# ---- rob_commit ----
$ cat config.mk
export PLATFORM = sky130hd
export DESIGN_NAME = rob_commit
export DESIGN_NICKNAME = d
export VERILOG_FILES = /design/src/rtl/rob_commit.sv
export SDC_FILE = /design/constraint.sdc
export NUM_CORES = 1
export LEC_CHECK = 0
export CAP_MARGIN = 0
export CELL_PAD_IN_SITES_DETAIL_PLACEMENT = 1
export CELL_PAD_IN_SITES_GLOBAL_PLACEMENT = 2
export CORE_MARGIN = 5
export CORE_UTILIZATION = 43
export CTS_CLUSTER_DIAMETER = 30
export CTS_CLUSTER_SIZE = 30
export DETAILED_ROUTE_END_ITERATION = 7
export PLACE_DENSITY = 0.87
export SLEW_MARGIN = 40
export SYNTH_ARGS = -nofsm -noshare
export SYNTH_HDL_FRONTEND = slang
export SYNTH_SLANG_ARGS = --single-unit
$ cat constraint.sdc
create_clock -name clk1 -period 8.4 [get_ports clk1]
set_clock_uncertainty 0.1 [all_clocks]
set_input_delay 0.84 -clock clk1 [delete_from_list [all_inputs] [get_ports clk1]]
set_output_delay 0.84 -clock clk1 [all_outputs]
set_load 0.01 [all_outputs]
$ cat src/rtl/rob_commit.sv
// rtl/rob_commit.sv - reorder buffer retire end: in-order commit, CDB writeback, mispredict flush
module rob_commit #(
    parameter int DEPTH  = 8,
    parameter int TAG_W  = 3,
    parameter int DATA_W = 16,
    parameter int REG_W  = 4
) (
    input  logic              clk1,
    input  logic              rst,
    input  logic              alloc_valid,
    input  logic [REG_W-1:0]  alloc_rd,
    input  logic              alloc_is_branch,
    output logic              alloc_ready,
    output logic [TAG_W-1:0]  alloc_tag,
    input  logic              cdb_valid,
    input  logic [TAG_W-1:0]  cdb_tag,
    input  logic [DATA_W-1:0] cdb_value,
    input  logic              cdb_mispredict,
    output logic              commit_valid,
    output logic [REG_W-1:0]  commit_rd,
    output logic [DATA_W-1:0] commit_value,
    output logic [TAG_W-1:0]  commit_tag,
    output logic              flush,
    output logic [TAG_W-1:0]  head_p,
    output logic [TAG_W-1:0]  tail_p,
    output logic [TAG_W:0]    count
);

    localparam logic [TAG_W:0]   FULL_CNT = (TAG_W+1)'(DEPTH);
    localparam logic [TAG_W:0]   ONE_CNT  = (TAG_W+1)'(1);
    localparam logic [TAG_W-1:0] ONE_TAG  = TAG_W'(1);

    // Per-entry bookkeeping
    logic [DEPTH-1:0]  busy_q;
    logic [DEPTH-1:0]  ready_q;
    logic [DEPTH-1:0]  br_q;
    logic [DEPTH-1:0]  mp_q;
    logic [REG_W-1:0]  rd_q  [DEPTH];
    logic [DATA_W-1:0] val_q [DEPTH];

    logic [TAG_W-1:0]  head_q;
    logic [TAG_W-1:0]  tail_q;
    logic [TAG_W:0]    count_q;

    logic head_live;
    logic flush_now;
    logic retire;
    logic alloc_fire;

    // Head decisions are taken from registered state only, so a result
    // arriving on the CDB this cycle can never retire in the same cycle.
    always_comb begin
        head_live  = busy_q[head_q] && ready_q[head_q];
        flush_now  = head_live && br_q[head_q] && mp_q[head_q];
        retire     = head_live && !flush_now;
        alloc_fire = alloc_valid && alloc_ready;
    end

    assign alloc_ready = (count_q < FULL_CNT) && !flush_now;
    assign alloc_tag   = tail_q;
    assign head_p      = head_q;
    assign tail_p      = tail_q;
    assign count       = count_q;

    // Entry state: CDB writeback, retire clear, then allocation; a flush
    // discards everything including any CDB write or alloc this cycle.
    always_ff @(posedge clk1 or posedge rst) begin
        if (rst) begin
            busy_q  <= '0;
            ready_q <= '0;
            br_q    <= '0;
            mp_q    <= '0;
            for (int i = 0; i < DEPTH; i++) begin
                rd_q[i]  <= '0;
                val_q[i] <= '0;
            end
        end else if (flush_now) begin
            busy_q  <= '0;
            ready_q <= '0;
        end else begin
            if (cdb_valid && busy_q[cdb_tag]) begin
                ready_q[cdb_tag] <= 1'b1;
                val_q[cdb_tag]   <= cdb_value;
                mp_q[cdb_tag]    <= cdb_mispredict;
            end
            if (retire) begin
                busy_q[head_q] <= 1'b0;
            end
            if (alloc_fire) begin
                busy_q[tail_q]  <= 1'b1;
                ready_q[tail_q] <= 1'b0;
                br_q[tail_q]    <= alloc_is_branch;
                mp_q[tail_q]    <= 1'b0;
                rd_q[tail_q]    <= alloc_rd;
            end
        end
    end

    // Head/tail pointers wrap naturally at the power-of-two depth.
    always_ff @(posedge clk1 or posedge rst) begin
        if (rst) begin
            head_q <= '0;
            tail_q <= '0;
        end else if (flush_now) begin
            head_q <= '0;
            tail_q <= '0;
        end else begin
            if (retire) begin
                head_q <= head_q + ONE_TAG;
            end
            if (alloc_fire) begin
                tail_q <= tail_q + ONE_TAG;
            end
        end
    end

    // Occupancy: an alloc and a retire in the same cycle cancel out.
    always_ff @(posedge clk1 or posedge rst) begin
        if (rst) begin
            count_q <= '0;
        end else if (flush_now) begin
            count_q <= '0;
        end else begin
            case ({alloc_fire, retire})
                2'b10:   count_q <= count_q + ONE_CNT;
                2'b01:   count_q <= count_q - ONE_CNT;
                default: count_q <= count_q;
            endcase
        end
    end

    // Registered commit and flush pulses; commit payload holds between pulses.
    always_ff @(posedge clk1 or posedge rst) begin
        if (rst) begin
            commit_valid <= 1'b0;
            commit_rd    <= '0;
            commit_value <= '0;
            commit_tag   <= '0;
            flush        <= 1'b0;
        end else begin
            commit_valid <= retire && !br_q[head_q];
            flush        <= flush_now;
            if (retire && !br_q[head_q]) begin
                commit_rd    <= rd_q[head_q];
                commit_value <= val_q[head_q];
                commit_tag   <= head_q;
            end
        end
    end

endmodule

# ---- cmd_frame_ctrl_flat ----
File: src/rtl/cmd_frame_ctrl_pkg.sv
// Shared constants and helpers for the command frame sequencer.
//   FRAME_LEN   bytes per command frame
//   ACK_OK/ERR  first acknowledge byte for good/bad frames
//   OP_*        opcode values carried in frame byte 2
//   state_e     sequencer FSM states
//   frame_t     packed 8-byte frame buffer, index = byte position
package cmd_frame_ctrl_pkg;

  localparam int         FRAME_LEN = 8;
  localparam int         NUM_CPU   = 2;   // reset channels: 0 = CPU A, 1 = CPU B

  localparam logic [7:0] ACK_OK    = 8'h5A;
  localparam logic [7:0] ACK_ERR   = 8'hA5;

  localparam logic [7:0] OP_MAN_A  = 8'h01;
  localparam logic [7:0] OP_MAN_B  = 8'h02;
  localparam logic [7:0] OP_RST_A  = 8'h03;
  localparam logic [7:0] OP_RST_B  = 8'h04;
  localparam logic [7:0] OP_AUTO   = 8'h05;

  typedef enum logic [2:0] {
    S_IDLE,
    S_POP,
    S_GAP,
    S_CHECK,
    S_EXEC,
    S_ACK
  } state_e;

  typedef logic [FRAME_LEN-1:0][7:0] frame_t;

  // Checksum covers opcode and the four argument bytes, 8-bit wrap.
  function automatic logic [7:0] frame_sum(input frame_t f);
    logic [7:0] s;
    s = '0;
    for (int i = 2; i < FRAME_LEN-1; i++) s = s + f[i];
    return s;
  endfunction

  function automatic logic op_valid(input logic [7:0] op);
    return (op >= OP_MAN_A) && (op <= OP_AUTO);
  endfunction

endpackage

File: src/rtl/cmd_frame_ctrl_if.sv
// Byte streams around the sequencer.
//   com_count/rec_command/com_pop : selected comm-port UART receive FIFO
//   tdr_cpuAB/tf_push_cpuAB       : acknowledge bytes to both CPU UART TX FIFOs
// master = sequencer side, slave = UART side.
interface cmd_frame_ctrl_if #(
  parameter int CNT_W = 5
);
  logic [CNT_W-1:0] com_count;
  logic [7:0]       rec_command;
  logic             com_pop;
  logic [7:0]       tdr_cpuAB;
  logic             tf_push_cpuAB;

  modport master (
    input  com_count, rec_command,
    output com_pop, tdr_cpuAB, tf_push_cpuAB
  );

  modport slave (
    output com_count, rec_command,
    input  com_pop, tdr_cpuAB, tf_push_cpuAB
  );
endinterface

File: src/rtl/cmd_frame_ctrl_rst_pulse_gen.sv
// Fixed-width reset pulse generator, one per CPU.
//   clk, rst : clock, synchronous active-high reset
//   load     : (re)start a pulse of RST_CYC cycles; re-load restarts, never sums
//   pulse    : high while the down-counter is non-zero
module rst_pulse_gen #(
  parameter logic [15:0] RST_CYC = 16'd50000
) (
  input  logic clk,
  input  logic rst,
  input  logic load,
  output logic pulse
);
  logic [15:0] cnt;

  always_ff @(posedge clk) begin
    if (rst)              cnt <= '0;
    else if (load)        cnt <= RST_CYC;
    else if (cnt != '0)   cnt <= cnt - 16'd1;
  end

  assign pulse = (cnt != '0);
endmodule

File: src/rtl/cmd_frame_ctrl.sv
// Command sequencer for the dual-CPU switch core.
// Drains 8-byte frames (HDR0 HDR1 op arg0..arg3 csum) from the selected receive
// FIFO, validates them, drives switch-control levels and CPU reset pulses, and
// answers every framed command with a 2-byte acknowledge.
//   clk, rst   : clock, synchronous active-high reset
//   bus        : FIFO pop side + acknowledge push side (master modport)
//   force_swi  : 1 = manual switch mode
//   com_swi    : manual target, 0 = CPU A, 1 = CPU B
//   reset_A/B  : RST_CYC-cycle reset pulses
//   error      : sticky bad-frame flag, cleared by the next good frame
module cmd_frame_ctrl
  import cmd_frame_ctrl_pkg::*;
#(
  parameter int          CNT_W   = 5,
  parameter logic [7:0]  HDR0    = 8'hEB,
  parameter logic [7:0]  HDR1    = 8'h90,
  parameter logic [15:0] RST_CYC = 16'd50000
) (
  input  logic              clk,
  input  logic              rst,
  cmd_frame_ctrl_if.master  bus,
  output logic              force_swi,
  output logic              com_swi,
  output logic              reset_A,
  output logic              reset_B,
  output logic              error
);

  state_e                 state;
  logic [2:0]             idx;      // byte position being popped
  frame_t                 frm;
  logic                   ack_sel;  // 0 = first ACK byte on the bus, 1 = second
  logic                   frame_good;
  logic [7:0]             opcode;
  logic [NUM_CPU-1:0]     ld;
  logic [NUM_CPU-1:0]     pulse;

  assign opcode     = frm[2];
  assign frame_good = (frm[0] == HDR0) && (frm[1] == HDR1) &&
                      (frame_sum(frm) == frm[FRAME_LEN-1]) && op_valid(opcode);

  // Loading on the EXEC exit edge makes the pulse visible the cycle after EXEC.
  assign ld[0] = (state == S_EXEC) && (opcode == OP_RST_A);
  assign ld[1] = (state == S_EXEC) && (opcode == OP_RST_B);

  rst_pulse_gen #(.RST_CYC(RST_CYC)) u_pulse [NUM_CPU-1:0] (
    .clk   (clk),
    .rst   (rst),
    .load  (ld),
    .pulse (pulse)
  );

  assign reset_A = pulse[0];
  assign reset_B = pulse[1];

  always_ff @(posedge clk) begin
    if (rst) begin
      state             <= S_IDLE;
      idx               <= '0;
      frm               <= '0;
      ack_sel           <= 1'b0;
      bus.com_pop       <= 1'b0;
      bus.tdr_cpuAB     <= '0;
      bus.tf_push_cpuAB <= 1'b0;
      force_swi         <= 1'b0;
      com_swi           <= 1'b0;
      error             <= 1'b0;
    end else begin
      bus.com_pop       <= 1'b0;
      bus.tf_push_cpuAB <= 1'b0;
      case (state)
        // Wait for a whole frame; after that, a shrinking count never aborts.
        S_IDLE: begin
          if (bus.com_count >= CNT_W'(FRAME_LEN)) begin
            idx         <= '0;
            bus.com_pop <= 1'b1;
            state       <= S_POP;
          end
        end
        // com_pop is high this cycle; the head byte is consumed at this edge.
        S_POP: begin
          frm[idx] <= bus.rec_command;
          if ((idx == 3'd0 && bus.rec_command != HDR0) ||
              (idx == 3'd1 && bus.rec_command != HDR1))
            state <= S_IDLE;   // drop just this byte and resync
          else
            state <= S_GAP;
        end
        // Let the UART count settle before the next pop.
        S_GAP: begin
          if (idx == 3'(FRAME_LEN-1)) begin
            state <= S_CHECK;
          end else begin
            idx         <= idx + 3'd1;
            bus.com_pop <= 1'b1;
            state       <= S_POP;
          end
        end
        S_CHECK: begin
          ack_sel <= 1'b0;
          if (frame_good) begin
            state <= S_EXEC;
          end else begin
            error             <= 1'b1;
            bus.tf_push_cpuAB <= 1'b1;
            bus.tdr_cpuAB     <= ACK_ERR;
            state             <= S_ACK;
          end
        end
        S_EXEC: begin
          case (opcode)
            OP_MAN_A: begin force_swi <= 1'b1; com_swi <= 1'b0; end
            OP_MAN_B: begin force_swi <= 1'b1; com_swi <= 1'b1; end
            OP_AUTO:  force_swi <= 1'b0;
            default:  ;   // reset opcodes act through ld[]
          endcase
          error             <= 1'b0;
          bus.tf_push_cpuAB <= 1'b1;
          bus.tdr_cpuAB     <= ACK_OK;
          state             <= S_ACK;
        end
        // First ACK byte already on the bus; follow with the opcode echo.
        S_ACK: begin
          if (!ack_sel) begin
            ack_sel           <= 1'b1;
            bus.tf_push_cpuAB <= 1'b1;
            bus.tdr_cpuAB     <= opcode;
          end else begin
            state <= S_IDLE;
          end
        end
        default: state <= S_IDLE;
      endcase
    end
  end

endmodule

File: src/flat_wrapper.sv
// flat-port wrapper written by rule: the top's interface ports become plain ports
module cmd_frame_ctrl_flat import cmd_frame_ctrl_pkg::*;
#(
  parameter int          CNT_W   = 5,
  parameter logic [7:0]  HDR0    = 8'hEB,
  parameter logic [7:0]  HDR1    = 8'h90,
  parameter logic [15:0] RST_CYC = 16'd50000
)
  (clk, rst, force_swi, com_swi, reset_A, reset_B, error, bus_com_count, bus_rec_command, bus_com_pop, bus_tdr_cpuAB, bus_tf_push_cpuAB);
  cmd_frame_ctrl_if #(.CNT_W(CNT_W)) bus_i ();
  input  logic clk;
  input  logic rst;
  output logic force_swi;
  output logic com_swi;
  output logic reset_A;
  output logic reset_B;
  output logic error;
  input wire logic [$bits(bus_i.com_count)-1:0] bus_com_count;
  input wire logic [$bits(bus_i.rec_command)-1:0] bus_rec_command;
  output wire logic [$bits(bus_i.com_pop)-1:0] bus_com_pop;
  output wire logic [$bits(bus_i.tdr_cpuAB)-1:0] bus_tdr_cpuAB;
  output wire logic [$bits(bus_i.tf_push_cpuAB)-1:0] bus_tf_push_cpuAB;
  assign bus_i.com_count = bus_com_count;
  assign bus_i.rec_command = bus_rec_command;
  assign bus_com_pop = bus_i.com_pop;
  assign bus_tdr_cpuAB = bus_i.tdr_cpuAB;
  assign bus_tf_push_cpuAB = bus_i.tf_push_cpuAB;
  cmd_frame_ctrl #(.CNT_W(CNT_W), .HDR0(HDR0), .HDR1(HDR1), .RST_CYC(RST_CYC)) u_core (.clk(clk), .rst(rst), .bus(bus_i), .force_swi(force_swi), .com_swi(com_swi), .reset_A(reset_A), .reset_B(reset_B), .error(error));
endmodule
File: config.mk
export PLATFORM = sky130hd
export DESIGN_NAME = cmd_frame_ctrl_flat
export DESIGN_NICKNAME = d
export VERILOG_FILES = /design/src/rtl/cmd_frame_ctrl_pkg.sv /design/src/rtl/cmd_frame_ctrl_if.sv /design/src/rtl/cmd_frame_ctrl_rst_pulse_gen.sv /design/src/rtl/cmd_frame_ctrl.sv /design/src/flat_wrapper.sv
export SDC_FILE = /design/constraint.sdc
export NUM_CORES = 1
export LEC_CHECK = 0
export CAP_MARGIN = 20
export CORE_UTILIZATION = 40
export DETAILED_ROUTE_END_ITERATION = 16
export DONT_BUFFER_PORTS = 1
export PLACE_DENSITY = 0.63
export SLEW_MARGIN = 25
export SYNTH_ARGS = -nofsm -noshare
export SYNTH_HDL_FRONTEND = slang
export SYNTH_SLANG_ARGS = --single-unit
File: constraint.sdc
create_clock -name clk -period 11.65 [get_ports clk]
set_clock_uncertainty 0.05 [all_clocks]
set_input_delay 2.33 -clock clk [delete_from_list [all_inputs] [get_ports clk]]
set_output_delay 2.33 -clock clk [all_outputs]
set_load 0.02 [all_outputs]
# ---- controlador_estados_temp ----
===== src/rtl/controlador_estados_pkg.sv =====
// Shared state encodings for the temp controller and any display logic that decodes estado.
package controlador_estados_pkg;

  localparam int ESTADO_W = 4;

  typedef enum logic [2:0] {
    ST_IDLE       = 3'd0,
    ST_DORMINDO   = 3'd1,
    ST_COMENDO    = 3'd2,
    ST_DANDO_AULA = 3'd3,
    ST_MORTO      = 3'd4,
    ST_ESPERA     = 3'd5
  } estado_t;

  // ESPERA is an internal combo-window state; outside observers see it as IDLE.
  function automatic logic [ESTADO_W-1:0] estado_visivel(input estado_t st);
    if (st == ST_ESPERA) return ESTADO_W'(ST_IDLE);
    return ESTADO_W'(st);
  endfunction

endpackage


===== src/rtl/detector_borda.sv =====
// 1-bit rising-edge detector; the previous sample resets high so a level held through reset is not an edge.
module detector_borda (
  input  logic clk,
  input  logic rst_n,
  input  logic nivel,
  output logic borda
);

  logic prev_q;

  always_ff @(posedge clk) begin
    if (!rst_n) prev_q <= 1'b1;
    else        prev_q <= nivel;
  end

  assign borda = nivel & ~prev_q;

endmodule


===== src/rtl/controlador_estados_temp.sv =====
// Activity controller: button presses (alone or paired within a window) start timed activities.
module controlador_estados_temp
  import controlador_estados_pkg::*;
#(
  parameter int CNT_W    = 16,
  parameter int T_DORMIR = 1000,
  parameter int T_COMER  = 200,
  parameter int T_AULA   = 500,
  parameter int JANELA   = 8
) (
  input  logic             clk,
  input  logic             rst_n,
  input  logic             b1,
  input  logic             b2,
  input  logic             morreu,
  input  logic             reviver,
  output logic [3:0]       estado,
  output logic [CNT_W-1:0] restante,
  output logic             fim
);

  localparam int WIN_W = (JANELA > 1) ? $clog2(JANELA) : 1;

  localparam logic [CNT_W-1:0] L_DORMIR = CNT_W'(T_DORMIR - 1);
  localparam logic [CNT_W-1:0] L_COMER  = CNT_W'(T_COMER - 1);
  localparam logic [CNT_W-1:0] L_AULA   = CNT_W'(T_AULA - 1);
  localparam logic [WIN_W-1:0] L_JANELA = WIN_W'(JANELA - 1);

  logic e1, e2;

  detector_borda u_borda_b1 (.clk(clk), .rst_n(rst_n), .nivel(b1), .borda(e1));
  detector_borda u_borda_b2 (.clk(clk), .rst_n(rst_n), .nivel(b2), .borda(e2));

  estado_t          state_q, state_d;
  logic [CNT_W-1:0] cnt_q, cnt_d;
  logic [WIN_W-1:0] win_q, win_d;
  logic             rec_b1_q, rec_b1_d;  // recorded button in ESPERA: 1 = b1, 0 = b2
  logic             fim_q, fim_d;
  logic             saida;

  // NOTE: state registers use non-blocking assignments so every flop samples pre-edge values.
  always_ff @(posedge clk) begin
    if (!rst_n) begin
      state_q  <= ST_IDLE;
      cnt_q    <= '0;
      win_q    <= '0;
      rec_b1_q <= 1'b0;
      fim_q    <= 1'b0;
    end else begin
      state_q  <= state_d;
      cnt_q    <= cnt_d;
      win_q    <= win_d;
      rec_b1_q <= rec_b1_d;
      fim_q    <= fim_d;
    end
  end

  always_comb begin
    saida = 1'b0;
    unique case (state_q)
      ST_DORMINDO:   saida = e2;
      ST_COMENDO:    saida = e1;
      ST_DANDO_AULA: saida = b1 && b2 && (e1 || e2);
      default:       saida = 1'b0;
    endcase
  end

  // NOTE: every combinational output gets a default first so no path infers a latch.
  always_comb begin
    state_d  = state_q;
    cnt_d    = cnt_q;
    win_d    = win_q;
    rec_b1_d = rec_b1_q;
    fim_d    = 1'b0;

    if (morreu) begin
      state_d = ST_MORTO;
      cnt_d   = '0;
      win_d   = '0;
    end else begin
      case (state_q)
        ST_IDLE: begin
          if (e1 && e2) begin
            state_d = ST_DANDO_AULA;
            cnt_d   = L_AULA;
          end else if (e1 || e2) begin
            state_d  = ST_ESPERA;
            rec_b1_d = e1;
            win_d    = L_JANELA;
          end
        end
        ST_ESPERA: begin
          if (rec_b1_q ? e2 : e1) begin
            state_d = ST_DANDO_AULA;
            cnt_d   = L_AULA;
            win_d   = '0;
          end else if (win_q == '0) begin
            state_d = rec_b1_q ? ST_COMENDO : ST_DORMINDO;
            cnt_d   = rec_b1_q ? L_COMER : L_DORMIR;
          end else begin
            win_d = win_q - WIN_W'(1);
          end
        end
        ST_DORMINDO, ST_COMENDO, ST_DANDO_AULA: begin
          // Timeout wins over a simultaneous early exit.
          if (cnt_q == '0) begin
            state_d = ST_IDLE;
            fim_d   = 1'b1;
          end else if (saida) begin
            state_d = ST_IDLE;
            cnt_d   = '0;
          end else begin
            cnt_d = cnt_q - CNT_W'(1);
          end
        end
        ST_MORTO: begin
          if (reviver) state_d = ST_IDLE;
        end
        default: begin
          state_d = ST_IDLE;
          cnt_d   = '0;
          win_d   = '0;
        end
      endcase
    end
  end

  assign estado   = estado_visivel(state_q);
  assign restante = cnt_q;
  assign fim      = fim_q;

endmodule


===== config.mk =====
export PLATFORM = sky130hd
export DESIGN_NAME = controlador_estados_temp
export DESIGN_NICKNAME = d
export VERILOG_FILES = /design/src/rtl/controlador_estados_pkg.sv /design/src/rtl/detector_borda.sv /design/src/rtl/controlador_estados_temp.sv
export SDC_FILE = /design/constraint.sdc
export NUM_CORES = 1
export LEC_CHECK = 0
export CORE_MARGIN = 4
export CORE_UTILIZATION = 45
export CTS_BUF_LIST = sky130_fd_sc_hd__clkbuf_8 sky130_fd_sc_hd__clkbuf_16
export DETAILED_ROUTE_END_ITERATION = 12
export GPL_ROUTABILITY_DRIVEN = 0
export PLACE_DENSITY_LB_ADDON = 0.25
export SYNTH_ARGS = -nofsm -noshare
export SYNTH_HDL_FRONTEND = slang
export SYNTH_HIERARCHICAL = 1
export SYNTH_SLANG_ARGS = --single-unit

===== constraint.sdc =====
create_clock -name clk -period 2.96 [get_ports clk]
set_clock_uncertainty 0.1 [all_clocks]
set_input_delay 0.296 -clock clk [delete_from_list [all_inputs] [get_ports clk]]
set_output_delay 0.296 -clock clk [all_outputs]
set_load 0.05 [all_outputs]

rob_commit/met2.png
Scale: 3 px per um.
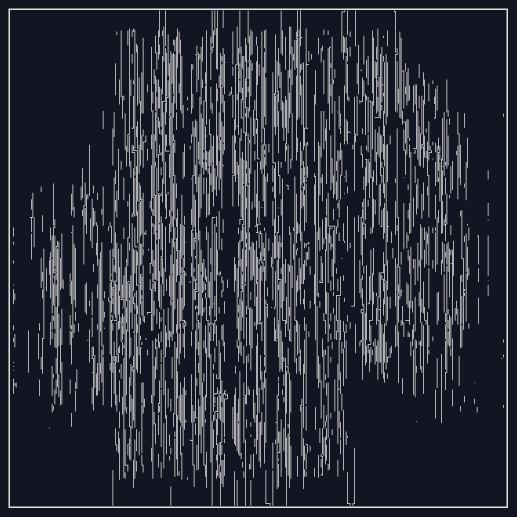
main direction	vertical
wire length on this layer	14,800 um
final wirelength: 28,320 um
grt met2 use: 0.3742
Vias: 6,661

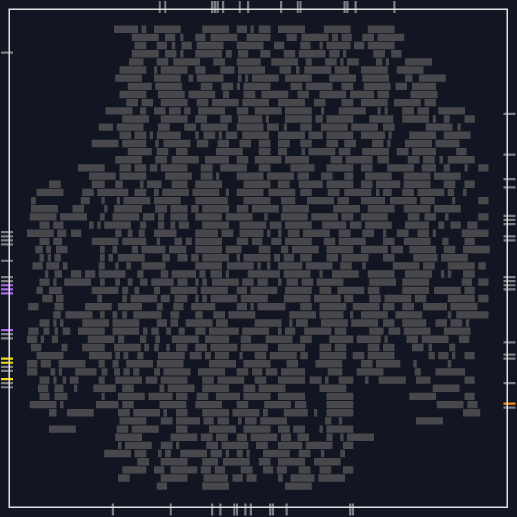
rob_commit/pins.png
Scale: 3 px per um. Pins as bars across the die edge, other pins in gray.
color	port	pins	direction	edge
yellow	alloc_tag	3	output	west
orange	commit_valid	1	output	east
purple	count	4	output	west
all pins by edge	21 west, 19 east, 15 north, 13 south
IO Port Bufs: 67
Die H: 165.5 um
Die X: 165.5 um

==> flow_summary.toml, rob_commit <==
# implementation run metrics
[critical_path]
crit_cells = 6
worstSetupPathType = "flop to primary output"
cp.arrival_ns = 3.49

[global_routing]
top_usage_layer = "met2"
gr-total-overflow = 0
grt_usage = 0.2148
grt_use_met1 = 0.2724

[logic_synthesis]
ys_sh_aoi = 0.03260
top_cells_by_count = "227 x dfrtp_1, 173 x mux2_2, 51 x nand2_1"
yosysTopAreaCell = "dfrtp_1"
syn_area_um2 = 10400
yosys.area_share.simple = 0.07843
top_cell_area_share = 0.5461

[worst_hold_path]
min_to = "br_q[5]"

[drt]
top_layer = "met4"
avgViaCountPerCell = 5.683

[final_layout]
comb_share = 0.3405
mostFrequentLayoutCells = "225 x dfrtp_1, 173 x mux2_2, 67 x clkdlybuf4s50_1"

[status]
status = "complete, no violations"

[flow_run]
cap_violations = 0

[placed_design]
placed_area_um2 = 11420

[power]
maxPowerGroup = "combinational cells"

[final_timing]
fin_setup_tns_ns = 0

[floorplan]
nWellTaps = 324
-- rob_commit: stage by stage --
step / setup slack, ns / hold WS, ns / util
after floorplan: 1.240 / 0.3526 / -
after global placement: 4.633 / 0.3623 / 0.4713
after detailed placement: 4.615 / 0.3867 / 0.4754
after CTS: 3.954 / 0.4016 / 0.5457
after global routing: 3.784 / 0.4146 / 0.5470
final: 3.973 / 0.3937 / 0.5470
-- rob_commit: registers in the layout, indices dropped and copies added, names as in the netlist --
name,count
val_q,128
count,4
commit_valid,1
busy_q,8
ready_q,8
mp_q,8
rd_q,32
commit_rd,4
alloc_tag,3
head_p,3
br_q,8
commit_value,16
commit_tag,3
flush,1
-- rob_commit: worst register-to-register path, cell delays in order, from the launching register on --
cell     delay [ns]
dfrtp_4        0.70
mux4_1         0.68
mux2i_1        0.48
nor4_4         0.07
buf_4          0.32
nor3_4         0.68
buf_8          0.24
mux2_2         0.35
-- rob_commit: cells by family (layout without fill, tap and decap cells) --
logic type | after synthesis | count (layout)
multiplexers | 237 | 237
adder cells (fa/ha/maj) | 4 | 4
AND/OR/NAND/NOR | 142 | 142
buffers and inverters | 45 | 178
XOR/XNOR | 4 | 4
AND-OR/OR-AND | 56 | 56
flip-flops | 227 | 227
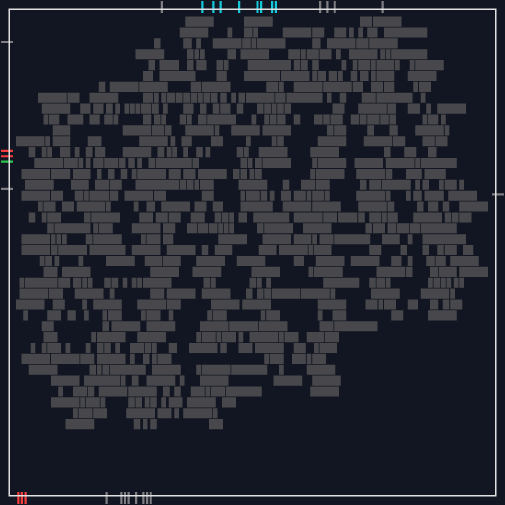
cmd_frame_ctrl_flat/pins.png
Scale: 4 px per um. Pins as bars across the die edge, other pins in gray.
color	port	pins	direction	edge
red	bus_com_count	5	input	3 south, 2 west
cyan	bus_tdr_cpuAB	8	output	north
green	bus_com_pop	1	output	west
all pins by edge	13 north, 11 south, 5 west, 1 east
Die X: 121.2 um
Die H: 121.2 um
IO Port Bufs: 0

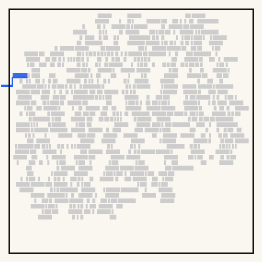
cmd_frame_ctrl_flat/port_nets.png
Scale: 2 px per um.
color	port	bits	direction	end cells	buffers	wire
blue	bus_com_pop	1	output	1	0	12.3 um
IO Count: 30

==> flow_summary.toml, cmd_frame_ctrl_flat <==
# implementation run metrics
[final_layout]
layout.nonclk_buf_frac = 0.001163
area_growth_pct = 13.49
reg_top3 = "u_core.frm: 56 flops, u_core.u_pulse.cnt: 32 flops"
flops = 116
num_antenna_cells = 0
clock_area_frac = 0.1026

[critical_path]
worstSetupPathType = "flop to primary output"
cp.arrival_ns = 2.42
rrSetupSlack_ns = 6.93
crit_required_ns = 9.27
cp_num_buf_inv = 0
timing.rr.start = "u_core.opcode[1]"
cp_slowest_cell = "or4_1"
worstSetupStartpoint = "u_core.u_pulse[1].cnt[6]"
slowest_delay_ns = 0.59
path_common_cell = "or4_1"

[drt]
routed_wl_um = 12530
antenna_left = 0
wl_per_cell_um = 15.59

[status]
status = "complete, no violations"

[cts]
clk_path_buf_depth = 2
cts_resized = 0
postCtsHoldBufs = 0

[logic_synthesis]
flop_cell = "dfxtp_1"
async_flop_share = 0
yosysUniqueCellTypes = 54
postSynthAreaPerCell_um2 = 9.111
yosysSeqAreaShare = 0.4085
syn_area_um2 = 5685

[global_routing]
antenna_found_initial = 0
grt_pass1_vias = 4307
gr-total-overflow = 0
grt_pass1_wl_um = 21160
use_met3 = 0.05169

[floorplan]
coreArea_um2 = 13880

[power]
internal-power_w = 0.0009655
total_power_w = 0.001339
comb_power_w = 0.000281

[worst_hold_path]
hold-path-cell-count = 2

[placed_design]
placed_area_um2 = 5791
preCtsSetupSlack_ns = 6.971
-- cmd_frame_ctrl_flat: kinds of logic (layout without fill, tap and decap cells) --
group                      count (synthesis)  after routing  share of synthesized area
muxes                                     42             42                    0.07416
DFF                                      116            116                     0.4085
xor gates and xnor gates                  43             43                    0.07108
buffers and inverters                     60             60                    0.04115
adders and majority gates                 35             35                     0.1034
AOI/OAI and AO/OA                         93             93                    0.09837
and+or+nand+nor                          235            235                     0.2033
-- cmd_frame_ctrl_flat: layout by cell type, fill, tap and decap left out, drive strengths merged, types with 4 or more instances in the layout --
master / n
or4: 6
nor3: 18
or3: 4
nor4bb: 5
nand3: 33
mux2i: 41
a31oi: 5
nand4: 4
fa: 20
bufinv: 5
inv: 27
a22oi: 6
nand2b: 6
nor2: 81
clkbuf: 24
nor4: 6
a211oi: 6
xor2: 16
dfxtp: 116
nand2: 49
a21oi: 45
nor2b: 6
xnor2: 25
ha: 15
o31ai: 4
o21ai: 15
-- cmd_frame_ctrl_flat: routing by layer --
metal / part of all wire / up-vias
met5: 0 / -
met4: 0.019 / 0
met3: 0.036 / 18
met2: 0.52 / 74
met1: 0.43 / 2102
li1: - / 2127
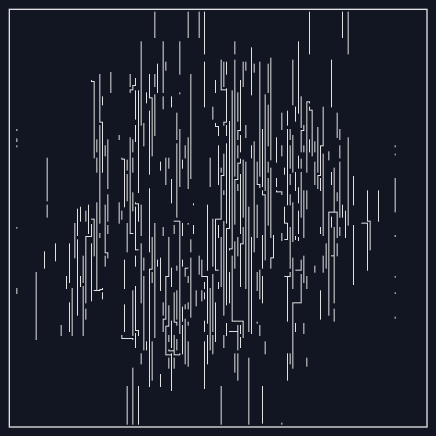
controlador_estados_temp/met2.png
Scale: 6 px per um.
longest straight run	26.4 um
share of all routed wire	45%
grt met2 use: 0.2458
Vias: 1,609
final wirelength: 4091 um

==> flow_summary.toml, controlador_estados_temp <==
# implementation run metrics
[status]
status = "complete, no violations"

[critical_path]
crit_fanout = 18
crit_chain = "nor2b_1 > nor2b_1 > clkdlybuf4s50_1"
cp.arrival_ns = 2.13

[cts]
numCtsBuffers = 3
postCtsHoldBufs = 0
cts_max_level = 1
cts_resized = 0

[final_timing]
hold_slack_ns = 0.3996
fin_setup_tns_ns = 0
setup_viol = 0

[final_layout]
largest_reg_flops = 16
fin_util = 0.5516

[logic_synthesis]
yosysSeqAreaShare = 0.3070
synthMuxAreaShare = 0.01181
ys_cells = 207
yosys.area_share.simple = 0.2856
yosysUniqueCellTypes = 53

[floorplan]
die_h_um = 69.38
coreArea_um2 = 3661

[power]
powerDensity_nw_per_um2 = 382.3
controlador_estados_temp: final timing paths:
| path | start | end | slack, ns | cells after the start |
|---|---|---|---|---|
| setup reg to reg | restante[3] | state_q[0] | 0.46 | 5 |
| hold / removal | win_q[2] | win_q[2] | 0.40 | 2 |
| setup / recovery | state_q[2] | estado[0] | 0.44 | 3 |
| hold reg to reg | win_q[2] | win_q[2] | 0.40 | 2 |
controlador_estados_temp: where the power goes:
| group | leakage (nW) | internal [W] | switching (W) | total (W) |
|---|---|---|---|---|
| clock network | 0.0216 | 0.0000913 | 0.000112 | 0.000203 |
| logic | 0.529 | 0.0000749 | 0.000119 | 0.000193 |
| registers | 0.211 | 0.000359 | 0.0000165 | 0.000375 |
controlador_estados_temp: final cells by class:
cell class                 count  share of cell area
tap                           48             0.02974
inverter                       9             0.01673
clock buffer                   3             0.02045
sequential                    26              0.2577
multi-input combinational    157              0.5328
timing repair buffer          30              0.1425
controlador_estados_temp: per-layer routing:
metal  share of wire  track usage  routed length (um)  vias to the layer above
met4          0.0093      0.06291                  38                        0
met3           0.033      0.01449                 136                        4
met5               0            0                   0                        -
met1            0.51       0.2560                2082                      762
li1                -            -                   -                      812
met2            0.45       0.2458                1833                       31

==> notes/layouts.md <==
Pictures saved along the way, in no particular order.

Placed standard cells.
shot_01.png
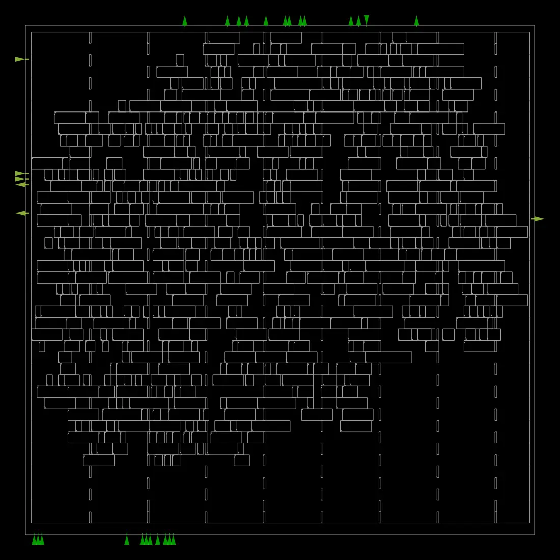
shot_02.png
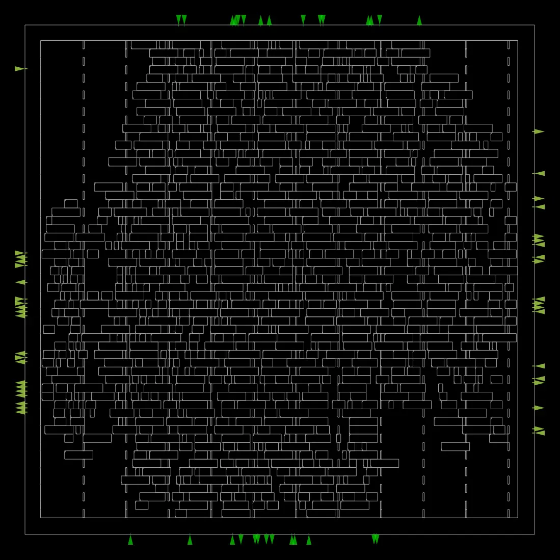
shot_03.png
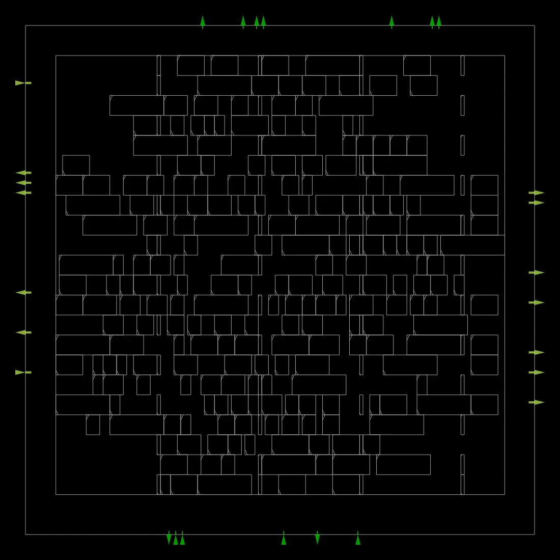
- shot_02.png = rob_commit
- shot_01.png = cmd_frame_ctrl_flat
- shot_03.png = controlador_estados_temp


# ---- apb3_req_master ----
apb3_req_master/metal_stack.png
Scale: 2 px per um. Two of the layers only.
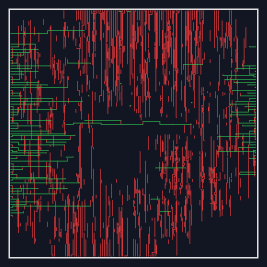

--- src/rtl/apb3_master_pkg.sv ---
// Shared types and constants for the APB3 request master: FSM states, response codes
// and the width helper for the ACCESS-phase timeout counter.
package apb3_master_pkg;

    typedef enum logic [1:0] {
        ST_IDLE   = 2'd0,
        ST_SETUP  = 2'd1,
        ST_ACCESS = 2'd2,
        ST_RESP   = 2'd3
    } apb_state_e;

    localparam logic [1:0] RSP_OK       = 2'd0;
    localparam logic [1:0] RSP_SLVERR   = 2'd1;
    localparam logic [1:0] RSP_TIMEOUT  = 2'd2;
    localparam logic [1:0] RSP_MISALIGN = 2'd3;

    // Counter only has to reach cycles-1; keep at least one bit when disabled or tiny.
    function automatic int tmo_cnt_w(input int cycles);
        return (cycles <= 2) ? 1 : $clog2(cycles);
    endfunction

endpackage

--- src/rtl/apb3_req_master.sv ---
// Valid/ready request -> APB3 SETUP/ACCESS master, one transfer outstanding; response 3 cycles after accept at zero wait.
// Backpressure: req_ready only in IDLE; the response is held stable in RESP until rsp_ready.
module apb3_req_master
    import apb3_master_pkg::*;
#(
    parameter int ADDR_W         = 32,
    parameter int DATA_W         = 32,
    parameter int TIMEOUT_CYCLES = 256,
    parameter int CNT_W          = 8
) (
    input  logic              PCLK,
    input  logic              PRESET,
    input  logic              req_valid,
    output logic              req_ready,
    input  logic [ADDR_W-1:0] req_addr,
    input  logic              req_write,
    input  logic [DATA_W-1:0] req_wdata,
    output logic              rsp_valid,
    input  logic              rsp_ready,
    output logic [DATA_W-1:0] rsp_rdata,
    output logic              rsp_err,
    output logic              rsp_timeout,
    output logic [CNT_W-1:0]  err_count,
    output logic [ADDR_W-1:0] M_PADDR,
    output logic              M_PSEL,
    output logic              M_PENABLE,
    output logic              M_PWRITE,
    output logic [DATA_W-1:0] M_PWDATA,
    input  logic [DATA_W-1:0] M_PRDATA,
    input  logic              M_PREADY,
    input  logic              M_PSLVERR
);

    localparam int               TMO_W    = tmo_cnt_w(TIMEOUT_CYCLES);
    localparam logic [TMO_W-1:0] TMO_LAST = TMO_W'(TIMEOUT_CYCLES > 0 ? TIMEOUT_CYCLES - 1 : 0);

    apb_state_e        state_q, state_d;
    logic [ADDR_W-1:0] paddr_q, paddr_d;
    logic              pwrite_q, pwrite_d;
    logic [DATA_W-1:0] pwdata_q, pwdata_d;
    logic [TMO_W-1:0]  tmo_q, tmo_d;
    logic [DATA_W-1:0] rdata_q, rdata_d;
    logic [1:0]        code_q, code_d;
    logic [CNT_W-1:0]  err_cnt_q, err_cnt_d;
    logic              enter_err;

    always_comb begin
        state_d   = state_q;
        paddr_d   = paddr_q;
        pwrite_d  = pwrite_q;
        pwdata_d  = pwdata_q;
        tmo_d     = tmo_q;
        rdata_d   = rdata_q;
        code_d    = code_q;
        err_cnt_d = err_cnt_q;
        enter_err = 1'b0;

        case (state_q)
            ST_IDLE: begin
                if (req_valid) begin
                    paddr_d  = req_addr;
                    pwrite_d = req_write;
                    pwdata_d = req_wdata;
                    if (req_addr[1:0] != 2'b00) begin
                        state_d   = ST_RESP;
                        code_d    = RSP_MISALIGN;
                        rdata_d   = '0;
                        enter_err = 1'b1;
                    end else begin
                        state_d = ST_SETUP;
                    end
                end
            end
            ST_SETUP: begin
                tmo_d   = '0;
                state_d = ST_ACCESS;
            end
            ST_ACCESS: begin
                // PREADY is checked first so a late ready still completes normally.
                if (M_PREADY) begin
                    state_d   = ST_RESP;
                    code_d    = M_PSLVERR ? RSP_SLVERR : RSP_OK;
                    rdata_d   = (pwrite_q || M_PSLVERR) ? '0 : M_PRDATA;
                    enter_err = M_PSLVERR;
                end else if (TIMEOUT_CYCLES > 0 && tmo_q == TMO_LAST) begin
                    state_d   = ST_RESP;
                    code_d    = RSP_TIMEOUT;
                    rdata_d   = '0;
                    enter_err = 1'b1;
                end else begin
                    tmo_d = tmo_q + 1'b1;
                end
            end
            ST_RESP: begin
                if (rsp_ready) begin
                    state_d = ST_IDLE;
                end
            end
            default: state_d = ST_IDLE;
        endcase

        if (enter_err && err_cnt_q != '1) begin
            err_cnt_d = err_cnt_q + 1'b1;
        end
    end

    always_ff @(posedge PCLK or posedge PRESET) begin
        if (PRESET) begin
            state_q   <= ST_IDLE;
            paddr_q   <= '0;
            pwrite_q  <= 1'b0;
            pwdata_q  <= '0;
            tmo_q     <= '0;
            rdata_q   <= '0;
            code_q    <= RSP_OK;
            err_cnt_q <= '0;
        end else begin
            state_q   <= state_d;
            paddr_q   <= paddr_d;
            pwrite_q  <= pwrite_d;
            pwdata_q  <= pwdata_d;
            tmo_q     <= tmo_d;
            rdata_q   <= rdata_d;
            code_q    <= code_d;
            err_cnt_q <= err_cnt_d;
        end
    end

    // Bus strobes decode straight from the state flop so reset drops them without a clock.
    assign req_ready   = (state_q == ST_IDLE);
    assign rsp_valid   = (state_q == ST_RESP);
    assign M_PSEL      = (state_q == ST_SETUP) || (state_q == ST_ACCESS);
    assign M_PENABLE   = (state_q == ST_ACCESS);
    assign M_PADDR     = paddr_q;
    assign M_PWRITE    = pwrite_q;
    assign M_PWDATA    = pwdata_q;
    assign rsp_rdata   = rdata_q;
    assign rsp_err     = (code_q != RSP_OK);
    assign rsp_timeout = (code_q == RSP_TIMEOUT);
    assign err_count   = err_cnt_q;

endmodule

--- config.mk ---
export PLATFORM = sky130hd
export DESIGN_NAME = apb3_req_master
export DESIGN_NICKNAME = d
export VERILOG_FILES = /design/src/rtl/apb3_master_pkg.sv /design/src/rtl/apb3_req_master.sv
export SDC_FILE = /design/constraint.sdc
export NUM_CORES = 1
export LEC_CHECK = 0
export CAP_MARGIN = 20
export CORE_MARGIN = 3
export CORE_UTILIZATION = 34
export CTS_CLUSTER_DIAMETER = 40
export CTS_CLUSTER_SIZE = 25
export DETAILED_ROUTE_END_ITERATION = 10
export PLACE_DENSITY_LB_ADDON = 0.08
export SYNTH_ARGS = -nofsm -noshare
export SYNTH_HDL_FRONTEND = slang
export SYNTH_SLANG_ARGS = --single-unit
--- constraint.sdc ---
create_clock -name PCLK -period 3.65 [get_ports PCLK]
set_clock_uncertainty 0.2 [all_clocks]
set_input_delay 0.365 -clock PCLK [delete_from_list [all_inputs] [get_ports PCLK]]
set_output_delay 0.365 -clock PCLK [all_outputs]
set_load 0.02 [all_outputs]
# ---- condiciona_sensores ----
### src/rtl/condiciona_sensores.sv
// Input conditioning for the irrigation controller: per-channel 2-flop sync + debounce.
// Optional sample-enable prescaler enabled by defining DEBOUNCE_PRESCALER_EN.
module condiciona_sensores #(
  parameter int unsigned DEB_CYCLES = 16,
  parameter int unsigned PRESC      = 1000
) (
  input  logic       clk,
  input  logic       rst,
  input  logic       H_in,
  input  logic       M_in,
  input  logic       L_in,
  input  logic       Us_in,
  input  logic       Ua_in,
  input  logic       T_in,
  input  logic       Sd_in,
  output logic       H,
  output logic       M,
  output logic       L,
  output logic       Us,
  output logic       Ua,
  output logic       T,
  output logic       Sd,
  output logic [6:0] chg,
  output logic       rdy
);

  localparam int unsigned NCH = 7;
  localparam int unsigned CW  = $clog2(DEB_CYCLES);
  localparam int unsigned RW  = $clog2(DEB_CYCLES + 1);
  localparam logic [CW-1:0] CNT_MAX  = CW'(DEB_CYCLES - 1);
  localparam logic [RW-1:0] RDY_LAST = RW'(DEB_CYCLES - 1);

  if (DEB_CYCLES < 2 || DEB_CYCLES > 255) begin : g_deb_range
    $error("condiciona_sensores: DEB_CYCLES out of range 2..255");
  end
  if (PRESC < 2 || PRESC > 65535) begin : g_presc_range
    $error("condiciona_sensores: PRESC out of range 2..65535");
  end

  logic [NCH-1:0]         raw;
  logic [NCH-1:0]         s1;
  logic [NCH-1:0]         s2;
  logic [NCH-1:0]         q;
  logic [NCH-1:0]         q_nxt;
  logic [NCH-1:0]         chg_nxt;
  logic [NCH-1:0][CW-1:0] cnt;
  logic [NCH-1:0][CW-1:0] cnt_nxt;
  logic [RW-1:0]          rcnt;
  logic                   en;

  assign raw = {Sd_in, T_in, Ua_in, Us_in, L_in, M_in, H_in};

`ifdef DEBOUNCE_PRESCALER_EN
  localparam int unsigned PW = $clog2(PRESC);
  localparam logic [PW-1:0] P_LAST = PW'(PRESC - 1);

  logic [PW-1:0] pcnt;

  // Free-running prescaler; en marks the last count of each period.
  always_ff @(posedge clk or posedge rst) begin
    if (rst) begin
      pcnt <= '0;
    end else if (pcnt == P_LAST) begin
      pcnt <= '0;
    end else begin
      pcnt <= pcnt + PW'(1);
    end
  end

  assign en = (pcnt == P_LAST);
`else
  assign en = 1'b1;
`endif

  // Debounce decision: any sample equal to the stable level restarts the window.
  always_comb begin
    q_nxt   = q;
    chg_nxt = '0;
    cnt_nxt = cnt;
    for (int i = 0; i < NCH; i++) begin
      if (s2[i] == q[i]) begin
        cnt_nxt[i] = '0;
      end else if (en) begin
        if (cnt[i] == CNT_MAX) begin
          q_nxt[i]   = s2[i];
          cnt_nxt[i] = '0;
          chg_nxt[i] = 1'b1;
        end else begin
          cnt_nxt[i] = cnt[i] + CW'(1);
        end
      end
    end
  end

  always_ff @(posedge clk or posedge rst) begin
    if (rst) begin
      s1  <= '0;
      s2  <= '0;
      q   <= '0;
      cnt <= '0;
      chg <= '0;
    end else begin
      s1  <= raw;
      s2  <= s1;
      q   <= q_nxt;
      cnt <= cnt_nxt;
      chg <= chg_nxt;
    end
  end

  // Readiness: one full debounce window of enabled samples since reset.
  always_ff @(posedge clk or posedge rst) begin
    if (rst) begin
      rcnt <= '0;
      rdy  <= 1'b0;
    end else if (en && !rdy) begin
      rcnt <= rcnt + RW'(1);
      if (rcnt == RDY_LAST) begin
        rdy <= 1'b1;
      end
    end
  end

  assign H  = q[0];
  assign M  = q[1];
  assign L  = q[2];
  assign Us = q[3];
  assign Ua = q[4];
  assign T  = q[5];
  assign Sd = q[6];

endmodule

### config.mk
export PLATFORM = sky130hd
export DESIGN_NAME = condiciona_sensores
export DESIGN_NICKNAME = d
export VERILOG_FILES = /design/src/rtl/condiciona_sensores.sv
export SDC_FILE = /design/constraint.sdc
export NUM_CORES = 1
export LEC_CHECK = 0
export CAP_MARGIN = 40
export CORE_ASPECT_RATIO = 0.7
export CORE_MARGIN = 2
export CORE_UTILIZATION = 53
export CTS_CLUSTER_DIAMETER = 40
export DETAILED_ROUTE_END_ITERATION = 12
export GPL_ROUTABILITY_DRIVEN = 0
export GPL_TIMING_DRIVEN = 0
export PLACE_DENSITY = 0.75
export REMOVE_ABC_BUFFERS = 1
export SLEW_MARGIN = 20
export SYNTH_ARGS = -nofsm -noshare
export SYNTH_HDL_FRONTEND = slang
export SYNTH_SLANG_ARGS = --single-unit
### constraint.sdc
create_clock -name clk -period 2.65 [get_ports clk]
set_input_delay 0.3975 -clock clk [delete_from_list [all_inputs] [get_ports clk]]
set_output_delay 0.3975 -clock clk [all_outputs]
set_load 0.05 [all_outputs]
# ---- spi_servo_rx_flat ----
`config.mk`:
```
export PLATFORM = sky130hd
export DESIGN_NAME = spi_servo_rx_flat
export DESIGN_NICKNAME = d
export VERILOG_FILES = /design/src/rtl/spi_servo_rx_pkg.sv /design/src/rtl/spi_servo_rx_if.sv /design/src/rtl/spi_servo_rx_sync_edge_det.sv /design/src/rtl/spi_servo_rx.sv /design/src/flat_wrapper.sv
export SDC_FILE = /design/constraint.sdc
export NUM_CORES = 1
export LEC_CHECK = 0
export CAP_MARGIN = 15
export CORE_MARGIN = 2
export CORE_UTILIZATION = 60
export CTS_BUF_LIST = sky130_fd_sc_hd__clkbuf_4 sky130_fd_sc_hd__clkbuf_8
export CTS_CLUSTER_DIAMETER = 60
export CTS_CLUSTER_SIZE = 8
export DETAILED_ROUTE_END_ITERATION = 16
export GPL_TIMING_DRIVEN = 0
export HOLD_SLACK_MARGIN = 0.03
export MAX_ROUTING_LAYER = met4
export PLACE_DENSITY = 0.78
export SLEW_MARGIN = 20
export SYNTH_ARGS = -nofsm -noshare
export SYNTH_HDL_FRONTEND = slang
export SYNTH_SLANG_ARGS = --single-unit
```
`constraint.sdc`:
```
create_clock -name clk -period 2.9 [get_ports clk]
set_clock_uncertainty 0.15 [all_clocks]
set_input_delay 0.725 -clock clk [delete_from_list [all_inputs] [get_ports clk]]
set_output_delay 0.725 -clock clk [all_outputs]
set_load 0.1 [all_outputs]
```
`src/rtl/spi_servo_rx_pkg.sv`:
```
// Shared constants and types for the servo SPI link (receiver and master-side transmitter).
package spi_servo_pkg;

  localparam int FRAME_BITS  = 16;
  localparam int ADDR_BITS   = 4;
  localparam int DATA_BITS   = FRAME_BITS - ADDR_BITS;
  localparam int TIMEOUT_CYC = 3000;
  // Cycles DRAIN waits after entry so the synchronisers reflect the real cs_n level.
  localparam int SETTLE_CYC  = 3;

  localparam int CNT_W = $clog2(FRAME_BITS + 2);
  localparam int TMO_W = $clog2(TIMEOUT_CYC);

  typedef enum logic [1:0] {
    IDLE  = 2'd0,
    SHIFT = 2'd1,
    DRAIN = 2'd2
  } rx_state_t;

  typedef struct packed {
    logic [ADDR_BITS-1:0] addr;
    logic [DATA_BITS-1:0] data;
  } frame_t;

  function automatic frame_t to_frame(input logic [FRAME_BITS-1:0] bits);
    return frame_t'(bits);
  endfunction

endpackage

```
`src/rtl/spi_servo_rx_if.sv`:
```
// SPI pins plus received-frame outputs of the servo receiver.
interface spi_servo_rx_if;
  import spi_servo_pkg::*;

  logic                 spi_sclk;
  logic                 spi_cs_n;
  logic                 spi_mosi;
  logic [ADDR_BITS-1:0] rx_addr;
  logic [DATA_BITS-1:0] rx_data;
  logic                 rx_valid;
  logic                 rx_err;
  logic                 busy;

  modport master (
    output spi_sclk, spi_cs_n, spi_mosi,
    input  rx_addr, rx_data, rx_valid, rx_err, busy
  );

  modport slave (
    input  spi_sclk, spi_cs_n, spi_mosi,
    output rx_addr, rx_data, rx_valid, rx_err, busy
  );

endinterface

```
`src/rtl/spi_servo_rx_sync_edge_det.sv`:
```
// Two-flop synchroniser with history flop; level and edge pulses are mutually aligned.
module sync_edge_det #(
  parameter logic RST_VAL = 1'b0
) (
  input  logic clk,
  input  logic rst_n,
  input  logic async_i,
  output logic level_o,
  output logic rise_o,
  output logic fall_o
);

  logic [1:0] sync_q, sync_d;
  logic       hist_q, hist_d;
  logic       rise_q, rise_d;
  logic       fall_q, fall_d;

  always_comb begin
    sync_d = {sync_q[0], async_i};
    hist_d = sync_q[1];
    rise_d = sync_q[1] & ~hist_q;
    fall_d = ~sync_q[1] & hist_q;
  end

  always_ff @(posedge clk or negedge rst_n) begin
    if (!rst_n) begin
      sync_q <= {2{RST_VAL}};
      hist_q <= RST_VAL;
      rise_q <= 1'b0;
      fall_q <= 1'b0;
    end else begin
      sync_q <= sync_d;
      hist_q <= hist_d;
      rise_q <= rise_d;
      fall_q <= fall_d;
    end
  end

  // hist_q is the level that produced the registered edge, so data sampled on rise_o lines up.
  assign level_o = hist_q;
  assign rise_o  = rise_q;
  assign fall_o  = fall_q;

endmodule

```
`src/rtl/spi_servo_rx.sv`:
```
// SPI mode-0 slave receiving fixed-length servo frames (channel address + position word).
module spi_servo_rx
  import spi_servo_pkg::*;
(
  input  logic           clk,
  input  logic           rst_n,
  spi_servo_rx_if.slave  bus
);

  localparam logic [CNT_W-1:0] CNT_FULL = CNT_W'(FRAME_BITS);
  localparam logic [CNT_W-1:0] CNT_SAT  = CNT_W'(FRAME_BITS + 1);
  localparam logic [TMO_W-1:0] TMO_LAST = TMO_W'(TIMEOUT_CYC - 1);
  localparam logic [TMO_W-1:0] SETTLE   = TMO_W'(SETTLE_CYC);

  logic sclk_rise, sclk_level_unused, sclk_fall_unused;
  logic cs_level, cs_rise, cs_fall;
  logic mosi_level, mosi_rise_unused, mosi_fall_unused;

  sync_edge_det #(.RST_VAL(1'b0)) u_sync_sclk (
    .clk     (clk),
    .rst_n   (rst_n),
    .async_i (bus.spi_sclk),
    .level_o (sclk_level_unused),
    .rise_o  (sclk_rise),
    .fall_o  (sclk_fall_unused)
  );

  sync_edge_det #(.RST_VAL(1'b1)) u_sync_cs (
    .clk     (clk),
    .rst_n   (rst_n),
    .async_i (bus.spi_cs_n),
    .level_o (cs_level),
    .rise_o  (cs_rise),
    .fall_o  (cs_fall)
  );

  sync_edge_det #(.RST_VAL(1'b0)) u_sync_mosi (
    .clk     (clk),
    .rst_n   (rst_n),
    .async_i (bus.spi_mosi),
    .level_o (mosi_level),
    .rise_o  (mosi_rise_unused),
    .fall_o  (mosi_fall_unused)
  );

  rx_state_t             state_q, state_d;
  logic [FRAME_BITS-1:0] shreg_q, shreg_d;
  logic [CNT_W-1:0]      cnt_q,   cnt_d;
  logic [TMO_W-1:0]      tmo_q,   tmo_d;
  frame_t                frame_q, frame_d;
  logic                  valid_q, valid_d;
  logic                  err_q,   err_d;
  logic                  busy_q,  busy_d;

  always_comb begin
    state_d = state_q;
    shreg_d = shreg_q;
    cnt_d   = cnt_q;
    tmo_d   = tmo_q;
    frame_d = frame_q;
    valid_d = 1'b0;
    err_d   = 1'b0;
    case (state_q)
      IDLE: begin
        if (cs_fall) begin
          state_d = SHIFT;
          cnt_d   = '0;
          tmo_d   = '0;
        end
      end
      SHIFT: begin
        // Priority: CS rise, then SCLK rise, then timeout.
        if (cs_rise) begin
          if (cnt_q == CNT_FULL) begin
            frame_d = to_frame(shreg_q);
            valid_d = 1'b1;
          end else begin
            err_d = 1'b1;
          end
          state_d = IDLE;
        end else if (sclk_rise) begin
          shreg_d = {shreg_q[FRAME_BITS-2:0], mosi_level};
          if (cnt_q != CNT_SAT) cnt_d = cnt_q + 1'b1;
          tmo_d = '0;
        end else if (tmo_q == TMO_LAST) begin
          err_d   = 1'b1;
          state_d = DRAIN;
          tmo_d   = '0;
        end else begin
          tmo_d = tmo_q + 1'b1;
        end
      end
      DRAIN: begin
        // Settling keeps a frame caught mid-flight after reset from looking like a fresh CS fall.
        if (tmo_q < SETTLE) begin
          tmo_d = tmo_q + 1'b1;
        end else if (cs_level) begin
          state_d = IDLE;
        end
      end
      default: state_d = DRAIN;
    endcase
    busy_d = (state_d == SHIFT);
  end

  always_ff @(posedge clk or negedge rst_n) begin
    if (!rst_n) begin
      state_q <= DRAIN;
      shreg_q <= '0;
      cnt_q   <= '0;
      tmo_q   <= '0;
      frame_q <= '0;
      valid_q <= 1'b0;
      err_q   <= 1'b0;
      busy_q  <= 1'b0;
    end else begin
      state_q <= state_d;
      shreg_q <= shreg_d;
      cnt_q   <= cnt_d;
      tmo_q   <= tmo_d;
      frame_q <= frame_d;
      valid_q <= valid_d;
      err_q   <= err_d;
      busy_q  <= busy_d;
    end
  end

  assign bus.rx_addr  = frame_q.addr;
  assign bus.rx_data  = frame_q.data;
  assign bus.rx_valid = valid_q;
  assign bus.rx_err   = err_q;
  assign bus.busy     = busy_q;

endmodule
```
`src/flat_wrapper.sv`:
```
// flat-port wrapper written by rule: the top's interface ports become plain ports
module spi_servo_rx_flat import spi_servo_pkg::*;
  (clk, rst_n, bus_spi_sclk, bus_spi_cs_n, bus_spi_mosi, bus_rx_addr, bus_rx_data, bus_rx_valid, bus_rx_err, bus_busy);
  spi_servo_rx_if bus_i ();
  input  logic clk;
  input  logic rst_n;
  input wire logic [$bits(bus_i.spi_sclk)-1:0] bus_spi_sclk;
  input wire logic [$bits(bus_i.spi_cs_n)-1:0] bus_spi_cs_n;
  input wire logic [$bits(bus_i.spi_mosi)-1:0] bus_spi_mosi;
  output wire logic [$bits(bus_i.rx_addr)-1:0] bus_rx_addr;
  output wire logic [$bits(bus_i.rx_data)-1:0] bus_rx_data;
  output wire logic [$bits(bus_i.rx_valid)-1:0] bus_rx_valid;
  output wire logic [$bits(bus_i.rx_err)-1:0] bus_rx_err;
  output wire logic [$bits(bus_i.busy)-1:0] bus_busy;
  assign bus_i.spi_sclk = bus_spi_sclk;
  assign bus_i.spi_cs_n = bus_spi_cs_n;
  assign bus_i.spi_mosi = bus_spi_mosi;
  assign bus_rx_addr = bus_i.rx_addr;
  assign bus_rx_data = bus_i.rx_data;
  assign bus_rx_valid = bus_i.rx_valid;
  assign bus_rx_err = bus_i.rx_err;
  assign bus_busy = bus_i.busy;
  spi_servo_rx u_core (.clk(clk), .rst_n(rst_n), .bus(bus_i));
endmodule
```
# ---- usb_tx_serializer_flat ----
**config.mk**
```make
export PLATFORM = sky130hd
export DESIGN_NAME = usb_tx_serializer_flat
export DESIGN_NICKNAME = d
export VERILOG_FILES = /design/src/rtl/usb_tx_serializer_if.sv /design/src/rtl/usb_tx_serializer.sv /design/src/flat_wrapper.sv
export SDC_FILE = /design/constraint.sdc
export NUM_CORES = 1
export LEC_CHECK = 0
export CORE_ASPECT_RATIO = 0.9
export CORE_MARGIN = 2
export CORE_UTILIZATION = 55
export CTS_CLUSTER_SIZE = 40
export DETAILED_ROUTE_END_ITERATION = 6
export HOLD_SLACK_MARGIN = 0.06
export PLACE_DENSITY_LB_ADDON = 0.3
export REMOVE_ABC_BUFFERS = 1
export SYNTH_ARGS = -nofsm -noshare
export SYNTH_HDL_FRONTEND = slang
export SYNTH_SLANG_ARGS = --single-unit
```
**constraint.sdc**
```tcl
create_clock -name clk -period 4.57 [get_ports clk]
set_clock_uncertainty 0.1 [all_clocks]
set_input_delay 0.457 -clock clk [delete_from_list [all_inputs] [get_ports clk]]
set_output_delay 0.457 -clock clk [all_outputs]
set_load 0.05 [all_outputs]
```
**src/rtl/usb_tx_serializer_if.sv**
```systemverilog
// Handshake bundle for usb_tx_serializer: packet request,
// payload stream and serial bit output.
interface usb_tx_serializer_if #(
    parameter int DATA_WIDTH = 8
);
    logic                  bit_en;
    logic                  pkt_start;
    logic [3:0]            pkt_pid;
    logic                  pkt_has_data;
    logic                  pkt_ready;
    logic [DATA_WIDTH-1:0] s_data;
    logic                  s_valid;
    logic                  s_last;
    logic                  s_ready;
    logic                  ser_out;
    logic                  ser_val;
    logic                  ser_last;
    logic                  ser_stuff;
    logic                  ser_busy;
    logic                  ser_underrun;

    modport master (
        output bit_en, pkt_start, pkt_pid, pkt_has_data,
        output s_data, s_valid, s_last,
        input  pkt_ready, s_ready,
        input  ser_out, ser_val, ser_last, ser_stuff,
        input  ser_busy, ser_underrun
    );

    modport slave (
        input  bit_en, pkt_start, pkt_pid, pkt_has_data,
        input  s_data, s_valid, s_last,
        output pkt_ready, s_ready,
        output ser_out, ser_val, ser_last, ser_stuff,
        output ser_busy, ser_underrun
    );
endinterface

```
**src/rtl/usb_tx_serializer.sv**
```systemverilog
// USB TX packet serializer: SYNC, PID, queued payload, LSB-first.
// Define USB_TX_BITSTUFF_EN to insert a 0 after six consecutive 1s.
module usb_tx_serializer #(
    parameter int         DATA_WIDTH   = 8,
    parameter int         QUEUE_DEPTH  = 4,
    parameter logic [7:0] SYNC_PATTERN = 8'h80
) (
    input logic                clk,
    input logic                rst_n,
    usb_tx_serializer_if.slave bus
);
`ifdef USB_TX_BITSTUFF_EN
    localparam bit STUFF_EN = 1'b1;
`else
    localparam bit STUFF_EN = 1'b0;
`endif
    localparam int MAXW = (DATA_WIDTH > 8) ? DATA_WIDTH : 8;
    localparam int BCW  = $clog2(MAXW);
    localparam int DIW  = $clog2(DATA_WIDTH);
    localparam int PW   = $clog2(QUEUE_DEPTH);
    localparam int CW   = $clog2(QUEUE_DEPTH + 1);

    typedef enum logic [1:0] {IDLE, SYNC, PID, PAYLOAD} state_t;

    state_t                state;
    logic [3:0]            pid;
    logic                  has_data;
    logic [BCW-1:0]        bit_cnt;
    logic [2:0]            ones;
    logic                  fin;
    logic [DATA_WIDTH-1:0] cur_word;
    logic                  cur_last;

    logic [DATA_WIDTH:0]   mem [QUEUE_DEPTH];
    logic [PW-1:0]         wr_ptr;
    logic [PW-1:0]         rd_ptr;
    logic [CW-1:0]         count;
    logic [DATA_WIDTH:0]   head;

    logic push, pop, underrun, stuff_due, stuff_next;
    logic field_end, pkt_done, cur_bit;
    logic [7:0] pid_byte;
    logic [PW-1:0] wr_idx;

    assign head      = mem[rd_ptr];
    assign pid_byte  = {~pid, pid};
    assign bus.pkt_ready = (state == IDLE);
    assign bus.s_ready   = (count != CW'(QUEUE_DEPTH));
    assign push      = bus.s_valid && bus.s_ready;
    assign stuff_due = STUFF_EN && (ones == 3'd6);
    assign underrun  = bus.bit_en && (state == PAYLOAD) && !stuff_due
                       && (bit_cnt == '0) && (count == '0);
    assign pop       = bus.bit_en && (state == PAYLOAD) && !stuff_due
                       && (bit_cnt == '0) && (count != '0);
    assign wr_idx    = underrun ? '0 : wr_ptr;

    always_comb begin
        cur_bit   = 1'b0;
        field_end = 1'b0;
        pkt_done  = 1'b0;
        case (state)
            SYNC: begin
                cur_bit   = SYNC_PATTERN[bit_cnt[2:0]];
                field_end = (bit_cnt == BCW'(7));
            end
            PID: begin
                cur_bit   = pid_byte[bit_cnt[2:0]];
                field_end = (bit_cnt == BCW'(7));
                pkt_done  = !has_data;
            end
            PAYLOAD: begin
                cur_bit   = (bit_cnt == '0) ? head[0]
                                            : cur_word[bit_cnt[DIW-1:0]];
                field_end = (bit_cnt == BCW'(DATA_WIDTH - 1));
                pkt_done  = cur_last;
            end
            default: ;
        endcase
    end

    // A final data bit that completes six 1s defers ser_last to the stuff bit
    assign stuff_next = STUFF_EN && cur_bit && (ones == 3'd5);

    always_ff @(posedge clk) begin
        if (push) mem[wr_idx] <= {bus.s_last, bus.s_data};
    end

    always_ff @(posedge clk or negedge rst_n) begin
        if (!rst_n) begin
            wr_ptr <= '0;
            rd_ptr <= '0;
            count  <= '0;
        end else if (underrun) begin
            rd_ptr <= '0;
            wr_ptr <= PW'(push);
            count  <= CW'(push);
        end else begin
            if (push) wr_ptr <= wr_ptr + PW'(1);
            if (pop)  rd_ptr <= rd_ptr + PW'(1);
            count <= count + CW'(push) - CW'(pop);
        end
    end

    always_ff @(posedge clk or negedge rst_n) begin
        if (!rst_n) begin
            state            <= IDLE;
            pid              <= '0;
            has_data         <= 1'b0;
            bit_cnt          <= '0;
            ones             <= '0;
            fin              <= 1'b0;
            cur_word         <= '0;
            cur_last         <= 1'b0;
            bus.ser_out      <= 1'b0;
            bus.ser_val      <= 1'b0;
            bus.ser_last     <= 1'b0;
            bus.ser_stuff    <= 1'b0;
            bus.ser_busy     <= 1'b0;
            bus.ser_underrun <= 1'b0;
        end else begin
            bus.ser_out      <= 1'b0;
            bus.ser_val      <= 1'b0;
            bus.ser_last     <= 1'b0;
            bus.ser_stuff    <= 1'b0;
            bus.ser_underrun <= 1'b0;
            if (state == IDLE) begin
                if (bus.pkt_start) begin
                    state        <= SYNC;
                    pid          <= bus.pkt_pid;
                    has_data     <= bus.pkt_has_data;
                    bit_cnt      <= '0;
                    ones         <= '0;
                    fin          <= 1'b0;
                    bus.ser_busy <= 1'b1;
                end
            end else if (bus.bit_en) begin
                if (stuff_due) begin
                    bus.ser_val   <= 1'b1;
                    bus.ser_stuff <= 1'b1;
                    ones          <= '0;
                    if (fin) begin
                        fin          <= 1'b0;
                        bus.ser_last <= 1'b1;
                        bus.ser_busy <= 1'b0;
                        state        <= IDLE;
                    end
                end else if (underrun) begin
                    bus.ser_underrun <= 1'b1;
                    bus.ser_busy     <= 1'b0;
                    state            <= IDLE;
                end else begin
                    bus.ser_val <= 1'b1;
                    bus.ser_out <= cur_bit;
                    if (STUFF_EN && state != SYNC)
                        ones <= cur_bit ? ones + 3'd1 : 3'd0;
                    if (pop) begin
                        cur_word <= head[DATA_WIDTH-1:0];
                        cur_last <= head[DATA_WIDTH];
                    end
                    if (!field_end) begin
                        bit_cnt <= bit_cnt + BCW'(1);
                    end else begin
                        bit_cnt <= '0;
                        if (pkt_done) begin
                            if (stuff_next) begin
                                fin <= 1'b1;
                            end else begin
                                bus.ser_last <= 1'b1;
                                bus.ser_busy <= 1'b0;
                                state        <= IDLE;
                            end
                        end else if (state == SYNC) begin
                            state <= PID;
                        end else if (state == PID) begin
                            state <= PAYLOAD;
                        end
                    end
                end
            end
        end
    end
endmodule

```
**src/flat_wrapper.sv**
```systemverilog
// flat-port wrapper written by rule: the top's interface ports become plain ports
module usb_tx_serializer_flat 
#(
    parameter int         DATA_WIDTH   = 8,
    parameter int         QUEUE_DEPTH  = 4,
    parameter logic [7:0] SYNC_PATTERN = 8'h80
)
  (clk, rst_n, bus_bit_en, bus_pkt_start, bus_pkt_pid, bus_pkt_has_data, bus_s_data, bus_s_valid, bus_s_last, bus_pkt_ready, bus_s_ready, bus_ser_out, bus_ser_val, bus_ser_last, bus_ser_stuff, bus_ser_busy, bus_ser_underrun);
  usb_tx_serializer_if #(.DATA_WIDTH(DATA_WIDTH)) bus_i ();
  input logic clk;
  input logic rst_n;
  input wire logic [$bits(bus_i.bit_en)-1:0] bus_bit_en;
  input wire logic [$bits(bus_i.pkt_start)-1:0] bus_pkt_start;
  input wire logic [$bits(bus_i.pkt_pid)-1:0] bus_pkt_pid;
  input wire logic [$bits(bus_i.pkt_has_data)-1:0] bus_pkt_has_data;
  input wire logic [$bits(bus_i.s_data)-1:0] bus_s_data;
  input wire logic [$bits(bus_i.s_valid)-1:0] bus_s_valid;
  input wire logic [$bits(bus_i.s_last)-1:0] bus_s_last;
  output wire logic [$bits(bus_i.pkt_ready)-1:0] bus_pkt_ready;
  output wire logic [$bits(bus_i.s_ready)-1:0] bus_s_ready;
  output wire logic [$bits(bus_i.ser_out)-1:0] bus_ser_out;
  output wire logic [$bits(bus_i.ser_val)-1:0] bus_ser_val;
  output wire logic [$bits(bus_i.ser_last)-1:0] bus_ser_last;
  output wire logic [$bits(bus_i.ser_stuff)-1:0] bus_ser_stuff;
  output wire logic [$bits(bus_i.ser_busy)-1:0] bus_ser_busy;
  output wire logic [$bits(bus_i.ser_underrun)-1:0] bus_ser_underrun;
  assign bus_i.bit_en = bus_bit_en;
  assign bus_i.pkt_start = bus_pkt_start;
  assign bus_i.pkt_pid = bus_pkt_pid;
  assign bus_i.pkt_has_data = bus_pkt_has_data;
  assign bus_i.s_data = bus_s_data;
  assign bus_i.s_valid = bus_s_valid;
  assign bus_i.s_last = bus_s_last;
  assign bus_pkt_ready = bus_i.pkt_ready;
  assign bus_s_ready = bus_i.s_ready;
  assign bus_ser_out = bus_i.ser_out;
  assign bus_ser_val = bus_i.ser_val;
  assign bus_ser_last = bus_i.ser_last;
  assign bus_ser_stuff = bus_i.ser_stuff;
  assign bus_ser_busy = bus_i.ser_busy;
  assign bus_ser_underrun = bus_i.ser_underrun;
  usb_tx_serializer #(.DATA_WIDTH(DATA_WIDTH), .QUEUE_DEPTH(QUEUE_DEPTH), .SYNC_PATTERN(SYNC_PATTERN)) u_core (.clk(clk), .rst_n(rst_n), .bus(bus_i));
endmodule
```
apb3_req_master/final_placement.png
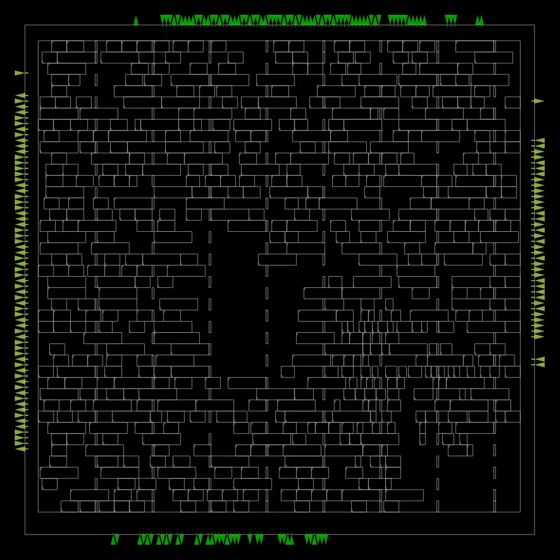
sequential cells: 117
fraction of area in registers: 0.3851
fillers: 1,138

Notes on apb3_req_master/metal_stack.png above:
color	layer	wire length
green	met3	1,230 um
red	met2	6,380 um
final wirelength: 12,800 um
Total GRT Usage: 0.1728

==> flow_summary.toml, apb3_req_master <==
# implementation run metrics
[critical_path]
crit_chain = "inv_1 > ha_1 > clkdlybuf4s50_1"
slowest_delay_ns = 0.69
crit_end = "M_PSEL"
end_kind = "primary output"

[final_timing]
fin_setup_tns_ns = 0
hold_violations = 0
fin_crit_ns = 2.595

[drt]
first_iter_violations = 182
via_count = 3572
wl_per_cell_um = 17.19

[logic_synthesis]
fp_nets = 442
edf_count = 0
ys_cells = 334
yosys.area_share.simple = 0.06077
yosysUniqueCellTypes = 38
synthXorXnorAreaFrac = 0.005597
yosysSeqAreaShare = 0.6237
synth.logic.top_family = "multiplexers"

[status]
status = "complete, no violations"

[power]
comb_power_share = 0.438

[cts]
cts-root-buf = "clkbuf_16"
cts_resized = 0
tritoncts = "yes"
clk_pin_slew_ns = 0.06

[final_layout]
layout.nonclk_buf_frac = 0.2870
seqCellArea_um2 = 2928
logic_area_um2 = 1673
mostFrequentLayoutCells = "213 x clkdlybuf4s50_1, 117 x dfrtp_1, 70 x mux2_2"

[floorplan]
core_util_floorplan = 0.3517
rows = 42

[global_routing]
grt_pass1_vias = 3859
gr-total-overflow = 0
[apb3_req_master: Yosys cell counts (2+ instances only)]
cell,instances,area [um^2]
xnor2_1,2,17.52
buf_2,8,40.04
dfrtp_1,117,2928
mux2_2,70,788.3
and4_1,2,17.52
a21o_1,5,37.54
o22ai_1,2,12.51
clkbuf_1,4,15.01
ha_1,5,62.56
nor4_1,3,18.77
o21ai_0,7,35.03
a21oi_1,5,25.02
a22o_1,35,306.5
nand2_1,18,67.56
nand2b_1,2,12.51
nor3_1,4,20.02
nand3_1,5,25.02
buf_4,3,22.52
nand4_1,3,18.77
inv_1,6,22.52
nor2b_1,4,25.02
nor2_1,8,30.03
[apb3_req_master: layer usage]
layer  part of all wire  vias up  wire length (um)  global-route usage
li1                   -     1672                 -                   -
met1               0.39     1753              4935              0.1992
met2               0.50      127              6377              0.2793
met3              0.096       20              1228             0.08234
met4              0.021        0               263             0.06505
met5                  0        -                 0                   0
[apb3_req_master: sequential cells by signal, summed over array words and instances (netlist names)]
| signal | flops |
|---|---|
| tmo_q | 8 |
| state_q | 2 |
| M_PWRITE | 1 |
| M_PWDATA | 32 |
| M_PADDR | 32 |
| code_q | 2 |
| err_count | 8 |
| rsp_rdata | 32 |
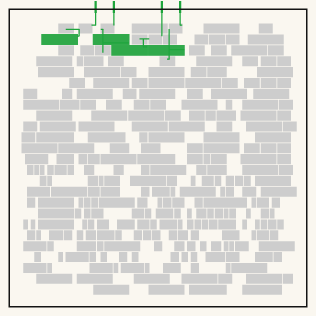
spi_servo_rx_flat/port_nets.png
Scale: 4 px per um.
color	port	bits	direction	end cells	buffers	wire
green	bus_rx_addr	4	output	4	4	53.3 um
IO Count: 24
IO Port Bufs: 23

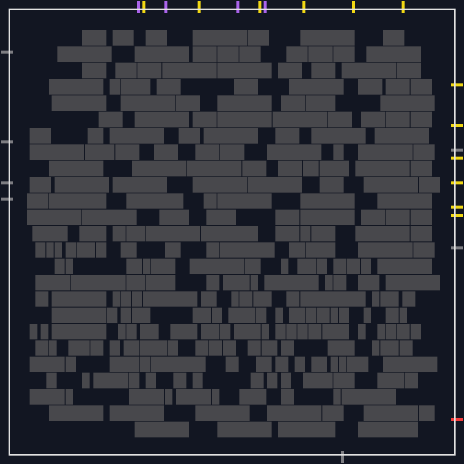
spi_servo_rx_flat/pins.png
Scale: 6 px per um. Pins as bars across the die edge, other pins in gray.
color	port	pins	direction	edge
yellow	bus_rx_data	12	output	6 north, 6 east
purple	bus_rx_addr	4	output	north
red	rst_n	1	input	east
all pins by edge	10 north, 9 east, 4 west, 1 south
Die X: 74.01 um
Die H: 74.01 um

==> flow_summary.toml, spi_servo_rx_flat <==
# implementation run metrics
[logic_synthesis]
async_flop_share = 1.000
yosysTopAreaCell = "dfrtp_1"
area_leaders = "dfrtp_1 53%, mux2_1 7.3%, mux2_2 5.0%"
flop_cell = "dfrtp_1"
postSynthAreaPerCell_um2 = 12.67
edf_count = 0
top_cells_by_count = "62 x dfrtp_1, 19 x mux2_1, 18 x nand3_1"
fp_nets = 245

[global_routing]
grt_max_degree = 50
grt_pass1_vias = 1818

[power]
powerDensity_nw_per_um2 = 716.8
pwr-share-seq = 0.454
power_leakage_nw = 1.599
p_seq_w = 0.00113

[cts]
postCtsHoldBufs = 0
postCtsSetupBuffers = 0
clock_latency_ns = 0.33
cts_max_level = 3

[final_layout]
largest_reg_flops = 16
mostFrequentLayoutCells = "62 x dfrtp_1, 22 x clkdlybuf4s50_1, 19 x mux2_1"
layout-drive-gt1-share = 0.2022

[critical_path]
crit_chain = "clkdlybuf4s50_1"
start_kind = "flop"
worstSetupPathType = "flop to primary output"
cp_num_buf_inv = 1
crit_cells = 1
cp_slowest_cell = "clkdlybuf4s50_1"
worstSetupStartpoint = "u_core.bus.rx_data[10]"
end_kind = "primary output"

[floorplan]
core_util_floorplan = 0.6225
coreArea_um2 = 4723
rows = 25

[placed_design]
gp_congestion = 0.8563

[drt]
avgViaCountPerCell = 5.658
dr.pass1.iters = 4

[status]
status = "complete, no violations"

[final_timing]
hold_violations = 0
spi_servo_rx_flat: per-layer routing:
metal	wire length [um]	GRT usage	share of wire
met5	0	-	0
met4	119	0.1152	0.025
met3	186	0.04201	0.040
met2	2179	0.3006	0.47
met1	2181	0.2875	0.47
spi_servo_rx_flat: layout make-up:
type / instances / area [um^2] / share of cell area
clock inverter: 5 / 55.05 / 0.01585
sequential: 66 / 1657 / 0.4769
clock buffer: 11 / 138.9 / 0.03999
multi-input combinational: 156 / 1231 / 0.3545
timing repair buffer: 24 / 255.2 / 0.07349
buffer: 5 / 33.78 / 0.009726
tap: 67 / 83.83 / 0.02414
inverter: 5 / 18.77 / 0.005403
spi_servo_rx_flat: logic make-up after synthesis:
family          Yosys count  share of synthesized area
fa+ha+maj                 8                    0.03404
mux                      34                     0.1294
flops                    66                     0.5634
simple gates             81                     0.1540
buf+inv                  10                    0.01787
compound gates           33                     0.1013
spi_servo_rx_flat: metrics by stage:
step,utilization,hold WS [ns],TNS [ns],cells
floorplan,-,0.1812,0,232
CTS,0.7354,0.1045,0,339
finish,0.7354,0.1118,0,339
global route,0.7354,0.1166,0,339
global placement,0.6890,0.1850,-70.66,322
detailed placement,0.6943,0.1855,0,323
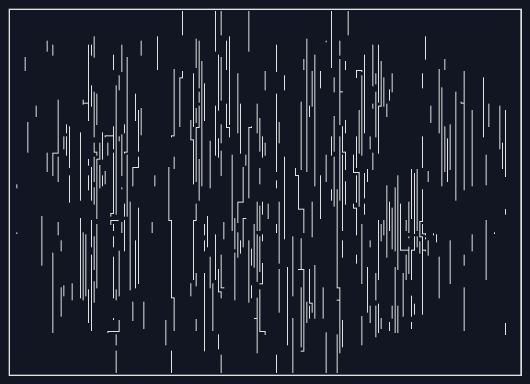
condiciona_sensores/met2.png
Scale: 6 px per um.
nets with wire on the layer	201
share of all routed wire	50%
final wirelength: 3751 um
grt met2 use: 0.2835
Vias: 1,401

==> flow_summary.toml, condiciona_sensores <==
# implementation run metrics
[status]
status = "complete, no violations"

[final_timing]
worst_slew_pin_slew_ns = 0.7173
grt_setup_unrepaired = "false"
hold_slack_ns = 0.3490
finalCritPeriodShare = 0.7770
maxSlewViolCount = 0

[power]
sw_frac_of_total = 0.2324

[logic_synthesis]
flop_cell = "dfrtp_1"
ys_cells = 173
async_flop_share = 1.000
top_cell_area_share = 0.6362
numSynthFlops = 62

[worst_hold_path]
hold-path-cell-count = 0
hold_path.class = "flop to flop"

[drt]
drc = 0
wl_per_cell_um = 14.05

[flow_run]
cap_violations = 0

[critical_path]
crit_fanout = 7
crit_end = "rdy"
end_kind = "primary output"
reg2reg_depth = 4
timing.rr.start = "rcnt[0]"
worstSetupStartpoint = "rdy"
slowest_delay_ns = 0.85
worstSetupPathType = "flop to primary output"
crit_required_ns = 2.25
cpLargestDelayFamily = "buffers and inverters"

[final_layout]
flops = 62
comb_share = 0.2896
num_antenna_cells = 0
layout.nonclk_buf_frac = 0.07813
final_nets = 225
fin_cells = 267

[cts]
clock_latency_ns = 0.34
cts_max_level = 3
numCtsBuffers = 9

[global_routing]
top_usage_layer = "met2"
grt_use_met1 = 0.2011
gr-total-overflow = 0

[placed_design]
dp_hpwl_um = 2598
port_buffers = 23

[floorplan]
rows = 20
coreArea_um2 = 4379
condiciona_sensores: power groups by stage:
| stage | combinational, W | sequential, W | clock [W] |
|---|---|---|---|
| after global placement | 0.0000922 | 0.00103 | 0 |
| after CTS | 0.000101 | 0.00102 | 0.000852 |
| after floorplan | 0.0000721 | 0.00103 | 0 |
| after detailed placement | 0.000100 | 0.00104 | 0 |
| after global routing | 0.000116 | 0.00102 | 0.000897 |
| final | 0.0000989 | 0.00102 | 0.000828 |
condiciona_sensores: layer usage:
metal	share of wire	wire, um	up-vias
met5	0	0	-
met4	0.016	61	0
met3	0.037	139	6
met2	0.50	1866	26
met1	0.45	1684	707
li1	-	-	662
condiciona_sensores: through the flow:
stage | area, um^2 | util
after global placement | 2738 | 0.6251
after global routing | 2947 | 0.6729
after CTS | 2947 | 0.6729
after detailed placement | 2740 | 0.6257
final | 2947 | 0.6729
after floorplan | 2439 | -
condiciona_sensores: logic make-up after synthesis:
kind of cell / synth area share
AND-OR/OR-AND: 0.04310
adder cells (fa/ha/maj): 0.04618
XOR/XNOR: 0.07029
multiplexers: 0.05182
flip-flops: 0.6362
buffers and inverters: 0.01385
AND/OR/NAND/NOR: 0.1385
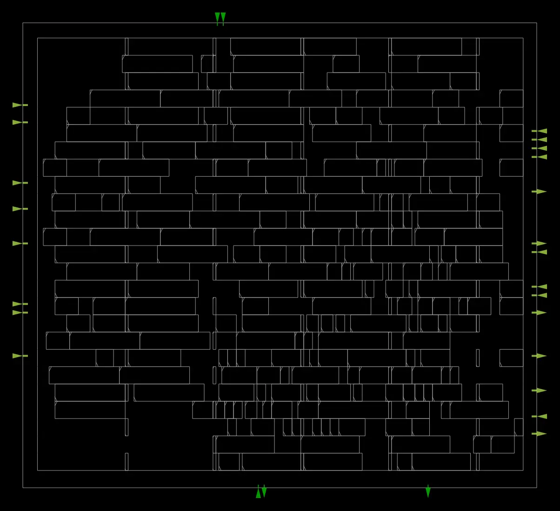
usb_tx_serializer_flat/final_placement.png
fin util: 0.6747
Rows: 25

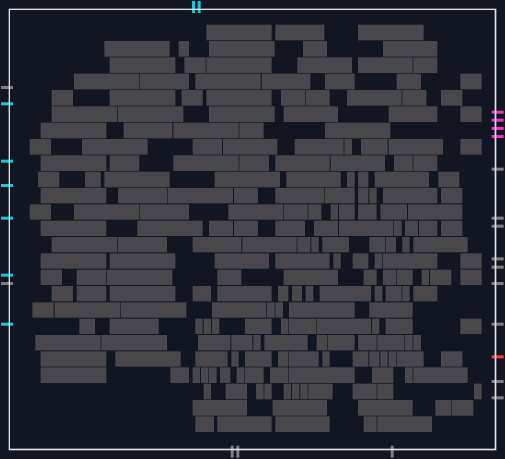
usb_tx_serializer_flat/pins.png
Scale: 6 px per um. Pins as bars across the die edge, other pins in gray.
color	port	pins	direction	edge
cyan	bus_s_data	8	input	6 west, 2 north
red	bus_pkt_ready	1	output	east
magenta	bus_pkt_pid	4	input	east
all pins by edge	14 east, 8 west, 3 south, 2 north
Die X: 80.79 um
IO Port Bufs: 25
Die H: 73.12 um

==> flow_summary.toml, usb_tx_serializer_flat <==
# implementation run metrics
[critical_path]
crit_chain = "inv_1 > ha_1 > nand4b_4 > or2_2 > inv_1 > ha_1 > inv_1 > ha_1 > inv_1 > fa_1 > xor2_1 > xnor2_1 > nor2_1"
path_common_cell = "inv_1"
cp_num_buf_inv = 4
timing.rr.start = "u_core.bit_cnt[0]"
cp.arrival_ns = 2.90
start_kind = "flop"
worstSetupStartpoint = "u_core.bit_cnt[0]"

[floorplan]
dieArea_um2 = 5907
nWellTaps = 67
coreArea_um2 = 5192

[final_layout]
postLayoutCellArea_um2 = 3503
clock_area_frac = 0.07536
seqCellArea_um2 = 1857
area_growth_pct = 20.02
layout.nonclk_buf_frac = 0.07357
num_antenna_cells = 0
mostFrequentLayoutCells = "36 x edfxtp_1, 31 x dfrtp_1, 25 x clkdlybuf4s50_1"
inv_count = 12
layout.non_clock_buffers = 26
comb_share = 0.2843

[global_routing]
grt_max_degree = 32

[logic_synthesis]
syn_inst = 187
async_flop_share = 0.4627
top_cells_by_count = "36 x edfxtp_1, 31 x dfrtp_1, 16 x nand2_1"
syn_area_um2 = 2919
yosysSeqAreaShare = 0.6361
top_cell_area_share = 0.3703

[cts]
clock_latency_ns = 0.33
clk_pin_slew_ns = 0.07
cts_max_level = 3

[power]
pwr-share-seq = 0.428
clk-power_w = 0.000636
powerDensity_nw_per_um2 = 659.8
sw_frac_of_total = 0.3089

[drt]
drc = 0
via_count = 1602
wl_met1_um = 2089

[final_timing]
grt_setup_unrepaired = "false"

[flow_run]
cap_violations = 0

[status]
status = "complete, no violations"

[worst_hold_path]
hp-start = "u_core.bus.ser_busy"

[placed_design]
placed_area_um2 = 3239
[usb_tx_serializer_flat: layer usage]
metal / GRT usage / up-vias
met1: 0.2370 / 812
li1: - / 748
met5: 0 / -
met3: 0.04455 / 4
met4: 0.06780 / 0
met2: 0.3111 / 38
[usb_tx_serializer_flat: registers in the layout, indices dropped and copies added (netlist names)]
name                     flops
u_core.bus.ser_last          1
u_core.wr_ptr                2
u_core.bus.ser_out           1
u_core.bit_cnt               3
u_core.cur_last              1
u_core.state                 2
u_core.bus.ser_busy          1
u_core.pid                   4
u_core.mem                  36
u_core.bus.ser_underrun      1
u_core.rd_ptr                2
u_core.cur_word              8
u_core.has_data              1
u_core.bus.ser_val           1
u_core.count                 3
[usb_tx_serializer_flat: stage by stage]
step	hold WS, ns	util	power [W]	setup slack, ns
after global routing	0.4176	0.6747	0.002447	1.512
after detailed placement	0.3801	0.6239	0.001699	1.506
after global placement	0.3602	0.6239	0.001662	1.629
final	0.3859	0.6747	0.002311	1.755
after CTS	0.3966	0.6747	0.002336	1.695
after floorplan	0.06141	-	0.001488	1.902


==> notes/layouts.md <==
Pictures saved along the way, in no particular order.

Met2 routing.
panel A
Scale: 4 px per um.
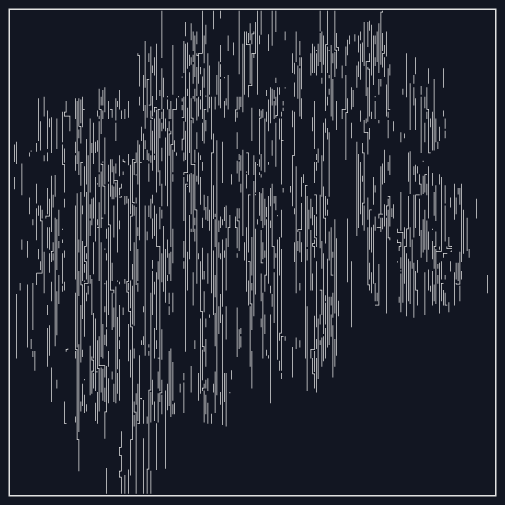
panel B
Scale: 4 px per um.
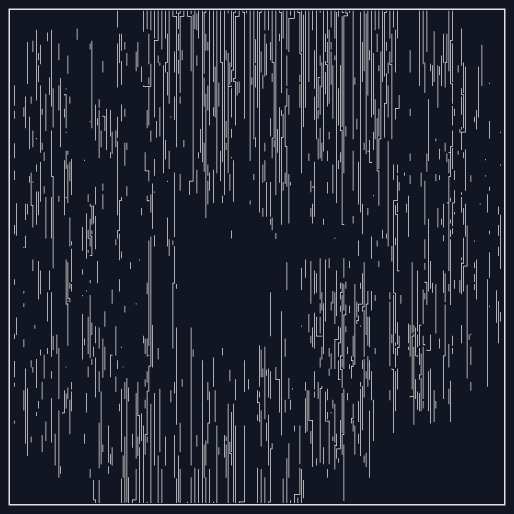
panel C
Scale: 6 px per um.
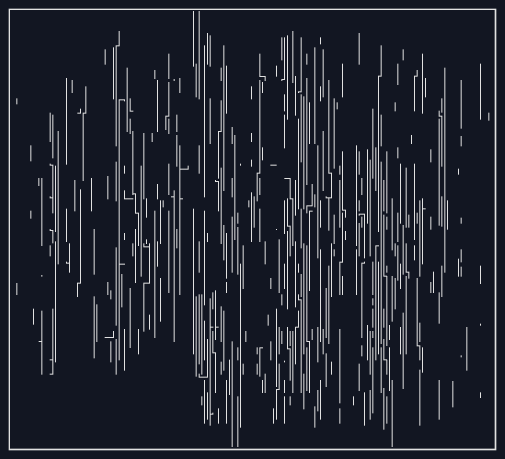
panel D
Scale: 6 px per um.
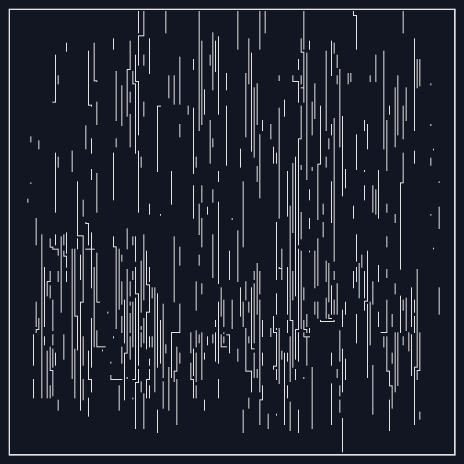
| picture | from |
|---|---|
| panel C | usb_tx_serializer_flat |
| panel B | apb3_req_master |
| panel D | spi_servo_rx_flat |
| panel A | cmd_frame_ctrl_flat |


==> screenshots <==
Metal layers overlaid.
picture 1
Scale: 3 px per um. Two of the layers only.
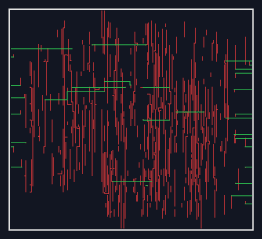
picture 2
Scale: 2 px per um. Two of the layers only.
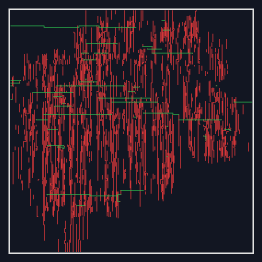
picture 3
Scale: 3 px per um. Two of the layers only.
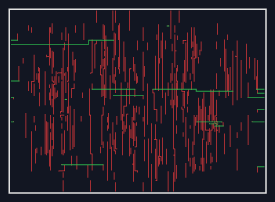
picture 4
Scale: 4 px per um. Two of the layers only.
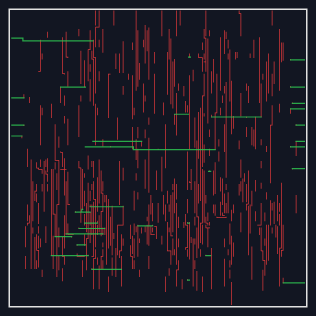
picture 5
Scale: 1.5 px per um. Two of the layers only.
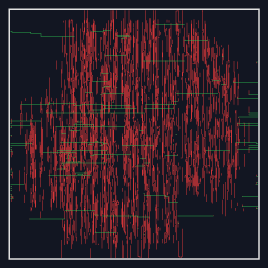
picture 6
Scale: 4 px per um. Two of the layers only.
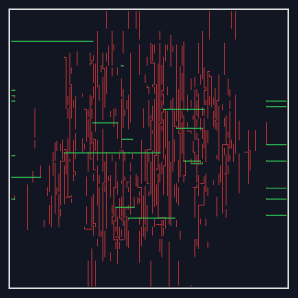
| picture | from |
|---|---|
| picture 5 | rob_commit |
| picture 4 | spi_servo_rx_flat |
| picture 1 | usb_tx_serializer_flat |
| picture 6 | controlador_estados_temp |
| picture 2 | cmd_frame_ctrl_flat |
| picture 3 | condiciona_sensores |
- most wire: picture 5
- largest die: picture 5

Key to picture 3:
color	layer	wire length
red	met2	1,870 um
green	met3	139 um

Power and IR drop assume default switching activity.
